==================== sensor_monitor
sensor_monitor, local utilization:
Scale: 6 px per um. 6 x 6 tiles, from black (low) to pale yellow (high), 0 to 100% covered.
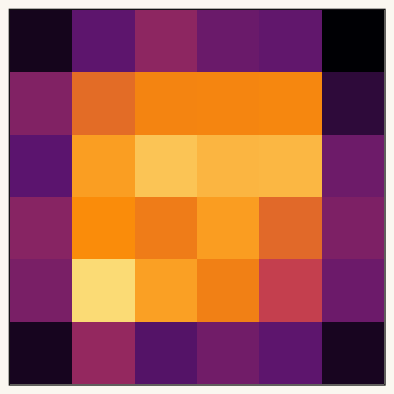

## config.mk

```make
export PLATFORM = sky130hd
export DESIGN_NAME = sensor_monitor
export DESIGN_NICKNAME = d
export VERILOG_FILES = /design/src/rtl/sensor_monitor.sv
export SDC_FILE = /design/constraint.sdc
export NUM_CORES = 1
export LEC_CHECK = 0
export CAP_MARGIN = 40
export CORE_MARGIN = 5
export CORE_UTILIZATION = 52
export DETAILED_ROUTE_END_ITERATION = 7
export PLACE_DENSITY = 0.83
export SYNTH_ARGS = -nofsm -noshare
export SYNTH_HDL_FRONTEND = slang
export SYNTH_SLANG_ARGS = --single-unit
```

## constraint.sdc

```tcl
create_clock -name clk -period 4.7 [get_ports clk]
set_input_delay 0.47 -clock clk [delete_from_list [all_inputs] [get_ports clk]]
set_output_delay 0.47 -clock clk [all_outputs]
set_load 0.05 [all_outputs]
```

## src/rtl/sensor_monitor.sv

```systemverilog
// Multi-channel sensor fault monitor: per-channel persistence FSM with sticky faults,
// clear handshake and a saturating count of fault-entry events.
module sensor_monitor #(
    parameter int unsigned NUM_CH  = 4,
    parameter int unsigned PERSIST = 3,
    parameter int unsigned CNT_W   = 8
) (
    input  logic                  clk,
    input  logic                  rst,
    input  logic                  enable,
    input  logic [4*NUM_CH-1:0]   sensors,
    input  logic                  clear,
    output logic [NUM_CH-1:0]     fault_mask,
    output logic                  error,
    output logic [CNT_W-1:0]      fault_count,
    output logic                  clear_ack
);

    localparam int unsigned PW    = $clog2(PERSIST + 1);
    localparam int unsigned ENT_W = 5;
    localparam int unsigned SUM_W = CNT_W + ENT_W;
    localparam logic [PW-1:0]    CNT_LAST = PW'(PERSIST - 1);
    localparam logic [CNT_W-1:0] CNT_MAX  = '1;

    typedef enum logic [1:0] {
        ST_OK      = 2'd0,
        ST_PENDING = 2'd1,
        ST_FAULT   = 2'd2
    } ch_state_e;

    ch_state_e          state_q [NUM_CH];
    ch_state_e          state_d [NUM_CH];
    logic [PW-1:0]      cnt_q   [NUM_CH];
    logic [PW-1:0]      cnt_d   [NUM_CH];

    logic [NUM_CH-1:0]  raw_c;
    logic [NUM_CH-1:0]  entry_c;
    logic [NUM_CH-1:0]  fault_mask_q, fault_mask_d;
    logic               error_q, error_d;
    logic [CNT_W-1:0]   fault_count_q, fault_count_d;
    logic               clear_ack_q, clear_ack_d;
    logic [ENT_W-1:0]   n_entry_c;
    logic [SUM_W-1:0]   sum_c;

    // Raw error: primary alone, or secondary confirmed by either backup.
    always_comb begin
        raw_c = '0;
        for (int k = 0; k < int'(NUM_CH); k++) begin
            raw_c[k] = sensors[4*k] | (sensors[4*k+1] & (sensors[4*k+2] | sensors[4*k+3]));
        end
    end

    // Per-channel next state; a fault latched before a clear edge is dropped,
    // while a channel entering fault on that same edge keeps it.
    always_comb begin
        entry_c = '0;
        for (int k = 0; k < int'(NUM_CH); k++) begin
            state_d[k] = state_q[k];
            cnt_d[k]   = cnt_q[k];
            case (state_q[k])
                ST_OK: begin
                    if (enable && raw_c[k]) begin
                        if (PERSIST == 1) begin
                            state_d[k] = ST_FAULT;
                            entry_c[k] = 1'b1;
                        end else begin
                            state_d[k] = ST_PENDING;
                            cnt_d[k]   = PW'(1);
                        end
                    end
                end
                ST_PENDING: begin
                    if (!enable || !raw_c[k]) begin
                        state_d[k] = ST_OK;
                        cnt_d[k]   = '0;
                    end else if (cnt_q[k] == CNT_LAST) begin
                        state_d[k] = ST_FAULT;
                        cnt_d[k]   = '0;
                        entry_c[k] = 1'b1;
                    end else begin
                        cnt_d[k] = cnt_q[k] + PW'(1);
                    end
                end
                ST_FAULT: begin
                    if (clear) begin
                        state_d[k] = ST_OK;
                        cnt_d[k]   = '0;
                    end
                end
                default: begin
                    state_d[k] = ST_OK;
                    cnt_d[k]   = '0;
                end
            endcase
        end
    end

    // Output next values: mask mirrors the next channel states; count adds all entries, saturating.
    always_comb begin
        fault_mask_d = '0;
        n_entry_c    = '0;
        for (int k = 0; k < int'(NUM_CH); k++) begin
            fault_mask_d[k] = (state_d[k] == ST_FAULT);
            n_entry_c       = n_entry_c + ENT_W'(entry_c[k]);
        end
        error_d     = |fault_mask_d;
        clear_ack_d = clear;
        sum_c       = SUM_W'(fault_count_q) + SUM_W'(n_entry_c);
        if (sum_c > SUM_W'(CNT_MAX)) begin
            fault_count_d = CNT_MAX;
        end else begin
            fault_count_d = CNT_W'(sum_c);
        end
    end

    always_ff @(posedge clk or posedge rst) begin
        if (rst) begin
            for (int k = 0; k < int'(NUM_CH); k++) begin
                state_q[k] <= ST_OK;
                cnt_q[k]   <= '0;
            end
            fault_mask_q  <= '0;
            error_q       <= 1'b0;
            fault_count_q <= '0;
            clear_ack_q   <= 1'b0;
        end else begin
            for (int k = 0; k < int'(NUM_CH); k++) begin
                state_q[k] <= state_d[k];
                cnt_q[k]   <= cnt_d[k];
            end
            fault_mask_q  <= fault_mask_d;
            error_q       <= error_d;
            fault_count_q <= fault_count_d;
            clear_ack_q   <= clear_ack_d;
        end
    end

    assign fault_mask  = fault_mask_q;
    assign error       = error_q;
    assign fault_count = fault_count_q;
    assign clear_ack   = clear_ack_q;

endmodule

```

==================== op_link_rst_seq
==> src/rtl/op_link_rst_seq.sv <==
// Optical-link reset request sequencer: merges startup, slow-control and loss-of-lock
// requests, pulses the reset FSM request lines and retries until the affected links re-lock.
//
// state       | meaning
// S_IDLE      | waiting for a pending request
// S_ASSERT    | request outputs held high for REQ_HOLD cycles
// S_LOCK_WAIT | masked settle window, then waiting for the required locks
// S_FAIL      | retries exhausted; only a new edge request restarts
module op_link_rst_seq #(
    parameter int unsigned REQ_HOLD  = 8,
    parameter logic [15:0] LOCK_MASK = 16'd4096,
    parameter logic [15:0] LOCK_TMO  = 16'd40000,
    parameter logic [3:0]  MAX_RETRY = 4'd3
) (
    input  logic       CLK,
    input  logic       RST,
    input  logic       STARTUP,
    input  logic       DAQ_REQ,
    input  logic       TRG_REQ,
    input  logic       AUTO_EN,
    input  logic       DAQ_LOCK,
    input  logic       TRG_LOCK,
    output logic       STRTUP_OP_RST,
    output logic       DAQ_OP_RST,
    output logic       TRG_OP_RST,
    output logic       BUSY,
    output logic       FAIL,
    output logic [7:0] RST_CNT
);

    localparam logic [15:0] HOLD_LAST = 16'(REQ_HOLD - 1);
    localparam logic [15:0] TMO_LAST  = LOCK_TMO - 16'd1;

    typedef enum logic [1:0] {S_IDLE, S_ASSERT, S_LOCK_WAIT, S_FAIL} state_t;

    state_t      state;
    logic        strt_q, daq_q, trg_q;
    logic [2:0]  pend;      // {strt_p, daq_p, trg_p}
    logic [2:0]  iss;       // {is_s, is_d, is_t}
    logic        armed;
    logic [15:0] timer;
    logic [3:0]  retry;

    logic [2:0]  edge_bits;
    logic [2:0]  auto_bits;
    logic        auto_fire;
    logic        need_daq, need_trg, locked;

    assign edge_bits = {STARTUP & ~strt_q, DAQ_REQ & ~daq_q, TRG_REQ & ~trg_q};
    assign auto_fire = AUTO_EN && armed && (state == S_IDLE) && !(DAQ_LOCK && TRG_LOCK);
    assign auto_bits = auto_fire ? {1'b0, ~DAQ_LOCK, ~TRG_LOCK} : 3'b000;
    // A startup reset touches both links, so both must re-lock.
    assign need_daq  = iss[2] | iss[1];
    assign need_trg  = iss[2] | iss[0];
    assign locked    = (!need_daq || DAQ_LOCK) && (!need_trg || TRG_LOCK);

    always_ff @(posedge CLK or posedge RST) begin
        if (RST) begin
            state         <= S_IDLE;
            strt_q        <= 1'b0;
            daq_q         <= 1'b0;
            trg_q         <= 1'b0;
            pend          <= 3'b000;
            iss           <= 3'b000;
            armed         <= 1'b0;
            timer         <= 16'd0;
            retry         <= 4'd0;
            STRTUP_OP_RST <= 1'b0;
            DAQ_OP_RST    <= 1'b0;
            TRG_OP_RST    <= 1'b0;
            BUSY          <= 1'b0;
            FAIL          <= 1'b0;
            RST_CNT       <= 8'd0;
        end else begin
            strt_q <= STARTUP;
            daq_q  <= DAQ_REQ;
            trg_q  <= TRG_REQ;
            pend   <= pend | edge_bits | auto_bits;
            if (auto_fire) armed <= 1'b0;

            case (state)
                S_IDLE, S_FAIL: begin
                    if (|pend) begin
                        // Requests arriving this very cycle stay pending for the next attempt.
                        pend  <= edge_bits | auto_bits;
                        iss   <= pend;
                        retry <= 4'd0;
                        timer <= 16'd0;
                        if (RST_CNT != 8'hFF) RST_CNT <= RST_CNT + 8'd1;
                        {STRTUP_OP_RST, DAQ_OP_RST, TRG_OP_RST} <= pend;
                        BUSY  <= 1'b1;
                        FAIL  <= 1'b0;
                        state <= S_ASSERT;
                    end
                end
                S_ASSERT: begin
                    if (timer == HOLD_LAST) begin
                        timer <= 16'd0;
                        {STRTUP_OP_RST, DAQ_OP_RST, TRG_OP_RST} <= 3'b000;
                        state <= S_LOCK_WAIT;
                    end else begin
                        timer <= timer + 16'd1;
                    end
                end
                S_LOCK_WAIT: begin
                    if (timer >= LOCK_MASK && locked) begin
                        armed <= 1'b1;
                        BUSY  <= 1'b0;
                        state <= S_IDLE;
                    end else if (timer == TMO_LAST) begin
                        timer <= 16'd0;
                        if (retry < MAX_RETRY) begin
                            retry <= retry + 4'd1;
                            if (RST_CNT != 8'hFF) RST_CNT <= RST_CNT + 8'd1;
                            {STRTUP_OP_RST, DAQ_OP_RST, TRG_OP_RST} <= iss;
                            state <= S_ASSERT;
                        end else begin
                            armed <= 1'b0;
                            BUSY  <= 1'b0;
                            FAIL  <= 1'b1;
                            state <= S_FAIL;
                        end
                    end else begin
                        timer <= timer + 16'd1;
                    end
                end
                default: state <= S_IDLE;
            endcase
        end
    end

endmodule

==> config.mk <==
export PLATFORM = sky130hd
export DESIGN_NAME = op_link_rst_seq
export DESIGN_NICKNAME = d
export VERILOG_FILES = /design/src/rtl/op_link_rst_seq.sv
export SDC_FILE = /design/constraint.sdc
export NUM_CORES = 1
export LEC_CHECK = 0
export CORE_MARGIN = 1
export CORE_UTILIZATION = 36
export CTS_CLUSTER_DIAMETER = 80
export CTS_CLUSTER_SIZE = 25
export DETAILED_ROUTE_END_ITERATION = 10
export HOLD_SLACK_MARGIN = 0.05
export PLACE_DENSITY = 0.63
export SYNTH_ARGS = -nofsm -noshare
export SYNTH_HDL_FRONTEND = slang
export SYNTH_SLANG_ARGS = --single-unit
==> constraint.sdc <==
create_clock -name CLK -period 2.1 [get_ports CLK]
set_clock_uncertainty 0.1 [all_clocks]
set_input_delay 0.21 -clock CLK [delete_from_list [all_inputs] [get_ports CLK]]
set_output_delay 0.21 -clock CLK [all_outputs]
set_load 0.05 [all_outputs]

## Gallery

Cell classes on the final placement.
picture 1
Scale: 3 px per um.
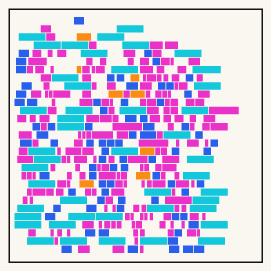
picture 2
Scale: 4 px per um.
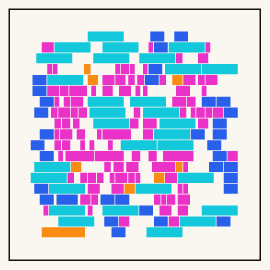
Of these, most cells: picture 1
sensor_monitor is picture 2.
op_link_rst_seq is picture 1.

sensor_monitor, pin placement:
Scale: 6 px per um. Pins as bars across the die edge, other pins in grey.
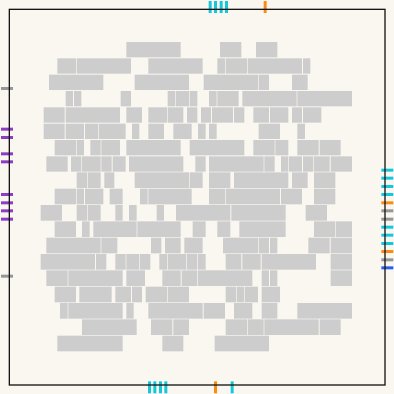
purple -> fault_count  # pins 8, direction output, edge west
cyan -> sensors  # pins 16, direction input, edge 7 east, 5 south, 4 north
orange -> fault_mask  # pins 4, direction output, edge 2 east, 1 north, 1 south
blue -> clear  # pins 1, direction input, edge east
all pins by edge = 13 east, 10 west, 6 south, 5 north
I/O Buffers: 33
Die Y: 62.4 um

sensor_monitor, signal wires by layer:
Scale: 4 px per um.
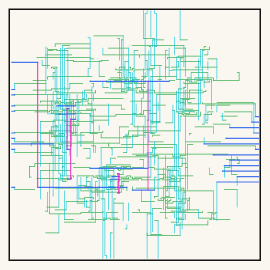
magenta -> metal 4  # wire length 88.4 um
green -> metal 1  # wire length 1300 um
cyan -> metal 2  # wire length 1360 um
blue -> metal 3  # wire length 185 um

Notes on 'local utilization' of sensor_monitor above:
nearly empty tiles = 2.8%
mean over tiles = 47%
tiles over 75% full = 22%
fullest tile = 92%
densest ninth of the die = centre

==> flow_summary.json, sensor_monitor <==
{
  "status": "finished, final reports clean",
  "place_ws_ns": 1.22,
  "m1WireLength_um": 1300,
  "use_met2": 0.260,
  "drive_gt1_frac": 0.0824,
  "ff_type": "dfrtp_1",
  "powerDensity_mw_per_mm2": 372,
  "grt_pass1_wl_um": 5160,
  "grt.busiest_layer": "met2",
  "grt.total_usage": 0.169,
  "simple_gate_area_frac": 0.165,
  "crit_start": "sensors[1]",
  "areaGrowthSynthToFinish_pct": 31.1,
  "slew_headroom": 0.571,
  "startpoint_type": "primary input",
  "layout.cells.non_filler": 201,
  "ys_sh_aoi": 0.203,
  "xor_area_frac": 0.0246,
  "setup_ws_ns": 1.59,
  "leakage_nw": 0.819,
  "irDropWorstVdd_mv": 0.348,
  "coreArea_mm2": 0.00269,
  "synthArstFlopShare": 1.00,
  "final-hold-violation-count": 0,
  "nonClockBufferCount": 34,
  "arrival_ns": 3.37,
  "logic_family": "AND-OR/OR-AND gates",
  "netlist_instances": 132
}
op_link_rst_seq, clock wiring as the flow saved it:
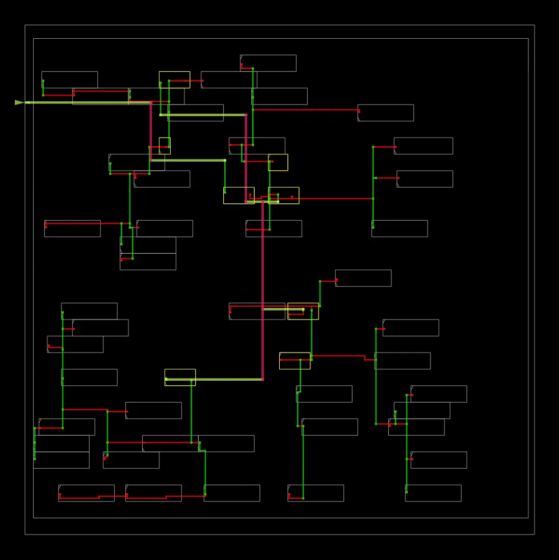
Flops: 45
Power Clock: 578 uW
CTS buffer count: 5
layout clock buffer count: 6

==> flow_summary.json, op_link_rst_seq <==
{
  "critical_path_buf_inv_count": 1,
  "top_area_cell": "dfrtp_1",
  "slowest_delay_ns": 0.57,
  "status": "finished, violations left",
  "slew_headroom": 0.657,
  "mostFrequentLayoutCells": "buf_4, dfrtp_1, nand2_1, clkdlybuf4s50_1",
  "drtAntennaViolNets": 0,
  "grt.busiest_layer": "met2",
  "setup-violations-final": 33,
  "h-tree-depth": 2,
  "p_switching_uw": 335,
  "switching_share": 0.225,
  "pg_comb_uw": 42.0,
  "failed_checks": "negative setup slack",
  "setup_ws_ns": -0.182,
  "m1WireLength_um": 2850
}

==================== mem_port_arbiter
mem_port_arbiter, clock wiring as the flow saved it:
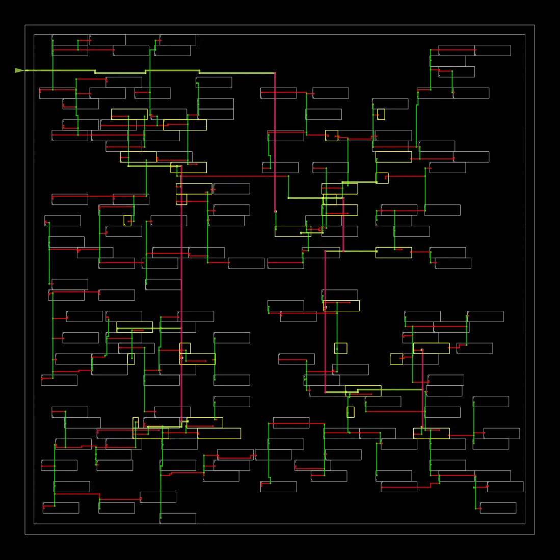

===== src/rtl/mem_arb_pkg.sv =====
// Shared state encoding and constants for the IF/MEM unified memory port arbiter.
package mem_arb_pkg;

    typedef enum logic [1:0] {
        StIdle    = 2'd0,
        StBusyIf  = 2'd1,
        StBusyMem = 2'd2,
        StDrain   = 2'd3
    } arb_state_e;

    localparam logic [3:0]  BE_WORD  = 4'hF;
    localparam int unsigned STARVE_W = 8;

endpackage


===== src/rtl/mem_arb_starve_cnt.sv =====
// Saturating count of MEM grants taken while IF was waiting; at_limit forces an IF win.
module mem_arb_starve_cnt
    import mem_arb_pkg::*;
#(
    parameter int unsigned MAX_MEM_BURST = 4
) (
    input  logic clk,
    input  logic reset,
    input  logic inc,
    input  logic clr,
    output logic at_limit
);

    localparam logic [STARVE_W-1:0] Limit = STARVE_W'(MAX_MEM_BURST);

    logic [STARVE_W-1:0] cnt_q, cnt_d;

    always_comb begin
        cnt_d = cnt_q;
        if (clr) begin
            cnt_d = '0;
        end else if (inc && (cnt_q != Limit)) begin
            cnt_d = cnt_q + STARVE_W'(1);
        end
    end

    always_ff @(posedge clk or negedge reset) begin
        if (!reset) begin
            cnt_q <= '0;
        end else begin
            cnt_q <= cnt_d;
        end
    end

    assign at_limit = (cnt_q == Limit);

endmodule


===== src/rtl/mem_port_arbiter.sv =====
// Arbitrates the single unified memory port between instruction fetch and load/store,
// returning read data with one-cycle ready pulses and cancelling fetches on taken branches.
module mem_port_arbiter
    import mem_arb_pkg::*;
#(
    parameter int unsigned ADDR_W        = 32,
    parameter int unsigned DATA_W        = 32,
    parameter int unsigned MAX_MEM_BURST = 4
) (
    input  logic              clk,
    input  logic              reset,
    input  logic              if_req,
    input  logic [ADDR_W-1:0] if_addr,
    input  logic              if_flush,
    output logic [DATA_W-1:0] if_rdata,
    output logic              if_ready,
    output logic              if_stall,
    input  logic              mem_req,
    input  logic              mem_we,
    input  logic [ADDR_W-1:0] mem_addr,
    input  logic [DATA_W-1:0] mem_wdata,
    input  logic [3:0]        mem_be,
    output logic [DATA_W-1:0] mem_rdata,
    output logic              mem_ready,
    output logic              mem_stall,
    output logic              m_req,
    output logic              m_we,
    output logic [ADDR_W-1:0] m_addr,
    output logic [DATA_W-1:0] m_wdata,
    output logic [3:0]        m_be,
    input  logic              m_ack,
    input  logic [DATA_W-1:0] m_rdata
);

    arb_state_e state_q, state_d;

    logic              m_we_q;
    logic [ADDR_W-1:0] m_addr_q;
    logic [DATA_W-1:0] m_wdata_q;
    logic [3:0]        m_be_q;
    logic [DATA_W-1:0] if_rdata_q, mem_rdata_q;
    logic              if_ready_q, mem_ready_q;

    logic if_elig, mem_elig, at_limit;
    logic grant_if, grant_mem, if_done, mem_done;

    // A requester just handed its ready pulse still shows stale operands this cycle.
    assign if_elig  = if_req & ~if_ready & ~if_flush;
    assign mem_elig = mem_req & ~mem_ready;

    always_comb begin
        state_d   = state_q;
        grant_if  = 1'b0;
        grant_mem = 1'b0;
        if_done   = 1'b0;
        mem_done  = 1'b0;
        case (state_q)
            StIdle: begin
                if (mem_elig && !(if_elig && at_limit)) begin
                    grant_mem = 1'b1;
                    state_d   = StBusyMem;
                end else if (if_elig) begin
                    grant_if = 1'b1;
                    state_d  = StBusyIf;
                end
            end
            StBusyIf: begin
                // A flush coinciding with the ack simply discards the fetched word.
                if (m_ack) begin
                    if_done = ~if_flush;
                    state_d = StIdle;
                end else if (if_flush) begin
                    state_d = StDrain;
                end
            end
            StBusyMem: begin
                if (m_ack) begin
                    mem_done = 1'b1;
                    state_d  = StIdle;
                end
            end
            StDrain: begin
                if (m_ack) begin
                    state_d = StIdle;
                end
            end
            default: state_d = StIdle;
        endcase
    end

    always_ff @(posedge clk or negedge reset) begin
        if (!reset) begin
            state_q     <= StIdle;
            m_we_q      <= 1'b0;
            m_addr_q    <= '0;
            m_wdata_q   <= '0;
            m_be_q      <= '0;
            if_rdata_q  <= '0;
            mem_rdata_q <= '0;
            if_ready_q  <= 1'b0;
            mem_ready_q <= 1'b0;
        end else begin
            state_q     <= state_d;
            if_ready_q  <= if_done;
            mem_ready_q <= mem_done;
            if (grant_mem) begin
                m_we_q    <= mem_we;
                m_addr_q  <= mem_addr;
                m_wdata_q <= mem_wdata;
                m_be_q    <= mem_be;
            end else if (grant_if) begin
                m_we_q    <= 1'b0;
                m_addr_q  <= if_addr;
                m_wdata_q <= '0;
                m_be_q    <= BE_WORD;
            end
            if (if_done) begin
                if_rdata_q <= m_rdata;
            end
            if (mem_done) begin
                mem_rdata_q <= m_rdata;
            end
        end
    end

    mem_arb_starve_cnt #(
        .MAX_MEM_BURST(MAX_MEM_BURST)
    ) u_starve_cnt (
        .clk     (clk),
        .reset   (reset),
        .inc     (grant_mem & if_req),
        .clr     (grant_if | ~if_req),
        .at_limit(at_limit)
    );

    assign m_req     = (state_q != StIdle);
    assign m_we      = m_we_q;
    assign m_addr    = m_addr_q;
    assign m_wdata   = m_wdata_q;
    assign m_be      = m_be_q;
    assign if_rdata  = if_rdata_q;
    assign mem_rdata = mem_rdata_q;
    assign if_ready  = if_ready_q & ~if_flush;
    assign mem_ready = mem_ready_q;
    assign if_stall  = if_req & ~if_ready;
    assign mem_stall = mem_req & ~mem_ready;

endmodule


===== config.mk =====
export PLATFORM = sky130hd
export DESIGN_NAME = mem_port_arbiter
export DESIGN_NICKNAME = d
export VERILOG_FILES = /design/src/rtl/mem_arb_pkg.sv /design/src/rtl/mem_arb_starve_cnt.sv /design/src/rtl/mem_port_arbiter.sv
export SDC_FILE = /design/constraint.sdc
export NUM_CORES = 1
export LEC_CHECK = 0
export ABC_AREA = 1
export ABC_CLOCK_PERIOD_IN_PS = 1700
export CAP_MARGIN = 25
export CORE_MARGIN = 2
export CORE_UTILIZATION = 38
export DETAILED_ROUTE_END_ITERATION = 16
export GPL_TIMING_DRIVEN = 0
export HOLD_SLACK_MARGIN = 0.02
export PLACE_DENSITY_LB_ADDON = 0.08
export SKIP_LAST_GASP = 1
export SLEW_MARGIN = 20
export SYNTH_ARGS = -nofsm -noshare
export SYNTH_HDL_FRONTEND = slang
export SYNTH_SLANG_ARGS = --single-unit

===== constraint.sdc =====
create_clock -name clk -period 1.7 [get_ports clk]
set_input_delay 0.34 -clock clk [delete_from_list [all_inputs] [get_ports clk]]
set_output_delay 0.34 -clock clk [all_outputs]
set_load 0.005 [all_outputs]

==================== result_commit_flat
## src/rtl/result_commit_pkg.sv

```systemverilog
// Shared types for the result-commit stage: FSM states, the result bundle
// handed over by the ALU-result register, and a small address helper.
package result_commit_pkg;

  localparam int COMMIT_DATA_W = 32;
  localparam int COMMIT_REG_W  = 5;

  typedef enum logic [1:0] {
    IDLE     = 2'd0,
    MEM_WAIT = 2'd1,
    REG_WB   = 2'd2
  } commit_state_t;

  // Field order matches the ALU-result stage so the bundle can be passed as one vector.
  typedef struct packed {
    logic [COMMIT_DATA_W-1:0] data;
    logic [COMMIT_DATA_W-1:0] mem_addr;
    logic [COMMIT_REG_W-1:0]  reg_num;
    logic                     reg_en;
    logic                     mem_en;
  } result_bundle_t;

  // Stores are word-sized; any nonzero low address bit makes them unservable.
  function automatic logic addr_misaligned(input logic [1:0] lsb);
    return lsb != 2'b00;
  endfunction

endpackage

```

## src/rtl/result_commit_if.sv

```systemverilog
// Store bus between the commit stage (master) and data memory (slave).
// The request is held with stable address/data until ack or abort.
interface result_commit_if #(
  parameter int DATA_W = 32
);

  logic              mem_req;
  logic [DATA_W-1:0] mem_addr;
  logic [DATA_W-1:0] mem_wdata;
  logic              mem_ack;

  modport master (
    output mem_req,
    output mem_addr,
    output mem_wdata,
    input  mem_ack
  );

  modport slave (
    input  mem_req,
    input  mem_addr,
    input  mem_wdata,
    output mem_ack
  );

endinterface

```

## src/rtl/result_commit_timeout_ctr.sv

```systemverilog
// Store-timeout down-counter. Loaded when a store is launched, decremented
// each cycle the store waits; expired marks the last cycle the request may
// still be held before the store is abandoned.
module result_commit_timeout_ctr #(
  parameter int MEM_TIMEOUT = 16
) (
  input  logic clk,
  input  logic rst,
  input  logic load,
  input  logic dec,
  output logic expired
);

  localparam int CNT_W = $clog2(MEM_TIMEOUT + 1);

  // Loading MEM_TIMEOUT-1 makes expiry coincide with the MEM_TIMEOUT-th waiting edge.
  localparam logic [CNT_W-1:0] LOAD_VAL = CNT_W'(MEM_TIMEOUT - 1);

  logic [CNT_W-1:0] cnt;

  // Load on store launch, count down while waiting, hold at zero.
  always_ff @(posedge clk) begin
    if (rst) begin
      cnt <= '0;
    end else if (load) begin
      cnt <= LOAD_VAL;
    end else if (dec && (cnt != '0)) begin
      cnt <= cnt - CNT_W'(1);
    end
  end

  assign expired = (cnt == '0);

endmodule

```

## src/rtl/result_commit.sv

```systemverilog
// Retires the latched ALU-result bundle: issues word stores over the memory
// handshake, writes the register file, flags misaligned/aborted stores and
// overruns, and counts retired bundles. commit_busy stalls the upstream stage.
module result_commit
  import result_commit_pkg::*;
#(
  parameter int DATA_W      = COMMIT_DATA_W,
  parameter int REG_W       = COMMIT_REG_W,
  parameter int MEM_TIMEOUT = 16
) (
  input  logic              clk,
  input  logic              rst,
  input  logic              commit_valid_in,
  input  logic [DATA_W-1:0] commit_data_in,
  input  logic [DATA_W-1:0] commit_mem_addr_in,
  input  logic [REG_W-1:0]  commit_reg_num_in,
  input  logic              commit_reg_enable_in,
  input  logic              commit_mem_enable_in,
  result_commit_if.master   mem_bus,
  output logic              commit_busy,
  output logic              rf_we,
  output logic [REG_W-1:0]  rf_waddr,
  output logic [DATA_W-1:0] rf_wdata,
  output logic              err_align,
  output logic              err_timeout,
  output logic              err_overrun,
  output logic [31:0]       retired_count
);

  commit_state_t  state;
  result_bundle_t bundle_in;
  result_bundle_t bundle_p1;
  logic           launch_store;
  logic           tmo_load;
  logic           tmo_dec;
  logic           tmo_expired;
  logic           unused_mem_en;

  // Register 0 is hard-wired, so writes to it are swallowed (the retire still counts).
  function automatic logic rf_write_ok(input logic en, input logic [REG_W-1:0] num);
    return en && (num != '0);
  endfunction

  // Assemble the incoming bundle and decide whether this strobe launches a store.
  always_comb begin
    bundle_in          = '0;
    bundle_in.data     = commit_data_in;
    bundle_in.mem_addr = commit_mem_addr_in;
    bundle_in.reg_num  = commit_reg_num_in;
    bundle_in.reg_en   = commit_reg_enable_in;
    bundle_in.mem_en   = commit_mem_enable_in;
    launch_store       = (state == IDLE) && commit_valid_in && commit_mem_enable_in &&
                         !addr_misaligned(commit_mem_addr_in[1:0]);
    tmo_load           = launch_store;
    tmo_dec            = (state == MEM_WAIT);
  end

  result_commit_timeout_ctr #(
    .MEM_TIMEOUT (MEM_TIMEOUT)
  ) u_timeout_ctr (
    .clk     (clk),
    .rst     (rst),
    .load    (tmo_load),
    .dec     (tmo_dec),
    .expired (tmo_expired)
  );

  // Store address/data come straight from the latched bundle, which cannot
  // change while a store is outstanding because new strobes are refused.
  assign mem_bus.mem_addr  = bundle_p1.mem_addr;
  assign mem_bus.mem_wdata = bundle_p1.data;

  // The store-enable bit has already been acted on by the time it is latched.
  assign unused_mem_en = bundle_p1.mem_en;

  // Commit FSM: latch, dispatch, wait for the store, write back, count retires.
  always_ff @(posedge clk) begin
    if (rst) begin
      state           <= IDLE;
      bundle_p1       <= '0;
      commit_busy     <= 1'b0;
      mem_bus.mem_req <= 1'b0;
      rf_we           <= 1'b0;
      rf_waddr        <= '0;
      rf_wdata        <= '0;
      err_align       <= 1'b0;
      err_timeout     <= 1'b0;
      err_overrun     <= 1'b0;
      retired_count   <= '0;
    end else begin
      rf_we       <= 1'b0;
      err_align   <= 1'b0;
      err_timeout <= 1'b0;
      err_overrun <= commit_valid_in && (state != IDLE);

      case (state)
        IDLE: begin
          if (commit_valid_in) begin
            bundle_p1 <= bundle_in;
            if (bundle_in.mem_en) begin
              if (addr_misaligned(bundle_in.mem_addr[1:0])) begin
                err_align <= 1'b1;
                if (bundle_in.reg_en) begin
                  state       <= REG_WB;
                  commit_busy <= 1'b1;
                end else begin
                  retired_count <= retired_count + 32'd1;
                end
              end else begin
                mem_bus.mem_req <= 1'b1;
                state           <= MEM_WAIT;
                commit_busy     <= 1'b1;
              end
            end else if (bundle_in.reg_en) begin
              rf_we         <= rf_write_ok(1'b1, bundle_in.reg_num);
              rf_waddr      <= bundle_in.reg_num;
              rf_wdata      <= bundle_in.data;
              retired_count <= retired_count + 32'd1;
            end
          end
        end

        MEM_WAIT: begin
          // Ack on the expiry edge still counts as a successful store.
          if (mem_bus.mem_ack || tmo_expired) begin
            mem_bus.mem_req <= 1'b0;
            err_timeout     <= !mem_bus.mem_ack;
            rf_we           <= rf_write_ok(bundle_p1.reg_en, bundle_p1.reg_num);
            rf_waddr        <= bundle_p1.reg_num;
            rf_wdata        <= bundle_p1.data;
            retired_count   <= retired_count + 32'd1;
            state           <= IDLE;
            commit_busy     <= 1'b0;
          end
        end

        REG_WB: begin
          rf_we         <= rf_write_ok(bundle_p1.reg_en, bundle_p1.reg_num);
          rf_waddr      <= bundle_p1.reg_num;
          rf_wdata      <= bundle_p1.data;
          retired_count <= retired_count + 32'd1;
          state         <= IDLE;
          commit_busy   <= 1'b0;
        end

        default: begin
          mem_bus.mem_req <= 1'b0;
          state           <= IDLE;
          commit_busy     <= 1'b0;
        end
      endcase
    end
  end

endmodule
```

## src/flat_wrapper.sv

```systemverilog
// flat-port wrapper written by rule: the top's interface ports become plain ports
module result_commit_flat import result_commit_pkg::*;
#(
  parameter int DATA_W      = COMMIT_DATA_W,
  parameter int REG_W       = COMMIT_REG_W,
  parameter int MEM_TIMEOUT = 16
)
  (clk, rst, commit_valid_in, commit_data_in, commit_mem_addr_in, commit_reg_num_in, commit_reg_enable_in, commit_mem_enable_in, commit_busy, rf_we, rf_waddr, rf_wdata, err_align, err_timeout, err_overrun, retired_count, mem_bus_mem_req, mem_bus_mem_addr, mem_bus_mem_wdata, mem_bus_mem_ack);
  result_commit_if #(.DATA_W(DATA_W)) mem_bus_i ();
  input  logic clk;
  input  logic rst;
  input  logic commit_valid_in;
  input  logic [DATA_W-1:0] commit_data_in;
  input  logic [DATA_W-1:0] commit_mem_addr_in;
  input  logic [REG_W-1:0] commit_reg_num_in;
  input  logic commit_reg_enable_in;
  input  logic commit_mem_enable_in;
  output logic commit_busy;
  output logic rf_we;
  output logic [REG_W-1:0] rf_waddr;
  output logic [DATA_W-1:0] rf_wdata;
  output logic err_align;
  output logic err_timeout;
  output logic err_overrun;
  output logic [31:0] retired_count;
  output wire logic [$bits(mem_bus_i.mem_req)-1:0] mem_bus_mem_req;
  output wire logic [$bits(mem_bus_i.mem_addr)-1:0] mem_bus_mem_addr;
  output wire logic [$bits(mem_bus_i.mem_wdata)-1:0] mem_bus_mem_wdata;
  input wire logic [$bits(mem_bus_i.mem_ack)-1:0] mem_bus_mem_ack;
  assign mem_bus_mem_req = mem_bus_i.mem_req;
  assign mem_bus_mem_addr = mem_bus_i.mem_addr;
  assign mem_bus_mem_wdata = mem_bus_i.mem_wdata;
  assign mem_bus_i.mem_ack = mem_bus_mem_ack;
  result_commit #(.DATA_W(DATA_W), .REG_W(REG_W), .MEM_TIMEOUT(MEM_TIMEOUT)) u_core (.clk(clk), .rst(rst), .commit_valid_in(commit_valid_in), .commit_data_in(commit_data_in), .commit_mem_addr_in(commit_mem_addr_in), .commit_reg_num_in(commit_reg_num_in), .commit_reg_enable_in(commit_reg_enable_in), .commit_mem_enable_in(commit_mem_enable_in), .mem_bus(mem_bus_i), .commit_busy(commit_busy), .rf_we(rf_we), .rf_waddr(rf_waddr), .rf_wdata(rf_wdata), .err_align(err_align), .err_timeout(err_timeout), .err_overrun(err_overrun), .retired_count(retired_count));
endmodule
```

## config.mk

```make
export PLATFORM = sky130hd
export DESIGN_NAME = result_commit_flat
export DESIGN_NICKNAME = d
export VERILOG_FILES = /design/src/rtl/result_commit_pkg.sv /design/src/rtl/result_commit_if.sv /design/src/rtl/result_commit_timeout_ctr.sv /design/src/rtl/result_commit.sv /design/src/flat_wrapper.sv
export SDC_FILE = /design/constraint.sdc
export NUM_CORES = 1
export LEC_CHECK = 0
export CORE_MARGIN = 5
export CORE_UTILIZATION = 47
export CTS_BUF_LIST = sky130_fd_sc_hd__clkbuf_4 sky130_fd_sc_hd__clkbuf_8 sky130_fd_sc_hd__clkbuf_16
export CTS_CLUSTER_SIZE = 12
export DETAILED_ROUTE_END_ITERATION = 8
export PLACE_DENSITY = 0.9
export REMOVE_ABC_BUFFERS = 1
export SLEW_MARGIN = 20
export SYNTH_ARGS = -nofsm -noshare
export SYNTH_HDL_FRONTEND = slang
export SYNTH_SLANG_ARGS = --single-unit
```

## constraint.sdc

```tcl
create_clock -name clk -period 3.1 [get_ports clk]
set_input_delay 0.775 -clock clk [delete_from_list [all_inputs] [get_ports clk]]
set_output_delay 0.775 -clock clk [all_outputs]
set_load 0.05 [all_outputs]
```

==================== mc_controller
### src/rtl/mips_ctrl_pkg.sv
// Shared control encodings for the multicycle MIPS core: FSM states, opcodes,
// funct fields and ALU operation codes.
package mips_ctrl_pkg;

   typedef enum logic [3:0] {
      S_FETCH   = 4'd0,
      S_DECODE  = 4'd1,
      S_MEMADR  = 4'd2,
      S_MEMRD   = 4'd3,
      S_MEMWB   = 4'd4,
      S_MEMWR   = 4'd5,
      S_RTYPEEX = 4'd6,
      S_RTYPEWB = 4'd7,
      S_BRANCH  = 4'd8,
      S_IMMEX   = 4'd9,
      S_IMMWB   = 4'd10,
      S_JUMP    = 4'd11,
      S_TRAP    = 4'd12
   } state_t;

   localparam logic [5:0] OP_RTYPE = 6'b000000;
   localparam logic [5:0] OP_LW    = 6'b100011;
   localparam logic [5:0] OP_SW    = 6'b101011;
   localparam logic [5:0] OP_BEQ   = 6'b000100;
   localparam logic [5:0] OP_BNE   = 6'b000101;
   localparam logic [5:0] OP_ADDI  = 6'b001000;
   localparam logic [5:0] OP_SLTI  = 6'b001010;
   localparam logic [5:0] OP_ANDI  = 6'b001100;
   localparam logic [5:0] OP_ORI   = 6'b001101;
   localparam logic [5:0] OP_XORI  = 6'b001110;
   localparam logic [5:0] OP_J     = 6'b000010;

   localparam logic [5:0] F_AND  = 6'b100100;
   localparam logic [5:0] F_OR   = 6'b100101;
   localparam logic [5:0] F_ADD  = 6'b100000;
   localparam logic [5:0] F_XOR  = 6'b100110;
   localparam logic [5:0] F_SUB  = 6'b100010;
   localparam logic [5:0] F_SLT  = 6'b101010;
   localparam logic [5:0] F_NOR  = 6'b100111;
   localparam logic [5:0] F_MULT = 6'b011000;
   localparam logic [5:0] F_SLL  = 6'b000000;
   localparam logic [5:0] F_SRL  = 6'b000010;

   localparam logic [3:0] ALU_AND  = 4'b0000;
   localparam logic [3:0] ALU_OR   = 4'b0001;
   localparam logic [3:0] ALU_ADD  = 4'b0010;
   localparam logic [3:0] ALU_XOR  = 4'b0011;
   localparam logic [3:0] ALU_SUB  = 4'b0110;
   localparam logic [3:0] ALU_SLT  = 4'b0111;
   localparam logic [3:0] ALU_NOR  = 4'b1000;
   localparam logic [3:0] ALU_MULT = 4'b1001;
   localparam logic [3:0] ALU_SLL  = 4'b1010;
   localparam logic [3:0] ALU_SRL  = 4'b1011;

   localparam logic [1:0] SRCB_RT     = 2'b00;
   localparam logic [1:0] SRCB_FOUR   = 2'b01;
   localparam logic [1:0] SRCB_IMM    = 2'b10;
   localparam logic [1:0] SRCB_IMMSH2 = 2'b11;

   localparam logic [1:0] PCSRC_ALU    = 2'b00;
   localparam logic [1:0] PCSRC_ALUOUT = 2'b01;
   localparam logic [1:0] PCSRC_JUMP   = 2'b10;

endpackage

### src/rtl/mc_alu_sel.sv
// ALU operation select: maps controller state, opcode and funct to the ALU
// code, the immediate zero-extend flag and an unsupported-funct flag.
module mc_alu_sel
   import mips_ctrl_pkg::*;
(
   input  logic [3:0] i_state,
   input  logic [5:0] i_opcode,
   input  logic [5:0] i_funct,
   output logic [3:0] o_alucontrol,
   output logic       o_ext_zero,
   output logic       o_funct_illegal
);

   state_t     w_state;
   logic [3:0] w_funct_alu;

   assign w_state = state_t'(i_state);

   always_comb begin
      w_funct_alu     = ALU_ADD;
      o_funct_illegal = 1'b0;
      case (i_funct)
         F_AND:   w_funct_alu = ALU_AND;
         F_OR:    w_funct_alu = ALU_OR;
         F_ADD:   w_funct_alu = ALU_ADD;
         F_XOR:   w_funct_alu = ALU_XOR;
         F_SUB:   w_funct_alu = ALU_SUB;
         F_SLT:   w_funct_alu = ALU_SLT;
         F_NOR:   w_funct_alu = ALU_NOR;
         F_MULT:  w_funct_alu = ALU_MULT;
         F_SLL:   w_funct_alu = ALU_SLL;
         F_SRL:   w_funct_alu = ALU_SRL;
         default: o_funct_illegal = 1'b1;
      endcase
   end

   always_comb begin
      o_alucontrol = ALU_ADD;
      o_ext_zero   = 1'b0;
      case (w_state)
         S_RTYPEEX: o_alucontrol = w_funct_alu;
         S_BRANCH:  o_alucontrol = ALU_SUB;
         S_IMMEX: begin
            case (i_opcode)
               OP_SLTI: o_alucontrol = ALU_SLT;
               OP_ANDI: begin o_alucontrol = ALU_AND; o_ext_zero = 1'b1; end
               OP_ORI:  begin o_alucontrol = ALU_OR;  o_ext_zero = 1'b1; end
               OP_XORI: begin o_alucontrol = ALU_XOR; o_ext_zero = 1'b1; end
               default: o_alucontrol = ALU_ADD;
            endcase
         end
         default: o_alucontrol = ALU_ADD;
      endcase
   end

endmodule

### src/rtl/mc_controller.sv
// Multicycle MIPS control FSM: sequences fetch, decode, execute, memory and
// writeback, stalling on the memory ready handshake.
module mc_controller
   import mips_ctrl_pkg::*;
(
   input  logic        clk,
   input  logic        rst_n,
   input  logic [31:0] instr,
   input  logic        zero,
   input  logic        mem_ready,
   output logic        mem_req,
   output logic        mem_we,
   output logic        iord,
   output logic        irwrite,
   output logic        pcwrite,
   output logic        regwrite,
   output logic        regdst,
   output logic        memtoreg,
   output logic        alusrca,
   output logic [1:0]  alusrcb,
   output logic        ext_zero,
   output logic [1:0]  pcsrc,
   output logic [3:0]  alucontrol,
   output logic        illegal
);

   state_t     r_state;
   state_t     w_next;
   logic [5:0] w_op;
   logic       w_funct_illegal;
   logic       w_mem_req, w_mem_we, w_irwrite, w_pcwrite, w_regwrite, w_illegal;
   logic       w_unused_instr;

   assign w_op           = instr[31:26];
   assign w_unused_instr = &{1'b0, instr[25:6]};

   mc_alu_sel u_alu_sel (
      .i_state         (r_state),
      .i_opcode        (w_op),
      .i_funct         (instr[5:0]),
      .o_alucontrol    (alucontrol),
      .o_ext_zero      (ext_zero),
      .o_funct_illegal (w_funct_illegal)
   );

   always_ff @(posedge clk or negedge rst_n) begin
      if (!rst_n) r_state <= S_FETCH;
      else        r_state <= w_next;
   end

   always_comb begin
      w_next     = r_state;
      w_mem_req  = 1'b0;
      w_mem_we   = 1'b0;
      w_irwrite  = 1'b0;
      w_pcwrite  = 1'b0;
      w_regwrite = 1'b0;
      w_illegal  = 1'b0;
      iord       = 1'b0;
      regdst     = 1'b0;
      memtoreg   = 1'b0;
      alusrca    = 1'b0;
      alusrcb    = SRCB_RT;
      pcsrc      = PCSRC_ALU;
      case (r_state)
         S_FETCH: begin
            w_mem_req = 1'b1;
            alusrcb   = SRCB_FOUR;
            if (mem_ready) begin
               w_irwrite = 1'b1;
               w_pcwrite = 1'b1;
               w_next    = S_DECODE;
            end
         end
         S_DECODE: begin
            alusrcb = SRCB_IMMSH2;
            case (w_op)
               OP_LW, OP_SW:   w_next = S_MEMADR;
               OP_RTYPE:       w_next = S_RTYPEEX;
               OP_BEQ, OP_BNE: w_next = S_BRANCH;
               OP_ADDI, OP_SLTI, OP_ANDI, OP_ORI, OP_XORI: w_next = S_IMMEX;
               OP_J:           w_next = S_JUMP;
               default:        w_next = S_TRAP;
            endcase
         end
         S_MEMADR: begin
            alusrca = 1'b1;
            alusrcb = SRCB_IMM;
            w_next  = (w_op == OP_LW) ? S_MEMRD : S_MEMWR;
         end
         S_MEMRD: begin
            w_mem_req = 1'b1;
            iord      = 1'b1;
            if (mem_ready) w_next = S_MEMWB;
         end
         S_MEMWB: begin
            w_regwrite = 1'b1;
            memtoreg   = 1'b1;
            w_next     = S_FETCH;
         end
         S_MEMWR: begin
            w_mem_req = 1'b1;
            w_mem_we  = 1'b1;
            iord      = 1'b1;
            if (mem_ready) w_next = S_FETCH;
         end
         S_RTYPEEX: begin
            alusrca = 1'b1;
            w_next  = w_funct_illegal ? S_TRAP : S_RTYPEWB;
         end
         S_RTYPEWB: begin
            w_regwrite = 1'b1;
            regdst     = 1'b1;
            w_next     = S_FETCH;
         end
         S_BRANCH: begin
            alusrca   = 1'b1;
            pcsrc     = PCSRC_ALUOUT;
            w_pcwrite = ((w_op == OP_BEQ) & zero) | ((w_op == OP_BNE) & ~zero);
            w_next    = S_FETCH;
         end
         S_IMMEX: begin
            alusrca = 1'b1;
            alusrcb = SRCB_IMM;
            w_next  = S_IMMWB;
         end
         S_IMMWB: begin
            w_regwrite = 1'b1;
            w_next     = S_FETCH;
         end
         S_JUMP: begin
            pcsrc     = PCSRC_JUMP;
            w_pcwrite = 1'b1;
            w_next    = S_FETCH;
         end
         S_TRAP:  w_illegal = 1'b1;
         default: w_next = S_FETCH;
      endcase
   end

   // Reset parks the state in FETCH, so the request/enable outputs are gated
   // directly by rst_n to keep them low for the whole reset interval.
   assign mem_req  = rst_n & w_mem_req;
   assign mem_we   = rst_n & w_mem_we;
   assign irwrite  = rst_n & w_irwrite;
   assign pcwrite  = rst_n & w_pcwrite;
   assign regwrite = rst_n & w_regwrite;
   assign illegal  = rst_n & w_illegal;

endmodule
### config.mk
export PLATFORM = sky130hd
export DESIGN_NAME = mc_controller
export DESIGN_NICKNAME = d
export VERILOG_FILES = /design/src/rtl/mips_ctrl_pkg.sv /design/src/rtl/mc_alu_sel.sv /design/src/rtl/mc_controller.sv
export SDC_FILE = /design/constraint.sdc
export NUM_CORES = 1
export LEC_CHECK = 0
export ABC_CLOCK_PERIOD_IN_PS = 1800
export CAP_MARGIN = 20
export CORE_MARGIN = 1.5
export CORE_UTILIZATION = 37
export DETAILED_ROUTE_END_ITERATION = 16
export GPL_ROUTABILITY_DRIVEN = 0
export PLACE_DENSITY = 0.8
export SYNTH_ARGS = -nofsm -noshare
export SYNTH_HDL_FRONTEND = slang
export SYNTH_SLANG_ARGS = --single-unit
### constraint.sdc
create_clock -name clk -period 1.8 [get_ports clk]
set_input_delay 0.36 -clock clk [delete_from_list [all_inputs] [get_ports clk]]
set_output_delay 0.36 -clock clk [all_outputs]
set_load 0.03 [all_outputs]
==================== tick_bcd_timer
==> src/rtl/timer_pkg.sv <==
// Shared types and helpers for the tick-driven BCD timer.
package timer_pkg;

    localparam int   DIGIT_W = 4;
    localparam logic [3:0] BCD_MAX = 4'd9;

    typedef logic [3:0] bcd_t;

    // Clamp a raw nibble into the legal BCD range so the count never holds 0xA..0xF.
    function automatic bcd_t bcd_sat(input bcd_t raw);
        bcd_t res;
        if (raw > BCD_MAX) begin
            res = BCD_MAX;
        end else begin
            res = raw;
        end
        return res;
    endfunction

endpackage

==> src/rtl/bcd_digit.sv <==
// One BCD digit register with saturating load and chained increment/decrement.
// Carry/borrow ripple from digit 0 upward; a digit moves only when every lower
// digit is rolling over, signalled by carry_in/borrow_in.
module bcd_digit
    import timer_pkg::*;
(
    input  logic clk,
    input  logic rst,
    input  logic clr,
    input  logic load,
    input  bcd_t load_val,
    input  logic inc,
    input  logic dec,
    input  logic carry_in,
    input  logic borrow_in,
    output bcd_t q,
    output logic carry_out,
    output logic borrow_out,
    output logic is_zero
);

    bcd_t q_d;
    bcd_t q_q;
    logic is_max_s;

    assign is_max_s   = (q_q == BCD_MAX);
    assign is_zero    = (q_q == 4'd0);
    assign carry_out  = carry_in & is_max_s;
    assign borrow_out = borrow_in & is_zero;
    assign q          = q_q;

    // Next digit value: clear, saturating load, then increment/decrement with wrap.
    always_comb begin
        q_d = q_q;
        if (clr) begin
            q_d = 4'd0;
        end else if (load) begin
            q_d = bcd_sat(load_val);
        end else if (inc && carry_in) begin
            q_d = is_max_s ? 4'd0 : (q_q + 4'd1);
        end else if (dec && borrow_in) begin
            q_d = is_zero ? BCD_MAX : (q_q - 4'd1);
        end else begin
            q_d = q_q;
        end
    end

    // Digit storage.
    always_ff @(posedge clk or posedge rst) begin
        if (rst) begin
            q_q <= 4'd0;
        end else begin
            q_q <= q_d;
        end
    end

endmodule

==> src/rtl/tick_bcd_timer.sv <==
// Multi-digit BCD up/down timer advanced by rising edges of an asynchronous slow
// clock that is sampled as data. Holds the synchroniser, edge detector, running
// flag, command priority decode and the registered done/wrapped event pulses.
module tick_bcd_timer
    import timer_pkg::*;
#(
    parameter int DIGITS      = 4,
    parameter int SYNC_STAGES = 2
) (
    input  logic                  clk,
    input  logic                  rst,
    input  logic                  slow_clk,
    input  logic                  start,
    input  logic                  stop,
    input  logic                  clear,
    input  logic                  load,
    input  logic [4*DIGITS-1:0]   load_val,
    input  logic                  dir,
    output logic [4*DIGITS-1:0]   count,
    output logic                  running,
    output logic                  tick,
    output logic                  done,
    output logic                  wrapped
);

    logic [SYNC_STAGES-1:0] sync_d;
    logic [SYNC_STAGES-1:0] sync_q;
    logic                   prev_d;
    logic                   prev_q;
    logic                   running_d;
    logic                   running_q;
    logic                   done_d;
    logic                   done_q;
    logic                   wrapped_d;
    logic                   wrapped_q;

    logic                   tick_s;
    logic                   adv_s;
    logic                   inc_s;
    logic                   dec_s;
    logic                   all_max_s;
    logic                   all_zero_s;
    logic                   upper_zero_s;
    logic                   cnt_one_s;
    logic [DIGITS:0]        carry_s;
    logic [DIGITS:0]        borrow_s;
    logic [DIGITS-1:0]      is_zero_s;
    logic [4*DIGITS-1:0]    count_s;

    assign tick_s      = sync_q[SYNC_STAGES-1] & ~prev_q;
    // Only a tick that survives every higher-priority command moves the count.
    assign adv_s       = tick_s & running_q & ~clear & ~load & ~stop;
    assign inc_s       = adv_s & dir;
    // At zero a down-advance only terminates; it never rolls over to all-9s.
    assign dec_s       = adv_s & ~dir & ~all_zero_s;
    assign carry_s[0]  = 1'b1;
    assign borrow_s[0] = 1'b1;
    assign all_max_s   = carry_s[DIGITS];
    assign all_zero_s  = borrow_s[DIGITS];
    assign cnt_one_s   = (count_s[3:0] == 4'd1) & upper_zero_s;

    genvar gi;
    generate
        for (gi = 0; gi < DIGITS; gi++) begin : g_digit
            bcd_digit u_digit (
                .clk        (clk),
                .rst        (rst),
                .clr        (clear),
                .load       (load & ~clear),
                .load_val   (load_val[4*gi +: 4]),
                .inc        (inc_s),
                .dec        (dec_s),
                .carry_in   (carry_s[gi]),
                .borrow_in  (borrow_s[gi]),
                .q          (count_s[4*gi +: 4]),
                .carry_out  (carry_s[gi+1]),
                .borrow_out (borrow_s[gi+1]),
                .is_zero    (is_zero_s[gi])
            );
        end
    endgenerate

    // Detect that every digit above digit 0 is zero (count reduces to digit 0 alone).
    always_comb begin
        upper_zero_s = 1'b1;
        for (int i = 0; i < DIGITS; i++) begin
            upper_zero_s = upper_zero_s & (is_zero_s[i] | (i == 0));
        end
    end

    // Synchroniser shift, edge history, running flag and event pulses.
    always_comb begin
        sync_d    = {sync_q[SYNC_STAGES-2:0], slow_clk};
        prev_d    = sync_q[SYNC_STAGES-1];
        running_d = running_q;
        done_d    = 1'b0;
        wrapped_d = 1'b0;
        if (clear) begin
            running_d = 1'b0;
        end else if (load) begin
            running_d = running_q;
        end else if (stop) begin
            running_d = 1'b0;
        end else if (start) begin
            // Starting a down-count already at zero would finish immediately; ignore it.
            running_d = dir | ~all_zero_s;
        end else if (adv_s && !dir && (cnt_one_s || all_zero_s)) begin
            running_d = 1'b0;
            done_d    = 1'b1;
        end else if (adv_s && dir && all_max_s) begin
            wrapped_d = 1'b1;
        end else begin
            running_d = running_q;
        end
    end

    // Control and synchroniser registers.
    always_ff @(posedge clk or posedge rst) begin
        if (rst) begin
            sync_q    <= '0;
            prev_q    <= 1'b0;
            running_q <= 1'b0;
            done_q    <= 1'b0;
            wrapped_q <= 1'b0;
        end else begin
            sync_q    <= sync_d;
            prev_q    <= prev_d;
            running_q <= running_d;
            done_q    <= done_d;
            wrapped_q <= wrapped_d;
        end
    end

    assign count   = count_s;
    assign running = running_q;
    assign tick    = tick_s;
    assign done    = done_q;
    assign wrapped = wrapped_q;

endmodule

==> config.mk <==
export PLATFORM = sky130hd
export DESIGN_NAME = tick_bcd_timer
export DESIGN_NICKNAME = d
export VERILOG_FILES = /design/src/rtl/timer_pkg.sv /design/src/rtl/bcd_digit.sv /design/src/rtl/tick_bcd_timer.sv
export SDC_FILE = /design/constraint.sdc
export NUM_CORES = 1
export LEC_CHECK = 0
export ABC_AREA = 1
export CORE_ASPECT_RATIO = 1.1
export CORE_MARGIN = 5
export CORE_UTILIZATION = 50
export DETAILED_ROUTE_END_ITERATION = 12
export HOLD_SLACK_MARGIN = 0.02
export PLACE_DENSITY_LB_ADDON = 0.08
export SKIP_CTS_REPAIR_TIMING = 1
export SLEW_MARGIN = 15
export SYNTH_ARGS = -nofsm -noshare
export SYNTH_HDL_FRONTEND = slang
export SYNTH_SLANG_ARGS = --single-unit
==> constraint.sdc <==
create_clock -name clk -period 2.1 [get_ports clk]
set_input_delay 0.315 -clock clk [delete_from_list [all_inputs] [get_ports clk]]
set_output_delay 0.315 -clock clk [all_outputs]
set_load 0.01 [all_outputs]
mem_port_arbiter, pin placement:
Scale: 3 px per um. Pins as bars across the die edge, other pins in grey.
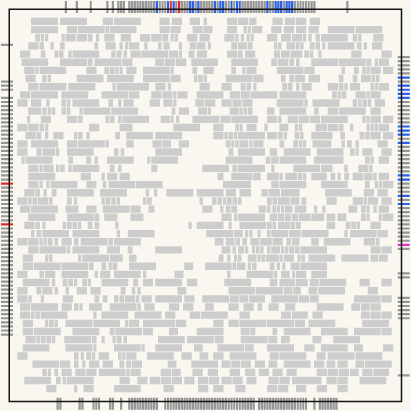
blue -> mem_addr  # pins 32, direction input, edge 19 north, 13 east
magenta -> mem_ready  # pins 1, direction output, edge east
red -> mem_be  # pins 4, direction input, edge 2 west, 2 north

## Picture notes: 'clock wiring as the flow saved it' of mem_port_arbiter
Power Clock: 3.59 mW
clk sinks: 145
layout clock buffer count: 18

==> flow_summary.json, mem_port_arbiter <==
{
  "synthAdderAreaFrac": 0.00413,
  "endpoint": "state_q[1]",
  "worstPathMaxFanout": 6,
  "netlist_instances": 634,
  "yosysMostFrequentCell": "nand2_1",
  "drv_cap": 0,
  "simple_gate_area_frac": 0.129,
  "numCtsBuffers": 17,
  "logic_family": "AND-OR/OR-AND gates",
  "largest_class": "flip-flops and latches",
  "crit_top_cell": "nand3_2",
  "crit_start": "u_starve_cnt.cnt_q[0]",
  "top_area_cell": "dfrtp_1",
  "failed_checks": "negative setup slack",
  "post_synth.cell_area_avg_um2": 9.56,
  "setup-violations-final": 20,
  "r2r-end": "state_q[1]",
  "clockRootBuffer": "clkbuf_16",
  "ios": 277,
  "combAreaFraction": 0.199,
  "status": "finished, violations left",
  "diodes": 0,
  "period_used_share": 1.03,
  "setup_ws_ns": -0.0537,
  "switching_share": 0.319,
  "p_switching_mw": 5.38,
  "finalWirelength_um": 19000,
  "drive_gt1_frac": 0.138
}
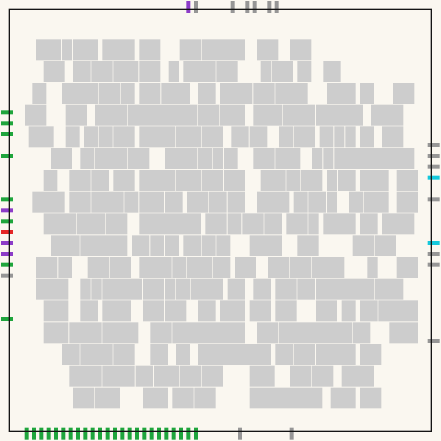
mc_controller: pin placement
Scale: 8 px per um. Pins as bars across the die edge, other pins in grey.
red -> zero  # pins 1, direction input, edge west
cyan -> alusrcb  # pins 2, direction output, edge east
green -> instr  # pins 32, direction input, edge 24 south, 8 west
purple -> alucontrol  # pins 4, direction output, edge 3 west, 1 north
all pins by edge = 26 south, 13 west, 9 east, 7 north

==> flow_summary.json, mc_controller <==
{
  "nClkBuffers": 3,
  "synthArstFlopShare": 1.00,
  "status": "finished, violations left",
  "fillers": 166,
  "drv_cap": 0,
  "max_clock_freq_mhz": 496,
  "rsz0062_at_grt": "yes",
  "setup_ws_ns": -0.218,
  "failed_checks": "negative setup slack",
  "simple_gate_area_frac": 0.459,
  "rows": 17,
  "fp.dieW_um": 52.6,
  "setup-violations-final": 14,
  "grt_max_degree": 18,
  "coreArea_mm2": 0.00228,
  "finalWirelength_um": 3890,
  "holdWs_ns": 0.613,
  "viasPerCell": 5.89,
  "maxPowerGroup": "combinational logic",
  "nWellTaps": 28
}
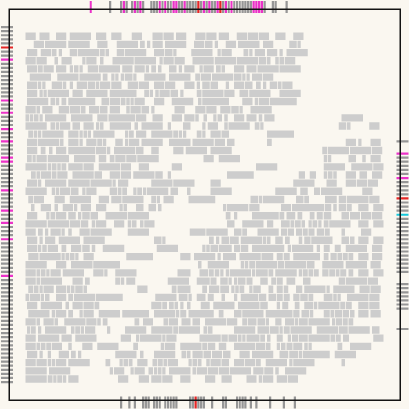
result_commit_flat: pin placement
Scale: 3 px per um. Pins as bars across the die edge, other pins in grey.
cyan -> rf_we  # pins 1, direction output, edge east
red -> rf_waddr  # pins 5, direction output, edge 2 north, 1 west, 1 south, 1 east
magenta -> mem_bus_mem_wdata  # pins 32, direction output, edge 18 north, 12 west, 2 east
all pins by edge = 88 west, 55 north, 39 east, 32 south
Die Span X: 130 um
I/O Buffers: 213

==> flow_summary.json, result_commit_flat <==
{
  "ys_types": 44,
  "fillers": 1104,
  "via_count": 6012,
  "finalClockSkew_ns": 0.00983,
  "register_area_mm2": 0.00304,
  "arrival_ns": 2.95,
  "status": "finished, final reports clean",
  "final_nets": 1026,
  "antenna_found_initial": 0,
  "yosysMostFrequentCell": "nand2_1",
  "areaGrowthSynthToFinish_pct": 36.9,
  "use_met1": 0.237,
  "ff_type": "dfxtp_1",
  "postCtsSetupBuffers": 0,
  "startpoint_type": "primary input",
  "combAreaFraction": 0.325,
  "drc": 0,
  "finalWirelength_um": 18200,
  "holdPathStages": 2,
  "signal_buffer_area_fraction": 0.254,
  "drv_slew": 0,
  "nonClockBufferCount": 232,
  "max_clock_freq_mhz": 378,
  "ys_sh_aoi": 0.139,
  "first_iter_violations": 333,
  "drtAntennaViolNets": 0,
  "grt_max_degree": 75,
  "clock-sinks": 152
}
tick_bcd_timer, pin placement:
Scale: 4 px per um. Pins as bars across the die edge, other pins in grey.
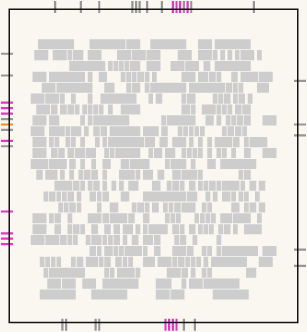
magenta -> load_val  # pins 16, direction input, edge 8 west, 4 south, 4 north
orange -> clear  # pins 1, direction input, edge west

tick_bcd_timer, cell classes on the final placement:
Scale: 4 px per um.
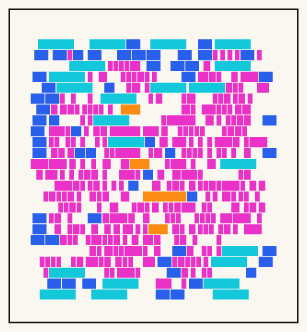
magenta -> combinational and other logic  # cells 302
cyan -> sequential cells  # cells 22
blue -> remaining buffers and delay cells  # cells 55
orange -> clock drivers and dummy loads  # cells 4
fin util: 0.680
Core Region: 0.00402 mm2

==> flow_summary.json, tick_bcd_timer <==
{
  "warning_count": 34,
  "status": "finished, final reports clean",
  "areaGrowthSynthToFinish_pct": 30.5,
  "mux_share": 0,
  "ff_type": "dfrtp_1",
  "final_nets": 420,
  "synthArstFlopShare": 1.00,
  "drv_cap": 0,
  "antenna_found_initial": 0,
  "netlist_area_mm2": 0.00210,
  "clockRootBuffer": "clkbuf_8",
  "first_iter_violations": 148,
  "setup-violations-final": 0,
  "initCoreUtil": 0.521,
  "final-hold-violation-count": 0
}

==================== serial_frame_capture
serial_frame_capture, cell classes on the final placement:
Scale: 2 px per um.
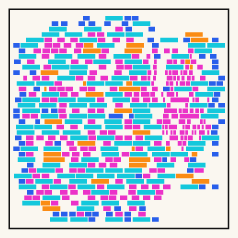

<file path="src/rtl/sync_edge_detect.sv">
// Multi-flop synchronizer for one asynchronous level, plus a history flop
// that turns the synchronized level into a single-cycle rising-edge pulse.
module sync_edge_detect #(
    parameter int SYNC_STAGES = 2
) (
    input  logic clk,
    input  logic rst,
    input  logic din,
    output logic level,
    output logic rise
);

    logic [SYNC_STAGES-1:0] sync_reg;
    logic                   hist_reg;

    // Shift the raw input through the synchronizer chain; remember the previous synchronized level
    always_ff @(posedge clk or posedge rst) begin
        if (rst) begin
            sync_reg <= '0;
            hist_reg <= 1'b0;
        end else begin
            sync_reg <= {sync_reg[SYNC_STAGES-2:0], din};
            hist_reg <= sync_reg[SYNC_STAGES-1];
        end
    end

    assign level = sync_reg[SYNC_STAGES-1];
    assign rise  = sync_reg[SYNC_STAGES-1] & ~hist_reg;

endmodule

</file>
<file path="src/rtl/serial_frame_capture.sv">
// Oversampling capture of a serial clk/latch/data display interface.
// Rebuilds each latched frame into parallel words (one per data channel),
// checks the bit count per frame and flags length errors.
module serial_frame_capture #(
    parameter int SHIFT_WIDTH = 48,
    parameter int CHANNELS    = 1,
    parameter int MSB_FIRST   = 1,
    parameter int SYNC_STAGES = 2
) (
    input  logic                         i_clk,
    input  logic                         i_reset,
    input  logic                         i_en,
    input  logic                         i_clear_err,
    input  logic                         i_serial_clk,
    input  logic                         i_serial_latch,
    input  logic [CHANNELS-1:0]          i_serial_data,
    output logic [CHANNELS*SHIFT_WIDTH-1:0] o_parallel_data,
    output logic                         o_frame_valid,
    output logic                         o_frame_error,
    output logic [15:0]                  o_frame_count
);

    localparam int COUNT_W = $clog2(SHIFT_WIDTH + 2);
    localparam logic [COUNT_W-1:0] FULL_COUNT = COUNT_W'(SHIFT_WIDTH);
    localparam logic [COUNT_W-1:0] SAT_COUNT  = COUNT_W'(SHIFT_WIDTH + 1);

    logic                           sclk_level;
    logic                           sclk_rise;
    logic                           latch_level;
    logic                           latch_rise;
    logic [CHANNELS-1:0]            data_sync_reg [SYNC_STAGES];
    logic [CHANNELS-1:0]            data_level;
    logic [CHANNELS*SHIFT_WIDTH-1:0] shift_reg;
    logic [CHANNELS*SHIFT_WIDTH-1:0] shift_next;
    logic [CHANNELS*SHIFT_WIDTH-1:0] frame_next;
    logic [COUNT_W-1:0]             count_reg;
    logic [COUNT_W-1:0]             count_next;

    sync_edge_detect #(.SYNC_STAGES(SYNC_STAGES)) u_sclk_sync (
        .clk   (i_clk),
        .rst   (i_reset),
        .din   (i_serial_clk),
        .level (sclk_level),
        .rise  (sclk_rise)
    );

    sync_edge_detect #(.SYNC_STAGES(SYNC_STAGES)) u_latch_sync (
        .clk   (i_clk),
        .rst   (i_reset),
        .din   (i_serial_latch),
        .level (latch_level),
        .rise  (latch_rise)
    );

    // Data synchronizer of the same depth keeps each data bit aligned with the synchronized sclk
    always_ff @(posedge i_clk or posedge i_reset) begin
        if (i_reset) begin
            for (int s = 0; s < SYNC_STAGES; s++) begin
                data_sync_reg[s] <= '0;
            end
        end else begin
            data_sync_reg[0] <= i_serial_data;
            for (int s = 1; s < SYNC_STAGES; s++) begin
                data_sync_reg[s] <= data_sync_reg[s-1];
            end
        end
    end

    assign data_level = data_sync_reg[SYNC_STAGES-1];

    // Per-channel next shift value; frame_next includes a same-cycle shift so a frame can complete as it latches
    generate
        for (genvar gi = 0; gi < CHANNELS; gi++) begin : g_chan
            if (MSB_FIRST != 0) begin : g_msb
                assign shift_next[gi*SHIFT_WIDTH +: SHIFT_WIDTH] =
                    {shift_reg[gi*SHIFT_WIDTH +: SHIFT_WIDTH-1], data_level[gi]};
            end else begin : g_lsb
                assign shift_next[gi*SHIFT_WIDTH +: SHIFT_WIDTH] =
                    {data_level[gi], shift_reg[gi*SHIFT_WIDTH+1 +: SHIFT_WIDTH-1]};
            end
        end
    endgenerate

    assign frame_next = sclk_rise ? shift_next : shift_reg;
    assign count_next = !sclk_rise ? count_reg :
                        (count_reg == SAT_COUNT) ? SAT_COUNT : count_reg + 1'b1;

    // Shift registers advance on each enabled sclk rise and are never cleared by a latch
    always_ff @(posedge i_clk or posedge i_reset) begin
        if (i_reset) begin
            shift_reg <= '0;
        end else if (i_en && sclk_rise) begin
            shift_reg <= shift_next;
        end
    end

    // Bit counting, frame judgement on latch rise, sticky error with set priority over clear
    always_ff @(posedge i_clk or posedge i_reset) begin
        if (i_reset) begin
            count_reg       <= '0;
            o_parallel_data <= '0;
            o_frame_valid   <= 1'b0;
            o_frame_error   <= 1'b0;
            o_frame_count   <= '0;
        end else begin
            o_frame_valid <= 1'b0;
            if (i_clear_err) begin
                o_frame_error <= 1'b0;
            end
            if (i_en) begin
                if (latch_rise) begin
                    count_reg <= '0;
                    if (count_next == FULL_COUNT) begin
                        o_parallel_data <= frame_next;
                        o_frame_valid   <= 1'b1;
                        o_frame_count   <= o_frame_count + 16'd1;
                    end else begin
                        o_frame_error <= 1'b1;
                    end
                end else begin
                    count_reg <= count_next;
                end
            end
        end
    end

endmodule

</file>
<file path="config.mk">
export PLATFORM = sky130hd
export DESIGN_NAME = serial_frame_capture
export DESIGN_NICKNAME = d
export VERILOG_FILES = /design/src/rtl/sync_edge_detect.sv /design/src/rtl/serial_frame_capture.sv
export SDC_FILE = /design/constraint.sdc
export NUM_CORES = 1
export LEC_CHECK = 0
export CORE_UTILIZATION = 50
export CTS_CLUSTER_DIAMETER = 200
export CTS_CLUSTER_SIZE = 10
export DETAILED_ROUTE_END_ITERATION = 12
export GPL_TIMING_DRIVEN = 1
export HOLD_SLACK_MARGIN = 0.06
export PLACE_DENSITY = 0.79
export SETUP_SLACK_MARGIN = 0.1
export SYNTH_ARGS = -nofsm -noshare
export SYNTH_HDL_FRONTEND = slang
export SYNTH_SLANG_ARGS = --single-unit
</file>
<file path="constraint.sdc">
create_clock -name i_clk -period 4.7 [get_ports i_clk]
set_input_delay 0.94 -clock i_clk [delete_from_list [all_inputs] [get_ports i_clk]]
set_output_delay 0.94 -clock i_clk [all_outputs]
set_load 0.005 [all_outputs]
</file>
==================== multicycle_maindec
===== src/rtl/multicycle_maindec.sv =====
// -----------------------------------------------------------------------------
// multicycle_maindec
//
// Main controller for the multicycle MIPS core. It walks each instruction
// through FETCH / DECODE / EXECUTE / MEM / WRITEBACK states. Memory states
// last MEM_WAIT+1 cycles. FP instructions are handed to a variable-latency
// FPU through a start/done handshake.
//
// Optional feature macro: FP_TIMEOUT_EN
//   defined   : FPWAIT aborts to FETCH after FP_TIMEOUT cycles without
//               fpu_done and sets the sticky fp_err flag.
//   undefined : FPWAIT waits indefinitely and fp_err is tied to 0.
//
// Ports
//   clk, reset    clock, synchronous active-high reset
//   op, funct     opcode / funct fields from the instruction register
//   zero          ALU zero flag (feeds pcen combinationally)
//   fpu_done      one-cycle FPU result-valid pulse
//   pcwrite, pcen unconditional PC load / effective PC enable
//   iord          memory address select (1 = ALUOut)
//   memwrite      memory write strobe
//   irwrite       instruction register load
//   regdst        destination select: 00 rt, 01 rd, 10 $31
//   memtoreg      write back from the data register
//   regwrite      integer register write
//   alusrca       ALU A select: 0 PC, 1 rs
//   alusrcb       ALU B select: 00 rt, 01 4, 10 signext imm, 11 imm<<2
//   zeroext       zero-extend the immediate (ORI/ANDI)
//   pcsrc         PC source: 00 ALU, 01 ALUOut, 10 jump target, 11 rs
//   aluop         0000 add, 0001 sub, 0011 or, 0111 and, 1111 decode funct
//   fpu_start     one-cycle FPU launch pulse
//   fpu_control   FPU operation, valid while fpu_start = 1
//   fp_regwrite   FP register write
//   illegal       sticky illegal-opcode flag
//   fp_err        sticky FPU timeout flag
// -----------------------------------------------------------------------------
module multicycle_maindec #(
    parameter int MEM_WAIT   = 1,
    parameter int FP_TIMEOUT = 64,
    parameter int CNT_W      = 7
) (
    input  logic       clk,
    input  logic       reset,
    input  logic [5:0] op,
    input  logic [5:0] funct,
    input  logic       zero,
    input  logic       fpu_done,
    output logic       pcwrite,
    output logic       pcen,
    output logic       iord,
    output logic       memwrite,
    output logic       irwrite,
    output logic [1:0] regdst,
    output logic       memtoreg,
    output logic       regwrite,
    output logic       alusrca,
    output logic [1:0] alusrcb,
    output logic       zeroext,
    output logic [1:0] pcsrc,
    output logic [3:0] aluop,
    output logic       fpu_start,
    output logic [3:0] fpu_control,
    output logic       fp_regwrite,
    output logic       illegal,
    output logic       fp_err
);

    typedef enum logic [4:0] {
        S_FETCH, S_DECODE, S_MEMADR, S_MEMRD, S_MEMWR, S_MEMWB,
        S_RTEX, S_RTWB, S_IMMEX, S_IMMWB, S_BR, S_JMP, S_JR,
        S_FPSTART, S_FPWAIT, S_FPWB, S_ILL
    } state_t;

    localparam logic [5:0] OP_RTYPE = 6'b000000;
    localparam logic [5:0] OP_LW    = 6'b100011;
    localparam logic [5:0] OP_SW    = 6'b101011;
    localparam logic [5:0] OP_BEQ   = 6'b000100;
    localparam logic [5:0] OP_BNE   = 6'b000101;
    localparam logic [5:0] OP_ADDI  = 6'b001000;
    localparam logic [5:0] OP_ORI   = 6'b001101;
    localparam logic [5:0] OP_ANDI  = 6'b001100;
    localparam logic [5:0] OP_J     = 6'b000010;
    localparam logic [5:0] OP_JAL   = 6'b000011;
    localparam logic [5:0] OP_FP    = 6'b010001;
    localparam logic [5:0] FN_JR    = 6'b001000;

    localparam logic [3:0] ALU_ADD   = 4'b0000;
    localparam logic [3:0] ALU_SUB   = 4'b0001;
    localparam logic [3:0] ALU_OR    = 4'b0011;
    localparam logic [3:0] ALU_AND   = 4'b0111;
    localparam logic [3:0] ALU_FUNCT = 4'b1111;

    // The counter only ever needs to reach the largest value it is compared
    // against, so it saturates there instead of at all-ones.
    localparam int               CNT_SAT_I = (MEM_WAIT > FP_TIMEOUT - 1) ? MEM_WAIT : FP_TIMEOUT - 1;
    localparam logic [CNT_W-1:0] CNT_SAT   = CNT_W'(CNT_SAT_I);
    localparam logic [CNT_W-1:0] MEM_LAST  = CNT_W'(MEM_WAIT);

    state_t           state, state_next;
    logic [CNT_W-1:0] cnt;
    logic             mem_last;
    logic             branch;
    logic             fp_timeout;
    logic             illegal_q;

    assign mem_last = (cnt == MEM_LAST);

    // NOTE: sequential state uses non-blocking assignments so every register
    // samples pre-edge values regardless of statement order.
    always_ff @(posedge clk) begin
        if (reset) begin
            state     <= S_FETCH;
            cnt       <= '0;
            illegal_q <= 1'b0;
        end else begin
            state <= state_next;
            if (state_next != state)
                cnt <= '0;
            else if (cnt != CNT_SAT)
                cnt <= cnt + CNT_W'(1);
            if (state_next == S_ILL)
                illegal_q <= 1'b1;
        end
    end

    assign illegal = illegal_q;

`ifdef FP_TIMEOUT_EN
    localparam logic [CNT_W-1:0] FP_LAST = CNT_W'(FP_TIMEOUT - 1);
    logic fp_err_q;

    // fpu_done arriving in the last allowed cycle still wins over the abort.
    assign fp_timeout = (state == S_FPWAIT) && (cnt == FP_LAST) && !fpu_done;

    always_ff @(posedge clk) begin
        if (reset)
            fp_err_q <= 1'b0;
        else if (fp_timeout)
            fp_err_q <= 1'b1;
    end

    assign fp_err = fp_err_q;
`else
    assign fp_timeout = 1'b0;
    assign fp_err     = 1'b0;
`endif

    // NOTE: every signal written in always_comb gets a default first; a path
    // that leaves one unassigned would infer a latch.
    always_comb begin
        state_next = state;
        case (state)
            S_FETCH:   if (mem_last) state_next = S_DECODE;
            S_DECODE: begin
                case (op)
                    OP_LW, OP_SW:               state_next = S_MEMADR;
                    OP_RTYPE:                   state_next = (funct == FN_JR) ? S_JR : S_RTEX;
                    OP_BEQ, OP_BNE:             state_next = S_BR;
                    OP_ADDI, OP_ORI, OP_ANDI:   state_next = S_IMMEX;
                    OP_J, OP_JAL:               state_next = S_JMP;
                    OP_FP:                      state_next = (funct < 6'd4) ? S_FPSTART : S_ILL;
                    default:                    state_next = S_ILL;
                endcase
            end
            S_MEMADR:  state_next = (op == OP_SW) ? S_MEMWR : S_MEMRD;
            S_MEMRD:   if (mem_last) state_next = S_MEMWB;
            S_MEMWR:   if (mem_last) state_next = S_FETCH;
            S_RTEX:    state_next = S_RTWB;
            S_IMMEX:   state_next = S_IMMWB;
            S_FPSTART: state_next = S_FPWAIT;
            S_FPWAIT: begin
                if (fpu_done)
                    state_next = S_FPWB;
                else if (fp_timeout)
                    state_next = S_FETCH;
            end
            S_ILL:     state_next = S_ILL;
            default:   state_next = S_FETCH;
        endcase
    end

    always_comb begin
        pcwrite     = 1'b0;
        iord        = 1'b0;
        memwrite    = 1'b0;
        irwrite     = 1'b0;
        regdst      = 2'b00;
        memtoreg    = 1'b0;
        regwrite    = 1'b0;
        alusrca     = 1'b0;
        alusrcb     = 2'b00;
        zeroext     = 1'b0;
        pcsrc       = 2'b00;
        aluop       = ALU_ADD;
        fpu_start   = 1'b0;
        fpu_control = 4'b0000;
        fp_regwrite = 1'b0;
        branch      = 1'b0;

        case (state)
            S_FETCH: begin
                alusrcb = 2'b01;
                irwrite = mem_last;
                pcwrite = mem_last;
            end
            S_DECODE:  alusrcb = 2'b11;
            S_MEMADR: begin
                alusrca = 1'b1;
                alusrcb = 2'b10;
            end
            S_MEMRD:   iord = 1'b1;
            S_MEMWR: begin
                iord     = 1'b1;
                memwrite = mem_last;
            end
            S_MEMWB: begin
                regwrite = 1'b1;
                memtoreg = 1'b1;
            end
            S_RTEX: begin
                alusrca = 1'b1;
                aluop   = ALU_FUNCT;
            end
            S_RTWB: begin
                regdst   = 2'b01;
                regwrite = 1'b1;
            end
            S_IMMEX: begin
                alusrca = 1'b1;
                alusrcb = 2'b10;
                case (op)
                    OP_ORI:  begin aluop = ALU_OR;  zeroext = 1'b1; end
                    OP_ANDI: begin aluop = ALU_AND; zeroext = 1'b1; end
                    default: aluop = ALU_ADD;
                endcase
            end
            S_IMMWB:   regwrite = 1'b1;
            S_BR: begin
                alusrca = 1'b1;
                aluop   = ALU_SUB;
                pcsrc   = 2'b01;
                branch  = 1'b1;
            end
            S_JMP: begin
                pcsrc   = 2'b10;
                pcwrite = 1'b1;
                if (op == OP_JAL) begin
                    regwrite = 1'b1;
                    regdst   = 2'b10;
                end
            end
            S_JR: begin
                pcsrc   = 2'b11;
                pcwrite = 1'b1;
            end
            S_FPSTART: begin
                fpu_start   = 1'b1;
                fpu_control = {funct[1:0], 2'b11};
            end
            S_FPWB:    fp_regwrite = 1'b1;
            default: ;
        endcase

        // A strobe in the reset cycle would commit a half-finished
        // instruction, so all side-effecting outputs are suppressed.
        if (reset) begin
            pcwrite     = 1'b0;
            memwrite    = 1'b0;
            irwrite     = 1'b0;
            regwrite    = 1'b0;
            fp_regwrite = 1'b0;
            fpu_start   = 1'b0;
            fpu_control = 4'b0000;
            branch      = 1'b0;
        end
    end

    // Branch resolution uses the live zero flag; bne inverts the sense.
    assign pcen = pcwrite | (branch & (zero ^ (op == OP_BNE)));

endmodule


===== config.mk =====
export PLATFORM = sky130hd
export DESIGN_NAME = multicycle_maindec
export DESIGN_NICKNAME = d
export VERILOG_FILES = /design/src/rtl/multicycle_maindec.sv
export SDC_FILE = /design/constraint.sdc
export NUM_CORES = 1
export LEC_CHECK = 0
export CORE_MARGIN = 4
export CORE_UTILIZATION = 49
export CTS_BUF_LIST = sky130_fd_sc_hd__clkbuf_8
export CTS_CLUSTER_SIZE = 16
export DETAILED_ROUTE_END_ITERATION = 16
export PLACE_DENSITY = 0.91
export SLEW_MARGIN = 20
export SYNTH_ARGS = -nofsm -noshare
export SYNTH_HDL_FRONTEND = slang
export SYNTH_SLANG_ARGS = --single-unit

===== constraint.sdc =====
create_clock -name clk -period 2.8 [get_ports clk]
set_clock_uncertainty 0.05 [all_clocks]
set_input_delay 0.42 -clock clk [delete_from_list [all_inputs] [get_ports clk]]
set_output_delay 0.42 -clock clk [all_outputs]
set_load 0.005 [all_outputs]

==================== hazard_scoreboard
[config.mk]
export PLATFORM = sky130hd
export DESIGN_NAME = hazard_scoreboard
export DESIGN_NICKNAME = d
export VERILOG_FILES = /design/src/rtl/hazard_scoreboard.sv
export SDC_FILE = /design/constraint.sdc
export NUM_CORES = 1
export LEC_CHECK = 0
export ABC_AREA = 1
export CAP_MARGIN = 25
export CORE_MARGIN = 4
export CORE_UTILIZATION = 50
export DETAILED_ROUTE_END_ITERATION = 16
export PLACE_DENSITY = 0.88
export REMOVE_ABC_BUFFERS = 1
export SLEW_MARGIN = 20
export SYNTH_ARGS = -nofsm -noshare
export SYNTH_HDL_FRONTEND = slang
export SYNTH_SLANG_ARGS = --single-unit
export TNS_END_PERCENT = 30
[constraint.sdc]
create_clock -name clk -period 3.2 [get_ports clk]
set_input_delay 0.48 -clock clk [delete_from_list [all_inputs] [get_ports clk]]
set_output_delay 0.48 -clock clk [all_outputs]
set_load 0.03 [all_outputs]
[src/rtl/hazard_scoreboard.sv]
// Decode-stage issue controller: tracks destination registers of in-flight loads and
// raises stall/hold on RAW, WAW, load-capacity and drain conditions.
module hazard_scoreboard #(
  parameter int unsigned MAX_OUT = 4,
  parameter int unsigned CNT_W   = 16
) (
  input  logic             clk,
  input  logic             rstn,
  input  logic             id_valid,
  input  logic [4:0]       id_rs1,
  input  logic [4:0]       id_rs2,
  input  logic [4:0]       id_rd,
  input  logic             id_regs_write,
  input  logic             id_mem_read,
  input  logic             id_mem_write,
  input  logic             id_flush,
  input  logic             rsp_valid,
  input  logic [4:0]       rsp_rd,
  input  logic             drain_req,
  output logic             ctrl_stall,
  output logic             pc_hold,
  output logic             ifid_hold,
  output logic             drain_done,
  output logic [31:0]      busy_mask,
  output logic [3:0]       out_cnt,
  output logic [CNT_W-1:0] stall_cycles,
  output logic             sb_err
);

  typedef enum logic [1:0] {RUN, STALL, DRAIN} state_t;

  state_t      state, state_n;
  logic        id_live, raw, waw, cap, hazard, issue;
  logic        drain_set, rsp_dec, rsp_bad;
  logic [31:0] set_vec, clr_vec;

  // Stores need no special case: rs2 is checked for every instruction.
  logic unused_mem_write;
  assign unused_mem_write = id_mem_write;

  always_comb begin
    id_live = id_valid & ~id_flush;
    raw     = ((id_rs1 != 5'd0) & busy_mask[id_rs1]) |
              ((id_rs2 != 5'd0) & busy_mask[id_rs2]);
    waw     = id_regs_write & (id_rd != 5'd0) & busy_mask[id_rd];
    cap     = id_mem_read & (out_cnt == 4'(MAX_OUT));
    hazard  = id_live & (raw | waw | cap);

    ctrl_stall = ~id_flush & (hazard | (state == DRAIN));
    pc_hold    = ctrl_stall;
    ifid_hold  = ctrl_stall;

    issue   = id_live & ~ctrl_stall & id_mem_read;
    set_vec = (issue && id_rd != 5'd0) ? (32'd1 << id_rd) : '0;
    clr_vec = rsp_valid ? (32'd1 << rsp_rd) : '0;
    rsp_dec = rsp_valid & (out_cnt != 4'd0);
    rsp_bad = rsp_valid & (((rsp_rd != 5'd0) & ~busy_mask[rsp_rd]) | (out_cnt == 4'd0));
  end

  always_comb begin
    state_n   = state;
    drain_set = 1'b0;
    case (state)
      RUN, STALL: begin
        if (drain_req && out_cnt != 4'd0) begin
          state_n = DRAIN;
        end else begin
          // An already-empty scoreboard completes the drain without stalling.
          drain_set = drain_req;
          state_n   = hazard ? STALL : RUN;
        end
      end
      DRAIN: begin
        if (out_cnt == 4'd0) begin
          state_n   = RUN;
          drain_set = 1'b1;
        end
      end
      default: state_n = RUN;
    endcase
  end

  always_ff @(posedge clk or negedge rstn) begin
    if (!rstn) begin
      state        <= RUN;
      busy_mask    <= '0;
      out_cnt      <= '0;
      stall_cycles <= '0;
      sb_err       <= 1'b0;
      drain_done   <= 1'b0;
    end else begin
      state      <= state_n;
      drain_done <= drain_set;
      busy_mask  <= (busy_mask | set_vec) & ~clr_vec;
      out_cnt    <= out_cnt + 4'(issue) - 4'(rsp_dec);
      if (rsp_bad)
        sb_err <= 1'b1;
      if (ctrl_stall && stall_cycles != '1)
        stall_cycles <= stall_cycles + 1'b1;
    end
  end

endmodule

==================== idex_hazard_stage
## src/rtl/idex_hazard_stage.sv

```systemverilog
// idex_hazard_stage: ID/EX pipeline register with load-use hazard detection.
// Captures the decoded instruction each cycle, inserts a one-cycle bubble
// when a load in EX feeds the instruction in ID, and applies branch flush
// and external memory stall.
// Optional feature macro: IDEX_STALL_CNT_EN adds a saturating 16-bit
// stall_cycles counter output (hazard or ext_stall cycles).
module idex_hazard_stage (
  input  logic        clk,
  input  logic        reset,
  input  logic        id_valid,
  input  logic [4:0]  id_rs,
  input  logic [4:0]  id_rt,
  input  logic [4:0]  id_rd,
  input  logic        id_uses_rt,
  input  logic [31:0] id_data1,
  input  logic [31:0] id_data2,
  input  logic [31:0] id_imm,
  input  logic [7:0]  id_ctrl,
  input  logic [1:0]  id_aluop,
  input  logic        flush,
  input  logic        ext_stall,
  output logic        ex_valid,
  output logic [4:0]  ex_rs,
  output logic [4:0]  ex_rt,
  output logic [4:0]  ex_rd,
  output logic [31:0] ex_data1,
  output logic [31:0] ex_data2,
  output logic [31:0] ex_imm,
  output logic [7:0]  ex_ctrl,
  output logic [1:0]  ex_aluop,
  output logic        pc_write,
  output logic        ifid_write,
`ifdef IDEX_STALL_CNT_EN
  output logic [15:0] stall_cycles,
`endif
  output logic        hazard
);

  // id_ctrl bit positions: {RegWrite, MemtoReg, MemRead, MemWrite, Branch, ALUSrc, RegDst, spare}
  localparam int unsigned MEMREAD_BIT = 5;

  logic        r_ex_valid;
  logic [4:0]  r_ex_rs;
  logic [4:0]  r_ex_rt;
  logic [4:0]  r_ex_rd;
  logic [31:0] r_ex_data1;
  logic [31:0] r_ex_data2;
  logic [31:0] r_ex_imm;
  logic [7:0]  r_ex_ctrl;
  logic [1:0]  r_ex_aluop;
  logic        w_hazard;
  logic        w_rt_match;
  logic        w_front_write;

  // Load-use detection: a valid load in EX whose nonzero rt is a source of ID.
  always_comb begin
    w_rt_match = 1'b0;
    w_hazard   = 1'b0;
    if (id_uses_rt && (r_ex_rt == id_rt)) begin
      w_rt_match = 1'b1;
    end else begin
      w_rt_match = 1'b0;
    end
    if (id_valid && r_ex_valid && r_ex_ctrl[MEMREAD_BIT] && (r_ex_rt != 5'd0) &&
        ((r_ex_rt == id_rs) || w_rt_match)) begin
      w_hazard = 1'b1;
    end else begin
      w_hazard = 1'b0;
    end
  end

  // Front end may advance only when neither a bubble nor a memory stall is pending.
  always_comb begin
    w_front_write = 1'b0;
    if (reset || w_hazard || ext_stall) begin
      w_front_write = 1'b0;
    end else begin
      w_front_write = 1'b1;
    end
  end

  // ID/EX register update: reset > flush > ext_stall > bubble > normal load.
  always_ff @(posedge clk) begin
    if (reset) begin
      r_ex_valid <= 1'b0;
      r_ex_rs    <= 5'd0;
      r_ex_rt    <= 5'd0;
      r_ex_rd    <= 5'd0;
      r_ex_data1 <= 32'd0;
      r_ex_data2 <= 32'd0;
      r_ex_imm   <= 32'd0;
      r_ex_ctrl  <= 8'd0;
      r_ex_aluop <= 2'd0;
    end else if (flush) begin
      // Squash only the control side; datapath fields are don't-care while invalid.
      r_ex_valid <= 1'b0;
      r_ex_ctrl  <= 8'd0;
      r_ex_aluop <= 2'd0;
    end else if (ext_stall) begin
      r_ex_valid <= r_ex_valid;
    end else if (w_hazard) begin
      // Bubble: zero register numbers so the forwarding unit never matches it.
      r_ex_valid <= 1'b0;
      r_ex_rs    <= 5'd0;
      r_ex_rt    <= 5'd0;
      r_ex_rd    <= 5'd0;
      r_ex_ctrl  <= 8'd0;
      r_ex_aluop <= 2'd0;
    end else begin
      r_ex_valid <= id_valid;
      r_ex_rs    <= id_rs;
      r_ex_rt    <= id_rt;
      r_ex_rd    <= id_rd;
      r_ex_data1 <= id_data1;
      r_ex_data2 <= id_data2;
      r_ex_imm   <= id_imm;
      r_ex_ctrl  <= id_valid ? id_ctrl  : 8'd0;
      r_ex_aluop <= id_valid ? id_aluop : 2'd0;
    end
  end

`ifdef IDEX_STALL_CNT_EN
  logic [15:0] r_stall_cycles;

  // Saturating count of cycles in which the front end was frozen.
  always_ff @(posedge clk) begin
    if (reset) begin
      r_stall_cycles <= 16'd0;
    end else if ((w_hazard || ext_stall) && (r_stall_cycles != 16'hFFFF)) begin
      r_stall_cycles <= r_stall_cycles + 16'd1;
    end else begin
      r_stall_cycles <= r_stall_cycles;
    end
  end

  assign stall_cycles = r_stall_cycles;
`endif

  assign ex_valid   = r_ex_valid;
  assign ex_rs      = r_ex_rs;
  assign ex_rt      = r_ex_rt;
  assign ex_rd      = r_ex_rd;
  assign ex_data1   = r_ex_data1;
  assign ex_data2   = r_ex_data2;
  assign ex_imm     = r_ex_imm;
  assign ex_ctrl    = r_ex_ctrl;
  assign ex_aluop   = r_ex_aluop;
  assign hazard     = w_hazard;
  assign pc_write   = w_front_write;
  assign ifid_write = w_front_write;

endmodule

```

## config.mk

```make
export PLATFORM = sky130hd
export DESIGN_NAME = idex_hazard_stage
export DESIGN_NICKNAME = d
export VERILOG_FILES = /design/src/rtl/idex_hazard_stage.sv
export SDC_FILE = /design/constraint.sdc
export NUM_CORES = 1
export LEC_CHECK = 0
export CORE_ASPECT_RATIO = 2
export CORE_MARGIN = 2
export CORE_UTILIZATION = 45
export CTS_CLUSTER_DIAMETER = 100
export DETAILED_ROUTE_END_ITERATION = 7
export GPL_ROUTABILITY_DRIVEN = 0
export MAX_ROUTING_LAYER = met4
export PLACE_DENSITY = 0.93
export REMOVE_ABC_BUFFERS = 1
export SLEW_MARGIN = 30
export SYNTH_ARGS = -nofsm -noshare
export SYNTH_HDL_FRONTEND = slang
export SYNTH_SLANG_ARGS = --single-unit
```

## constraint.sdc

```tcl
create_clock -name clk -period 4 [get_ports clk]
set_clock_uncertainty 0.15 [all_clocks]
set_input_delay 0.8 -clock clk [delete_from_list [all_inputs] [get_ports clk]]
set_output_delay 0.8 -clock clk [all_outputs]
set_load 0.005 [all_outputs]
```

idex_hazard_stage, cell classes on the final placement:
Scale: 2 px per um.
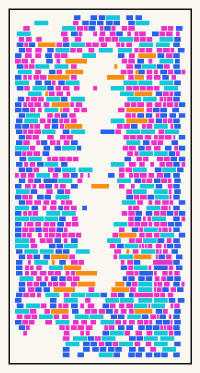
blue -> remaining buffers and delay cells  # cells 261
magenta -> combinational and other logic  # cells 464
orange -> clock drivers and dummy loads  # cells 30
cyan -> sequential cells  # cells 122

idex_hazard_stage, signal wires by layer:
Scale: 2 px per um.
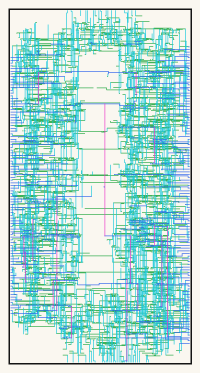
cyan -> metal 2  # wire length 10100 um
green -> metal 1  # wire length 8440 um
blue -> metal 3  # wire length 2250 um
magenta -> metal 4  # wire length 425 um
routed via count: 6892
WL/cell: 19.8 um
total wire length: 21200 um

==> flow_summary.json, idex_hazard_stage <==
{
  "power_frac_seq": 0.372,
  "numCtsBuffers": 17,
  "top_area_cell": "dfxtp_1",
  "crit_start": "id_rt[4]",
  "final-hold-violation-count": 0,
  "wl_met2_um": 10100,
  "clock-sinks": 122,
  "slew_headroom": 0.399,
  "ys_cells": 693,
  "period_used_share": 0.960,
  "register_area_mm2": 0.00244,
  "hold_path_end": "ex_rd[0]",
  "status": "finished, final reports clean",
  "crit_top_cell": "clkdlybuf4s50_1",
  "grt_pass1_wl_um": 33700,
  "place_ws_ns": 0.204,
  "clkCellAreaFrac": 0.0646,
  "nonClockBufferCount": 261,
  "use_met1": 0.313,
  "viasPerCell": 6.43,
  "ys_ff": 122,
  "xor_area_frac": 0.0131,
  "inverters": 1,
  "fin_total_pwr_mw": 3.72,
  "grt.total_usage": 0.266
}
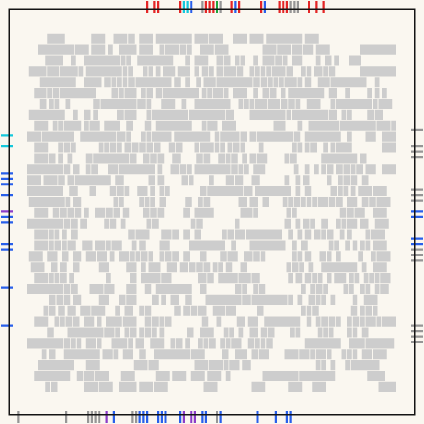
hazard_scoreboard: pin placement
Scale: 4 px per um. Pins as bars across the die edge, other pins in grey.
red -> stall_cycles  # pins 16, direction output, edge north
green -> sb_err  # pins 1, direction output, edge north
cyan -> out_cnt  # pins 4, direction output, edge 2 west, 2 north
blue -> busy_mask  # pins 32, direction output, edge 15 south, 10 west, 4 east, 3 north
purple -> rsp_rd  # pins 5, direction input, edge 4 south, 1 west
all pins by edge = 28 south, 27 north, 18 east, 13 west
I/O Buffers: 84
Die Y: 101 um
Die Span X: 101 um

==> flow_summary.json, hazard_scoreboard <==
{
  "status": "finished, final reports clean",
  "max_clock_freq_mhz": 326,
  "power_frac_seq": 0.326,
  "inverters": 89,
  "grt_max_degree": 32,
  "p_clk_frac": 0.124,
  "yosysWarnings": 0,
  "clkCellAreaFrac": 0.0161,
  "worst_slew_pin_slew_ns": 0.699,
  "grt.total_usage": 0.307,
  "fin_area_mm2": 0.00558,
  "end_kind": "flop",
  "place_congestion": 0.987,
  "combGateArea_mm2": 0.00241,
  "pg_clk_uw": 419,
  "startpoint_type": "primary input",
  "seq-power_mw": 1.10,
  "layout.cells.non_filler": 857,
  "period_needed_ns": 3.07,
  "xor_area_frac": 0.0304,
  "ff_type": "dfrtp_1",
  "drv_cap": 0,
  "clk_latency_ns": 0.32,
  "switching_share": 0.483
}
multicycle_maindec, cell classes on the final placement:
Scale: 4 px per um.
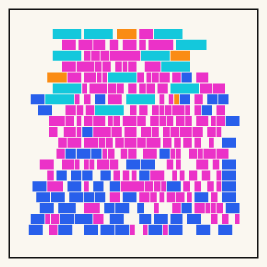
cyan -> sequential cells  # cells 13
magenta -> combinational and other logic  # cells 171
blue -> remaining buffers and delay cells  # cells 62
orange -> clock drivers and dummy loads  # cells 4
Std-Cell Rows: 19
Core Region: 0.00276 mm2
Seq area share: 0.130

==> flow_summary.json, multicycle_maindec <==
{
  "period_needed_ns": 2.67,
  "warning_count": 28,
  "arrival_ns": 2.20,
  "status": "finished, final reports clean",
  "crit_cells": 6,
  "critPathRequiredTime_ns": 2.33,
  "hold_path_class": "reg2reg",
  "drive_gt1_frac": 0.200,
  "tritoncts": "done",
  "power_frac_seq": 0.287,
  "via_count": 1693,
  "top_register": "cnt",
  "endpoint": "pcen",
  "p_int_uw": 536,
  "startpoint_type": "primary input",
  "die-height_um": 61.8,
  "enable_flop_cells": 0,
  "holdWs_ns": 0.411
}
serial_frame_capture, local utilization:
Scale: 3 px per um. 11 x 11 tiles, from black (low) to pale yellow (high), 0 to 100% covered.
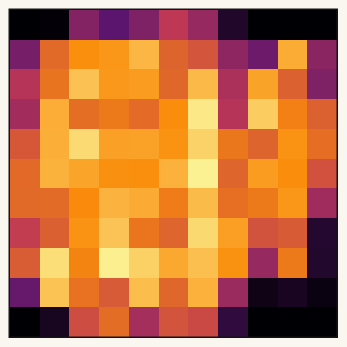
fullest tile = 97%
densest ninth of the die = centre
mean over tiles = 59%
nearly empty tiles = 7.4%
emptiest ninth of the die = south-east
Core Region: 0.0110 mm2
fin util: 0.649
fp util: 0.520

## Picture notes: 'cell classes on the final placement' of serial_frame_capture
orange -> clock drivers and dummy loads  # cells 30
magenta -> combinational and other logic  # cells 251
blue -> remaining buffers and delay cells  # cells 76
cyan -> sequential cells  # cells 128
Final Cell Area: 0.00712 mm2
Seq area share: 0.450
Std-Cell Rows: 38

==> flow_summary.json, serial_frame_capture <==
{
  "status": "finished, final reports clean",
  "layout.cells.non_filler": 625,
  "top_area_cell": "dfrtp_1",
  "leakage_nw": 3.39,
  "ys_chip_area_mm2": 0.00571,
  "combinationalPowerShare": 0.061,
  "dr.pass1.iters": 4,
  "grt.busiest_layer": "met2",
  "logic_family": "multiplexers",
  "setup-violations-final": 0,
  "grt_max_degree": 81,
  "combAreaFraction": 0.332,
  "r2r-start": "count_reg[1]",
  "warning_count": 27,
  "gr-usage-met3": 0.0640,
  "yosysWarnings": 0,
  "drtAntennaViolNets": 0,
  "use_met1": 0.268,
  "r2r-end": "o_parallel_data[37]",
  "m1WireLength_um": 5050,
  "topCellsByArea": "dfrtp_1, mux2_2, xor2_1"
}

==================== uart_tx_ctrl
uart_tx_ctrl, signal wires by layer:
Scale: 6 px per um.
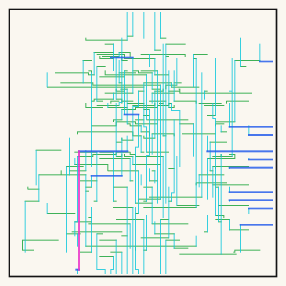

===== config.mk =====
export PLATFORM = sky130hd
export DESIGN_NAME = uart_tx_ctrl
export DESIGN_NICKNAME = d
export VERILOG_FILES = /design/src/rtl/uart_tx_pkg.sv /design/src/rtl/uart_parity_calc.sv /design/src/rtl/uart_tx_ctrl.sv
export SDC_FILE = /design/constraint.sdc
export NUM_CORES = 1
export LEC_CHECK = 0
export ABC_CLOCK_PERIOD_IN_PS = 1600
export CORE_MARGIN = 2
export CORE_UTILIZATION = 40
export CTS_CLUSTER_DIAMETER = 120
export CTS_CLUSTER_SIZE = 25
export DETAILED_ROUTE_END_ITERATION = 7
export PLACE_DENSITY = 0.76
export SYNTH_ARGS = -nofsm -noshare
export SYNTH_HDL_FRONTEND = slang
export SYNTH_SLANG_ARGS = --single-unit

===== constraint.sdc =====
create_clock -name CLK -period 1.6 [get_ports CLK]
set_input_delay 0.16 -clock CLK [delete_from_list [all_inputs] [get_ports CLK]]
set_output_delay 0.16 -clock CLK [all_outputs]
set_load 0.005 [all_outputs]

===== src/rtl/uart_tx_pkg.sv =====
// Shared types and line constants for the UART transmit frame controller.
package uart_tx_pkg;

    typedef enum logic [2:0] {
        IDLE,
        START,
        DATA,
        PARITY,
        STOP
    } tx_state_e;

    localparam logic START_BIT = 1'b0;
    localparam logic STOP_BIT  = 1'b1;
    localparam logic IDLE_BIT  = 1'b1;

    localparam logic PAR_EVEN  = 1'b0;
    localparam logic PAR_ODD   = 1'b1;

endpackage


===== src/rtl/uart_parity_calc.sv =====
// Registered parity generator; captures parity of the accepted byte so it is
// ready by the time the frame reaches its parity slot.
module uart_parity_calc
    import uart_tx_pkg::*;
#(
    parameter int unsigned DATA_WIDTH = 8
) (
    input  logic                  CLK,
    input  logic                  RST,
    input  logic                  load,
    input  logic [DATA_WIDTH-1:0] data,
    input  logic                  par_typ,
    output logic                  par_bit
);

    logic par_q;

    always_ff @(posedge CLK or posedge RST) begin
        if (RST) begin
            par_q <= 1'b0;
        end else if (load) begin
            par_q <= (^data) ^ (par_typ == PAR_ODD);
        end
    end

    assign par_bit = par_q;

endmodule


===== src/rtl/uart_tx_ctrl.sv =====
// UART transmit frame controller: sequences start/data/parity/stop around the
// 8-bit serializer. Define UART_TX_TWO_STOP_EN to add the STOP2 port and 2-stop-bit frames.
module uart_tx_ctrl
    import uart_tx_pkg::*;
#(
    parameter int unsigned DATA_WIDTH = 8
) (
    input  logic                  CLK,
    input  logic                  RST,
    input  logic [DATA_WIDTH-1:0] P_DATA,
    input  logic                  DATA_VALID,
    input  logic                  PAR_EN,
    input  logic                  PAR_TYP,
`ifdef UART_TX_TWO_STOP_EN
    input  logic                  STOP2,
`endif
    input  logic                  ser_done,
    input  logic                  ser_data,
    output logic [DATA_WIDTH-1:0] SER_P_DATA,
    output logic                  ser_en,
    output logic                  TX_OUT,
    output logic                  BUSY
);

    tx_state_e             state_q, state_d;
    logic [DATA_WIDTH-1:0] data_q;
    logic                  par_en_q;
    logic                  busy_q;
    logic                  par_bit;
    logic                  accept;
    logic                  stop_last;
    logic                  tx_out_d;
    logic                  ser_en_d;

`ifdef UART_TX_TWO_STOP_EN
    logic stop2_q;
    logic stop_cnt_q, stop_cnt_d;

    // Counter marks the second stop cycle; only meaningful when STOP2 was latched.
    assign stop_last  = ~stop2_q | stop_cnt_q;
    assign stop_cnt_d = (state_q == STOP) && !stop_last;

    always_ff @(posedge CLK or posedge RST) begin
        if (RST) begin
            stop2_q    <= 1'b0;
            stop_cnt_q <= 1'b0;
        end else begin
            stop_cnt_q <= stop_cnt_d;
            if (accept) begin
                stop2_q <= STOP2;
            end
        end
    end
`else
    assign stop_last = 1'b1;
`endif

    always_comb begin
        state_d  = state_q;
        accept   = 1'b0;
        ser_en_d = 1'b0;
        tx_out_d = IDLE_BIT;
        case (state_q)
            IDLE: begin
                if (DATA_VALID) begin
                    accept  = 1'b1;
                    state_d = START;
                end
            end
            START: begin
                tx_out_d = START_BIT;
                ser_en_d = 1'b1;
                state_d  = DATA;
            end
            DATA: begin
                tx_out_d = ser_data;
                ser_en_d = ~ser_done;
                if (ser_done) begin
                    state_d = par_en_q ? PARITY : STOP;
                end
            end
            PARITY: begin
                tx_out_d = par_bit;
                state_d  = STOP;
            end
            STOP: begin
                tx_out_d = STOP_BIT;
                // Final stop cycle doubles as an accept slot for back-to-back frames.
                if (stop_last) begin
                    if (DATA_VALID) begin
                        accept  = 1'b1;
                        state_d = START;
                    end else begin
                        state_d = IDLE;
                    end
                end
            end
            default: begin
                state_d = IDLE;
            end
        endcase
    end

    always_ff @(posedge CLK or posedge RST) begin
        if (RST) begin
            state_q  <= IDLE;
            data_q   <= '0;
            par_en_q <= 1'b0;
            busy_q   <= 1'b0;
        end else begin
            state_q <= state_d;
            busy_q  <= (state_d != IDLE);
            if (accept) begin
                data_q   <= P_DATA;
                par_en_q <= PAR_EN;
            end
        end
    end

    uart_parity_calc #(
        .DATA_WIDTH (DATA_WIDTH)
    ) u_parity (
        .CLK     (CLK),
        .RST     (RST),
        .load    (accept),
        .data    (P_DATA),
        .par_typ (PAR_TYP),
        .par_bit (par_bit)
    );

    assign SER_P_DATA = data_q;
    assign ser_en     = ser_en_d;
    assign TX_OUT     = tx_out_d;
    assign BUSY       = busy_q;

endmodule


==================== tx_iq_framer
==> config.mk <==
export PLATFORM = sky130hd
export DESIGN_NAME = tx_iq_framer
export DESIGN_NICKNAME = d
export VERILOG_FILES = /design/src/rtl/tx_iq_framer_pkg.sv /design/src/rtl/tx_iq_framer_shifter.sv /design/src/rtl/tx_iq_framer.sv
export SDC_FILE = /design/constraint.sdc
export NUM_CORES = 1
export LEC_CHECK = 0
export ABC_AREA = 1
export CAP_MARGIN = 25
export CORE_UTILIZATION = 55
export DETAILED_ROUTE_END_ITERATION = 12
export GPL_TIMING_DRIVEN = 0
export PLACE_DENSITY = 0.86
export SYNTH_ARGS = -nofsm -noshare
export SYNTH_HDL_FRONTEND = slang
export SYNTH_HIERARCHICAL = 1
export SYNTH_SLANG_ARGS = --single-unit
==> constraint.sdc <==
create_clock -name i_ddr_clk -period 2 [get_ports i_ddr_clk]
set_clock_uncertainty 0.15 [all_clocks]
set_input_delay 0.3 -clock i_ddr_clk [delete_from_list [all_inputs] [get_ports i_ddr_clk]]
set_output_delay 0.3 -clock i_ddr_clk [all_outputs]
set_load 0.01 [all_outputs]
==> src/rtl/tx_iq_framer_pkg.sv <==
// Shared constants, state encoding and word builder for the TX IQ framer.
// The I/Q field positions are the same ones rx_framer uses.
package tx_iq_framer_pkg;

  localparam logic [1:0]  SYNC_I    = 2'b10;
  localparam logic [1:0]  SYNC_Q    = 2'b01;
  localparam logic [31:0] ZERO_WORD = 32'h8000_4000;

  localparam int I_MSB = 28;
  localparam int I_LSB = 16;
  localparam int Q_MSB = 12;
  localparam int Q_LSB = 0;

  typedef enum logic [1:0] {
    ST_IDLE  = 2'd0,
    ST_PRIME = 2'd1,
    ST_RUN   = 2'd2
  } state_t;

  function automatic logic [31:0] build_word(input logic [12:0] i_val, input logic [12:0] q_val);
    return {SYNC_I, i_val, 1'b0, SYNC_Q, q_val, 1'b0};
  endfunction

endpackage

==> src/rtl/tx_iq_framer_shifter.sv <==
// 32-bit modem word shifter (MSB pair first) plus the 0..15 word phase counter.
module tx_iq_shifter (
  input  logic        i_ddr_clk,
  input  logic        i_rst_b,
  input  logic        load,
  input  logic [31:0] load_word,
  input  logic        advance,
  output logic [1:0]  pair,
  output logic [3:0]  phase
);

  logic [31:0] shift_reg;

  // Outside RUN the shifter is cleared and the phase parked at 0.
  always_ff @(posedge i_ddr_clk) begin
    if (!i_rst_b) begin
      shift_reg <= '0;
      phase     <= '0;
    end else if (load) begin
      shift_reg <= load_word;
      phase     <= 4'd0;
    end else if (advance) begin
      shift_reg <= {shift_reg[29:0], 2'b00};
      phase     <= phase + 4'd1;
    end else begin
      shift_reg <= '0;
      phase     <= 4'd0;
    end
  end

  assign pair = shift_reg[31:30];

endmodule

==> src/rtl/tx_iq_framer.sv <==
// Streams FIFO I/Q samples to the LVDS modem as 32-bit framed words, two bits
// per DDR clock, substituting a zero or repeated word when the FIFO runs dry.
module tx_iq_framer
  import tx_iq_framer_pkg::*;
#(
  parameter bit UNDERRUN_REPEAT = 1'b0,
  parameter int CNT_W           = 16
) (
  input  logic             i_ddr_clk,
  input  logic             i_rst_b,
  input  logic             i_enable,
  output logic             o_fifo_pull,
  input  logic [31:0]      i_fifo_pulled_data,
  input  logic             i_fifo_empty,
  output logic [1:0]       o_ddr_data,
  output logic             o_word_strobe,
  output logic             o_underrun,
  output logic [CNT_W-1:0] o_underrun_count,
  output logic             o_active
);

  state_t           state, next_state;
  logic [3:0]       phase;
  logic [1:0]       shift_pair;
  logic             pull, load, advance, underrun_load;
  logic [31:0]      load_word, fresh_word, staging, last_word;
  logic             prime_pulled, prime_captured, run_pulled, keep_run;
  logic             word_strobe, underrun_pulse;
  logic [CNT_W-1:0] underrun_count;
  logic             unused_fifo_bits;

  assign fresh_word       = build_word(i_fifo_pulled_data[I_MSB:I_LSB], i_fifo_pulled_data[Q_MSB:Q_LSB]);
  assign unused_fifo_bits = ^{i_fifo_pulled_data[31:29], i_fifo_pulled_data[15:13]};

  tx_iq_shifter u_shifter (
    .i_ddr_clk (i_ddr_clk),
    .i_rst_b   (i_rst_b),
    .load      (load),
    .load_word (load_word),
    .advance   (advance),
    .pair      (shift_pair),
    .phase     (phase)
  );

  // PRIME runs pull / capture / load over three cycles so the first RUN pull
  // lands exactly 16 cycles after the priming pull.
  always_comb begin
    next_state    = state;
    pull          = 1'b0;
    load          = 1'b0;
    advance       = 1'b0;
    underrun_load = 1'b0;
    load_word     = staging;
    case (state)
      ST_IDLE: begin
        if (i_enable) next_state = ST_PRIME;
      end
      ST_PRIME: begin
        if (prime_captured) begin
          load       = 1'b1;
          next_state = ST_RUN;
        end else if (!prime_pulled && !i_fifo_empty) begin
          pull = 1'b1;
        end
      end
      ST_RUN: begin
        advance = 1'b1;
        if (phase == 4'd13) pull = i_enable && !i_fifo_empty;
        if (phase == 4'd15) begin
          if (!keep_run) begin
            next_state = ST_IDLE;
          end else begin
            load = 1'b1;
            if (!run_pulled) begin
              underrun_load = 1'b1;
              load_word     = UNDERRUN_REPEAT ? last_word : ZERO_WORD;
            end
          end
        end
      end
      default: next_state = ST_IDLE;
    endcase
  end

  // Whether the stream continues is decided by i_enable at phase 13, so an
  // enable drop after the last fetch point never produces a counted underrun.
  always_ff @(posedge i_ddr_clk) begin
    if (!i_rst_b) begin
      state          <= ST_IDLE;
      prime_pulled   <= 1'b0;
      prime_captured <= 1'b0;
      run_pulled     <= 1'b0;
      keep_run       <= 1'b0;
      staging        <= '0;
      last_word      <= '0;
      word_strobe    <= 1'b0;
      underrun_pulse <= 1'b0;
      underrun_count <= '0;
    end else begin
      state          <= next_state;
      word_strobe    <= load;
      underrun_pulse <= underrun_load;
      prime_pulled   <= (state == ST_PRIME) && pull;
      prime_captured <= (state == ST_PRIME) && prime_pulled;
      if (state == ST_RUN && phase == 4'd13) begin
        run_pulled <= pull;
        keep_run   <= i_enable;
      end
      if (prime_pulled || (state == ST_RUN && phase == 4'd14 && run_pulled))
        staging <= fresh_word;
      if (load) last_word <= load_word;
      if (state == ST_IDLE && next_state == ST_PRIME)
        underrun_count <= '0;
      else if (underrun_load && underrun_count != {CNT_W{1'b1}})
        underrun_count <= underrun_count + {{(CNT_W-1){1'b0}}, 1'b1};
    end
  end

  assign o_fifo_pull      = pull && i_rst_b;
  assign o_ddr_data       = (state == ST_RUN) ? shift_pair : 2'b00;
  assign o_word_strobe    = word_strobe;
  assign o_underrun       = underrun_pulse;
  assign o_underrun_count = underrun_count;
  assign o_active         = (state == ST_PRIME) || (state == ST_RUN);

endmodule

tx_iq_framer, pin placement:
Scale: 4 px per um. Pins as bars across the die edge, other pins in grey.
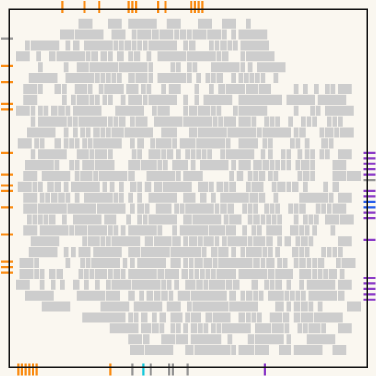
cyan -> o_underrun  # pins 1, direction output, edge south
purple -> o_underrun_count  # pins 16, direction output, edge 15 east, 1 south
orange -> i_fifo_pulled_data  # pins 32, direction input, edge 13 west, 12 north, 7 south
blue -> o_ddr_data  # pins 2, direction output, edge east
all pins by edge = 18 east, 14 west, 14 south, 12 north

==> flow_summary.json, tx_iq_framer <==
{
  "initCoreUtil": 0.572,
  "status": "finished, violations left",
  "setup_ws_ns": -0.118,
  "use_met2": 0.461,
  "fillers": 601,
  "drv_cap": 0,
  "ys_types": 32,
  "via_count": 3782,
  "setup-violations-final": 1,
  "grt_max_degree": 16,
  "logic_family": "simple AND/OR/NAND/NOR gates",
  "ys_seq_frac": 0.417,
  "failed_checks": "negative setup slack",
  "drtAntennaViolNets": 0,
  "path_clk_slew_ns": 0.08,
  "combinationalPowerShare": 0.045,
  "dp_hpwl_um": 6580,
  "arrival_ns": 1.67,
  "pg_clk_mw": 1.35,
  "signal_buffer_area_fraction": 0.136,
  "netlist_instances": 602
}
uart_tx_ctrl, local utilization:
Scale: 8 px per um. 9 x 9 tiles, from black (low) to pale yellow (high), 0 to 100% covered.
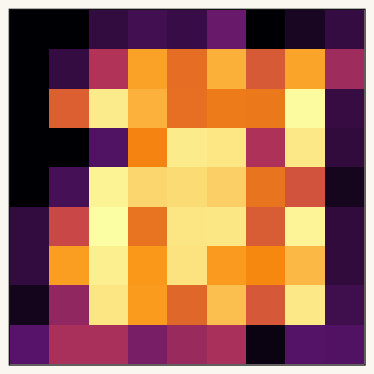
emptiest ninth of the die = north-west
tiles over 75% full = 33%
mean over tiles = 51%
fullest tile = 100%
nearly empty tiles = 9.9%

About 'signal wires by layer' of uart_tx_ctrl:
cyan -> metal 2  # wire length 762 um
blue -> metal 3  # wire length 77.7 um
magenta -> metal 4  # wire length 19.7 um
green -> metal 1  # wire length 554 um

==> flow_summary.json, uart_tx_ctrl <==
{
  "p_int_mw": 1.20,
  "failed_checks": "negative setup slack",
  "drv_slew": 0,
  "setup_ws_ns": -0.0166,
  "ys_chip_area_um2": 649,
  "end_kind": "primary output",
  "netlist_area_um2": 649,
  "status": "finished, violations left",
  "place_ws_ns": -0.182,
  "simple_gate_area_frac": 0.118,
  "xor_area_frac": 0.116,
  "finalWirelength_um": 1410,
  "slew_headroom": 0.650,
  "topCellsByArea": "dfrtp_1, mux2_2, xnor2_1",
  "layout_top_cell": "clkdlybuf4s50_1",
  "dr.pass1.iters": 4,
  "drtAntennaViolNets": 0,
  "setup-violations-final": 1,
  "numCtsBuffers": 3,
  "initCoreUtil": 0.431
}

==================== request_arbiter
<file path="config.mk">
export PLATFORM = sky130hd
export DESIGN_NAME = request_arbiter
export DESIGN_NICKNAME = d
export VERILOG_FILES = /design/src/rtl/request_arbiter.sv
export SDC_FILE = /design/constraint.sdc
export NUM_CORES = 1
export LEC_CHECK = 0
export ABC_CLOCK_PERIOD_IN_PS = 7400
export CAP_MARGIN = 30
export CELL_PAD_IN_SITES_DETAIL_PLACEMENT = 1
export CELL_PAD_IN_SITES_GLOBAL_PLACEMENT = 2
export CORE_MARGIN = 4
export CORE_UTILIZATION = 34
export DETAILED_ROUTE_END_ITERATION = 10
export GPL_TIMING_DRIVEN = 0
export HOLD_SLACK_MARGIN = 0.02
export PLACE_DENSITY_LB_ADDON = 0.15
export SLEW_MARGIN = 20
export SYNTH_ARGS = -nofsm -noshare
export SYNTH_HDL_FRONTEND = slang
export SYNTH_SLANG_ARGS = --single-unit
export TNS_END_PERCENT = 10
</file>
<file path="constraint.sdc">
create_clock -name clk -period 7.4 [get_ports clk]
set_clock_uncertainty 0.1 [all_clocks]
set_input_delay 1.48 -clock clk [delete_from_list [all_inputs] [get_ports clk]]
set_output_delay 1.48 -clock clk [all_outputs]
set_load 0.05 [all_outputs]
</file>
<file path="src/rtl/request_arbiter.sv">
// Round-robin arbiter in front of request_mux: one grant held until the
// downstream handshake, then the pointer advances past the served consumer.
module request_arbiter #(
    parameter  int NCONSUMERS = 8,
    localparam int SEL_W      = $clog2(NCONSUMERS)
) (
    input  logic                  clk,
    input  logic                  rst,
    input  logic [NCONSUMERS-1:0] req_valid,
    output logic [NCONSUMERS-1:0] req_ready,
    output logic [SEL_W-1:0]      select,
    output logic                  out_valid,
    input  logic                  out_ready
);

    typedef enum logic {
        IDLE = 1'b0,
        BUSY = 1'b1
    } state_e;

    state_e                  state_q, state_d;
    logic [SEL_W-1:0]        select_q, select_d;
    logic [SEL_W-1:0]        ptr_q, ptr_d;
    logic [SEL_W-1:0]        ptr_next;
    logic [NCONSUMERS-1:0]   sel_onehot;
    logic [NCONSUMERS-1:0]   scan_vec;
    logic [SEL_W-1:0]        scan_base;
    logic [SEL_W:0]          scan_res;
    logic                    fire;

    // Returns {found, index} of the first set bit at or after base, wrapping.
    function automatic logic [SEL_W:0] pick_first(
        input logic [NCONSUMERS-1:0] v,
        input logic [SEL_W-1:0]      base
    );
        logic [SEL_W:0] r;
        int             idx;
        r = '0;
        for (int k = NCONSUMERS - 1; k >= 0; k--) begin
            idx = int'(base) + k;
            if (idx >= NCONSUMERS) idx = idx - NCONSUMERS;
            if (v[idx]) r = {1'b1, SEL_W'(idx)};
        end
        return r;
    endfunction

    assign out_valid  = (state_q == BUSY);
    assign select     = select_q;
    assign fire       = out_valid & out_ready;
    assign sel_onehot = {{(NCONSUMERS-1){1'b0}}, 1'b1} << select_q;
    assign req_ready  = fire ? sel_onehot : '0;
    assign ptr_next   = (select_q == SEL_W'(NCONSUMERS - 1)) ? '0
                                                             : select_q + 1'b1;

    // The just-served consumer is masked so others get a turn without a bubble.
    always_comb begin
        scan_vec  = req_valid;
        scan_base = ptr_q;
        if (state_q == BUSY) begin
            scan_vec  = req_valid & ~sel_onehot;
            scan_base = ptr_next;
        end
        scan_res = pick_first(scan_vec, scan_base);
    end

    always_comb begin
        state_d  = state_q;
        select_d = select_q;
        ptr_d    = ptr_q;
        unique case (state_q)
            IDLE: begin
                if (scan_res[SEL_W]) begin
                    state_d  = BUSY;
                    select_d = scan_res[SEL_W-1:0];
                end
            end
            BUSY: begin
                if (fire) begin
                    ptr_d = ptr_next;
                    if (scan_res[SEL_W]) begin
                        select_d = scan_res[SEL_W-1:0];
                    end else begin
                        state_d = IDLE;
                    end
                end
            end
            default: state_d = IDLE;
        endcase
    end

    always_ff @(posedge clk or negedge rst) begin
        if (!rst) begin
            state_q  <= IDLE;
            select_q <= '0;
            ptr_q    <= '0;
        end else begin
            state_q  <= state_d;
            select_q <= select_d;
            ptr_q    <= ptr_d;
        end
    end

endmodule

</file>
==================== alu_flag_unit
===== config.mk =====
export PLATFORM = sky130hd
export DESIGN_NAME = alu_flag_unit
export DESIGN_NICKNAME = d
export VERILOG_FILES = /design/src/rtl/alu_flag_unit.sv
export SDC_FILE = /design/constraint.sdc
export NUM_CORES = 1
export LEC_CHECK = 0
export CELL_PAD_IN_SITES_DETAIL_PLACEMENT = 1
export CELL_PAD_IN_SITES_GLOBAL_PLACEMENT = 1
export CORE_ASPECT_RATIO = 0.8
export CORE_UTILIZATION = 23
export CTS_CLUSTER_SIZE = 8
export DETAILED_ROUTE_END_ITERATION = 6
export GPL_TIMING_DRIVEN = 1
export PLACE_DENSITY_LB_ADDON = 0.1
export SLEW_MARGIN = 20
export SYNTH_ARGS = -nofsm -noshare
export SYNTH_HDL_FRONTEND = slang
export SYNTH_SLANG_ARGS = --single-unit

===== constraint.sdc =====
create_clock -name clk -period 2.7 [get_ports clk]
set_input_delay 0.675 -clock clk [delete_from_list [all_inputs] [get_ports clk]]
set_output_delay 0.675 -clock clk [all_outputs]
set_load 0.03 [all_outputs]

===== src/rtl/alu_flag_unit.sv =====
// alu_flag_unit: architectural NZCV status register, in-flight flag-setter
// tracking and ARM condition-code evaluation behind a valid/ready handshake.
module alu_flag_unit #(
  parameter int unsigned PEND_W = 2
) (
  input  logic              clk,
  input  logic              rst_n,
  input  logic              flag_issue,
  input  logic              flag_wr,
  input  logic [31:0]       flags_in,
  input  logic              cond_valid,
  input  logic [3:0]        cond,
  output logic              cond_ready,
  output logic              res_valid,
  output logic              res_pass,
  output logic [3:0]        nzcv,
  output logic [PEND_W-1:0] pending,
  output logic              issue_stall,
  output logic              err
);

  localparam logic [PEND_W-1:0] PEND_MAX = '1;

  typedef enum logic {IDLE, WAIT} req_state_t;

  req_state_t        req_state;
  logic [PEND_W-1:0] pend_eff;
  logic [3:0]        nzcv_eff;
  logic              accept;
  logic              cond_pass;
  logic              unused_flags;

  // Only the top nibble of the flags word carries NZCV.
  assign unused_flags = ^flags_in[27:0];

  // Evaluate an ARM condition code against a {N,Z,C,V} nibble.
  function automatic logic eval_cond(input logic [3:0] c, input logic [3:0] f);
    logic n, z, cf, v;
    n  = f[3];
    z  = f[2];
    cf = f[1];
    v  = f[0];
    case (c)
      4'h0:    eval_cond = z;
      4'h1:    eval_cond = !z;
      4'h2:    eval_cond = cf;
      4'h3:    eval_cond = !cf;
      4'h4:    eval_cond = n;
      4'h5:    eval_cond = !n;
      4'h6:    eval_cond = v;
      4'h7:    eval_cond = !v;
      4'h8:    eval_cond = cf & !z;
      4'h9:    eval_cond = !cf | z;
      4'hA:    eval_cond = (n == v);
      4'hB:    eval_cond = (n != v);
      4'hC:    eval_cond = !z & (n == v);
      4'hD:    eval_cond = z | (n != v);
      4'hE:    eval_cond = 1'b1;
      default: eval_cond = 1'b0;
    endcase
  endfunction

  // Same-cycle bypass: a retiring flag setter is already visible to the
  // request; a same-cycle flag_issue belongs to a younger op and is ignored.
  always_comb begin
    pend_eff = pending;
    if (flag_wr && (pending != '0)) begin
      pend_eff = pending - PEND_W'(1);
    end
    nzcv_eff    = flag_wr ? flags_in[31:28] : nzcv;
    cond_ready  = (pend_eff == '0);
    accept      = cond_valid & cond_ready;
    cond_pass   = eval_cond(cond, nzcv_eff);
    issue_stall = (pending == PEND_MAX);
  end

  // NZCV register, pending counter with saturation and sticky error.
  always_ff @(posedge clk) begin
    if (!rst_n) begin
      nzcv    <= '0;
      pending <= '0;
      err     <= 1'b0;
    end else begin
      if (flag_wr) begin
        nzcv <= flags_in[31:28];
      end
      case ({flag_issue, flag_wr})
        2'b10: begin
          if (pending == PEND_MAX) begin
            err <= 1'b1;
          end else begin
            pending <= pending + PEND_W'(1);
          end
        end
        2'b01: begin
          if (pending == '0) begin
            err <= 1'b1;
          end else begin
            pending <= pending - PEND_W'(1);
          end
        end
        default: pending <= pending;
      endcase
    end
  end

  // Request control and registered condition result.
  always_ff @(posedge clk) begin
    if (!rst_n) begin
      req_state <= IDLE;
      res_valid <= 1'b0;
      res_pass  <= 1'b0;
    end else begin
      res_valid <= accept;
      if (accept) begin
        res_pass <= cond_pass;
      end
      case (req_state)
        IDLE:    if (cond_valid && !cond_ready) req_state <= WAIT;
        WAIT:    if (accept) req_state <= IDLE;
        default: req_state <= IDLE;
      endcase
    end
  end

endmodule



==> layout pictures side by side <==
Pin placement.
(a)
Scale: 4 px per um. Pins as bars across the die edge, other pins in grey.
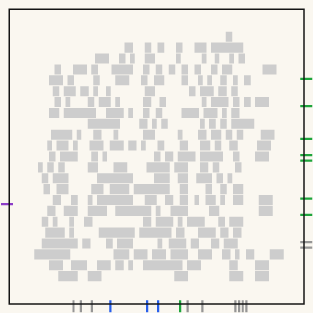
(b)
Scale: 6 px per um. Pins as bars across the die edge, other pins in grey.
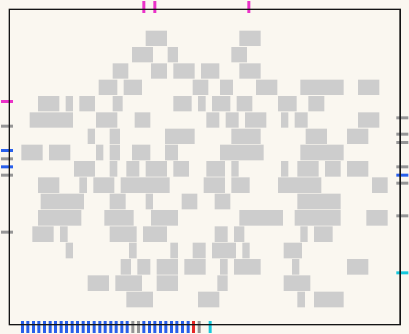
(a) is request_arbiter.
(b) is alu_flag_unit.

alu_flag_unit, clock wiring as the flow saved it:
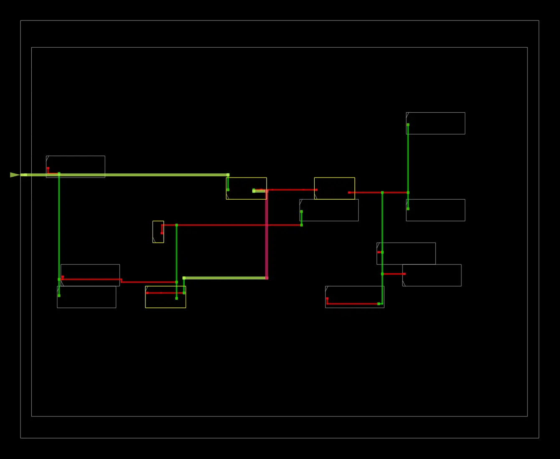
CTS buffer count: 3
layout clock buffer count: 4

==> flow_summary.json, alu_flag_unit <==
{
  "period_used_share": 0.931,
  "ys_types": 37,
  "rsz0062_at_grt": "no",
  "slowest_delay_ns": 0.51,
  "wl_met3_um": 126,
  "grt.busiest_layer": "met2",
  "fillers": 337,
  "layout_top_cell": "clkdlybuf4s50_1",
  "top_register": "nzcv",
  "seq_share": 0.166,
  "nonClockBufferCount": 31,
  "status": "finished, final reports clean",
  "clockRootBuffer": "clkbuf_8",
  "ios": 52,
  "floorplan.nets": 127,
  "fin_setup_tns_ns": 0
}
request_arbiter, local utilization:
Scale: 4 px per um. 7 x 7 tiles, from black (low) to pale yellow (high), 0 to 100% covered.
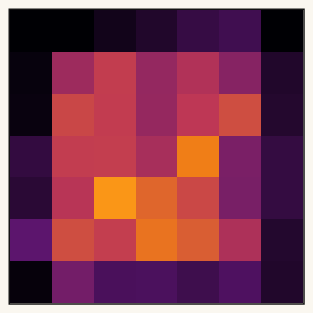
tiles over 75% full = 2.0%
densest ninth of the die = centre
mean over tiles = 32%
fullest tile = 77%
nearly empty tiles = 8.2%

==> flow_summary.json, request_arbiter <==
{
  "status": "finished, final reports clean",
  "rsz0062_at_grt": "no",
  "critical_path_buf_inv_count": 3,
  "use_met2": 0.331,
  "clk_latency_ns": 0.23,
  "viasPerCell": 6.05,
  "wl_met2_um": 2330,
  "drive_gt1_frac": 0.160,
  "holdPathStages": 2,
  "hold_path_end": "ptr_q[2]",
  "first_iter_violations": 139,
  "mux_share": 0.144,
  "routed.top_layer": "met4",
  "final_nets": 231,
  "numCtsBuffers": 3,
  "m1WireLength_um": 2260,
  "gr-usage-met3": 0.0205
}


==> layout pictures side by side <==
Pin placement.
Plate I
Scale: 6 px per um. Pins as bars across the die edge, other pins in grey.
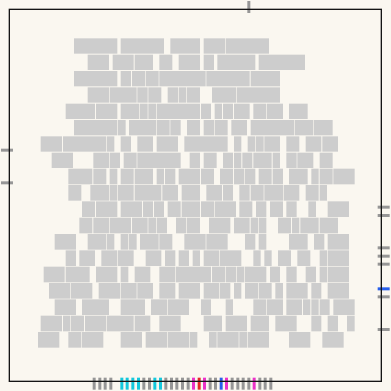
Plate II
Scale: 4 px per um. Pins as bars across the die edge, other pins in grey.
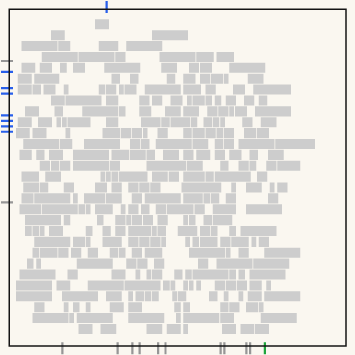
Plate III
Scale: 8 px per um. Pins as bars across the die edge, other pins in grey.
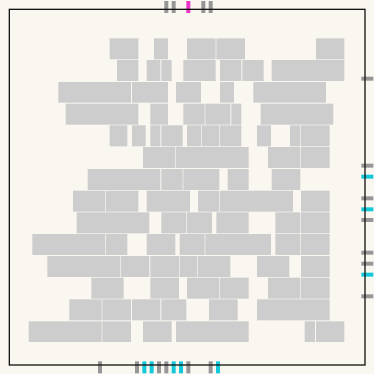
Plate IV
Scale: 3 px per um. Pins as bars across the die edge, other pins in grey.
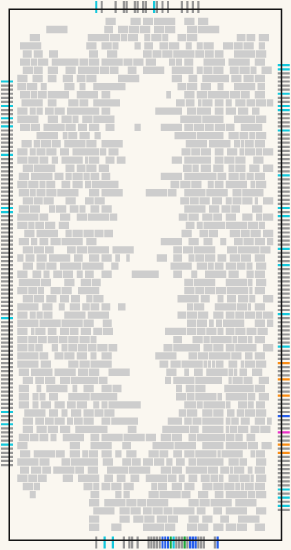
Plate V
Scale: 3 px per um. Pins as bars across the die edge, other pins in grey.
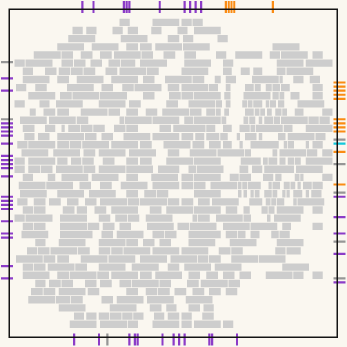
| from | picture |
|---|---|
| idex_hazard_stage | Plate IV |
| serial_frame_capture | Plate V |
| op_link_rst_seq | Plate II |
| multicycle_maindec | Plate I |
| uart_tx_ctrl | Plate III |
- smallest die: Plate III
- most pins: Plate IV


==> gallery <==
Cell classes on the final placement.
image #1
Scale: 4 px per um.
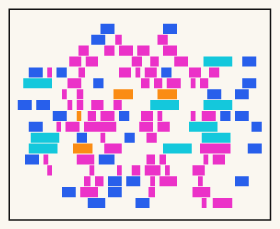
image #2
Scale: 2 px per um.
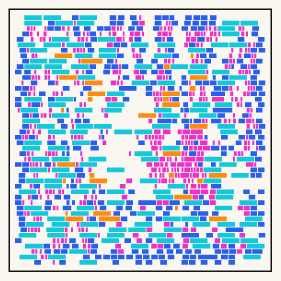
image #3
Scale: 2 px per um.
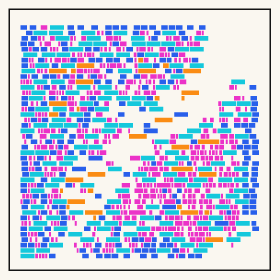
image #4
Scale: 3 px per um.
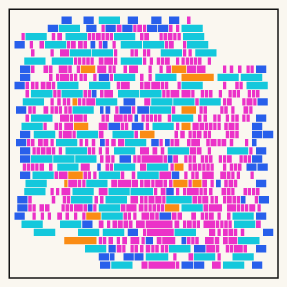
image #5
Scale: 4 px per um.
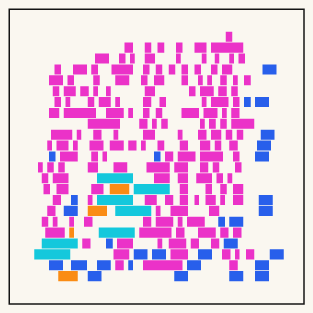
image #6
Scale: 6 px per um.
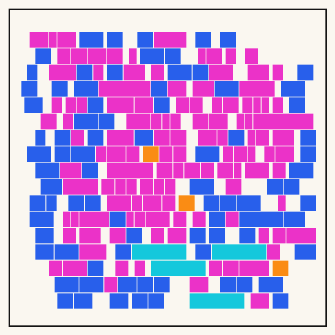
- image #6 = mc_controller
- image #5 = request_arbiter
- image #1 = alu_flag_unit
- image #2 = mem_port_arbiter
- image #4 = tx_iq_framer
- image #3 = result_commit_flat
- smallest die: image #6
- fewest sequential cells: image #6

Power figures rest on the tool's default switching activity, not on a simulated workload.
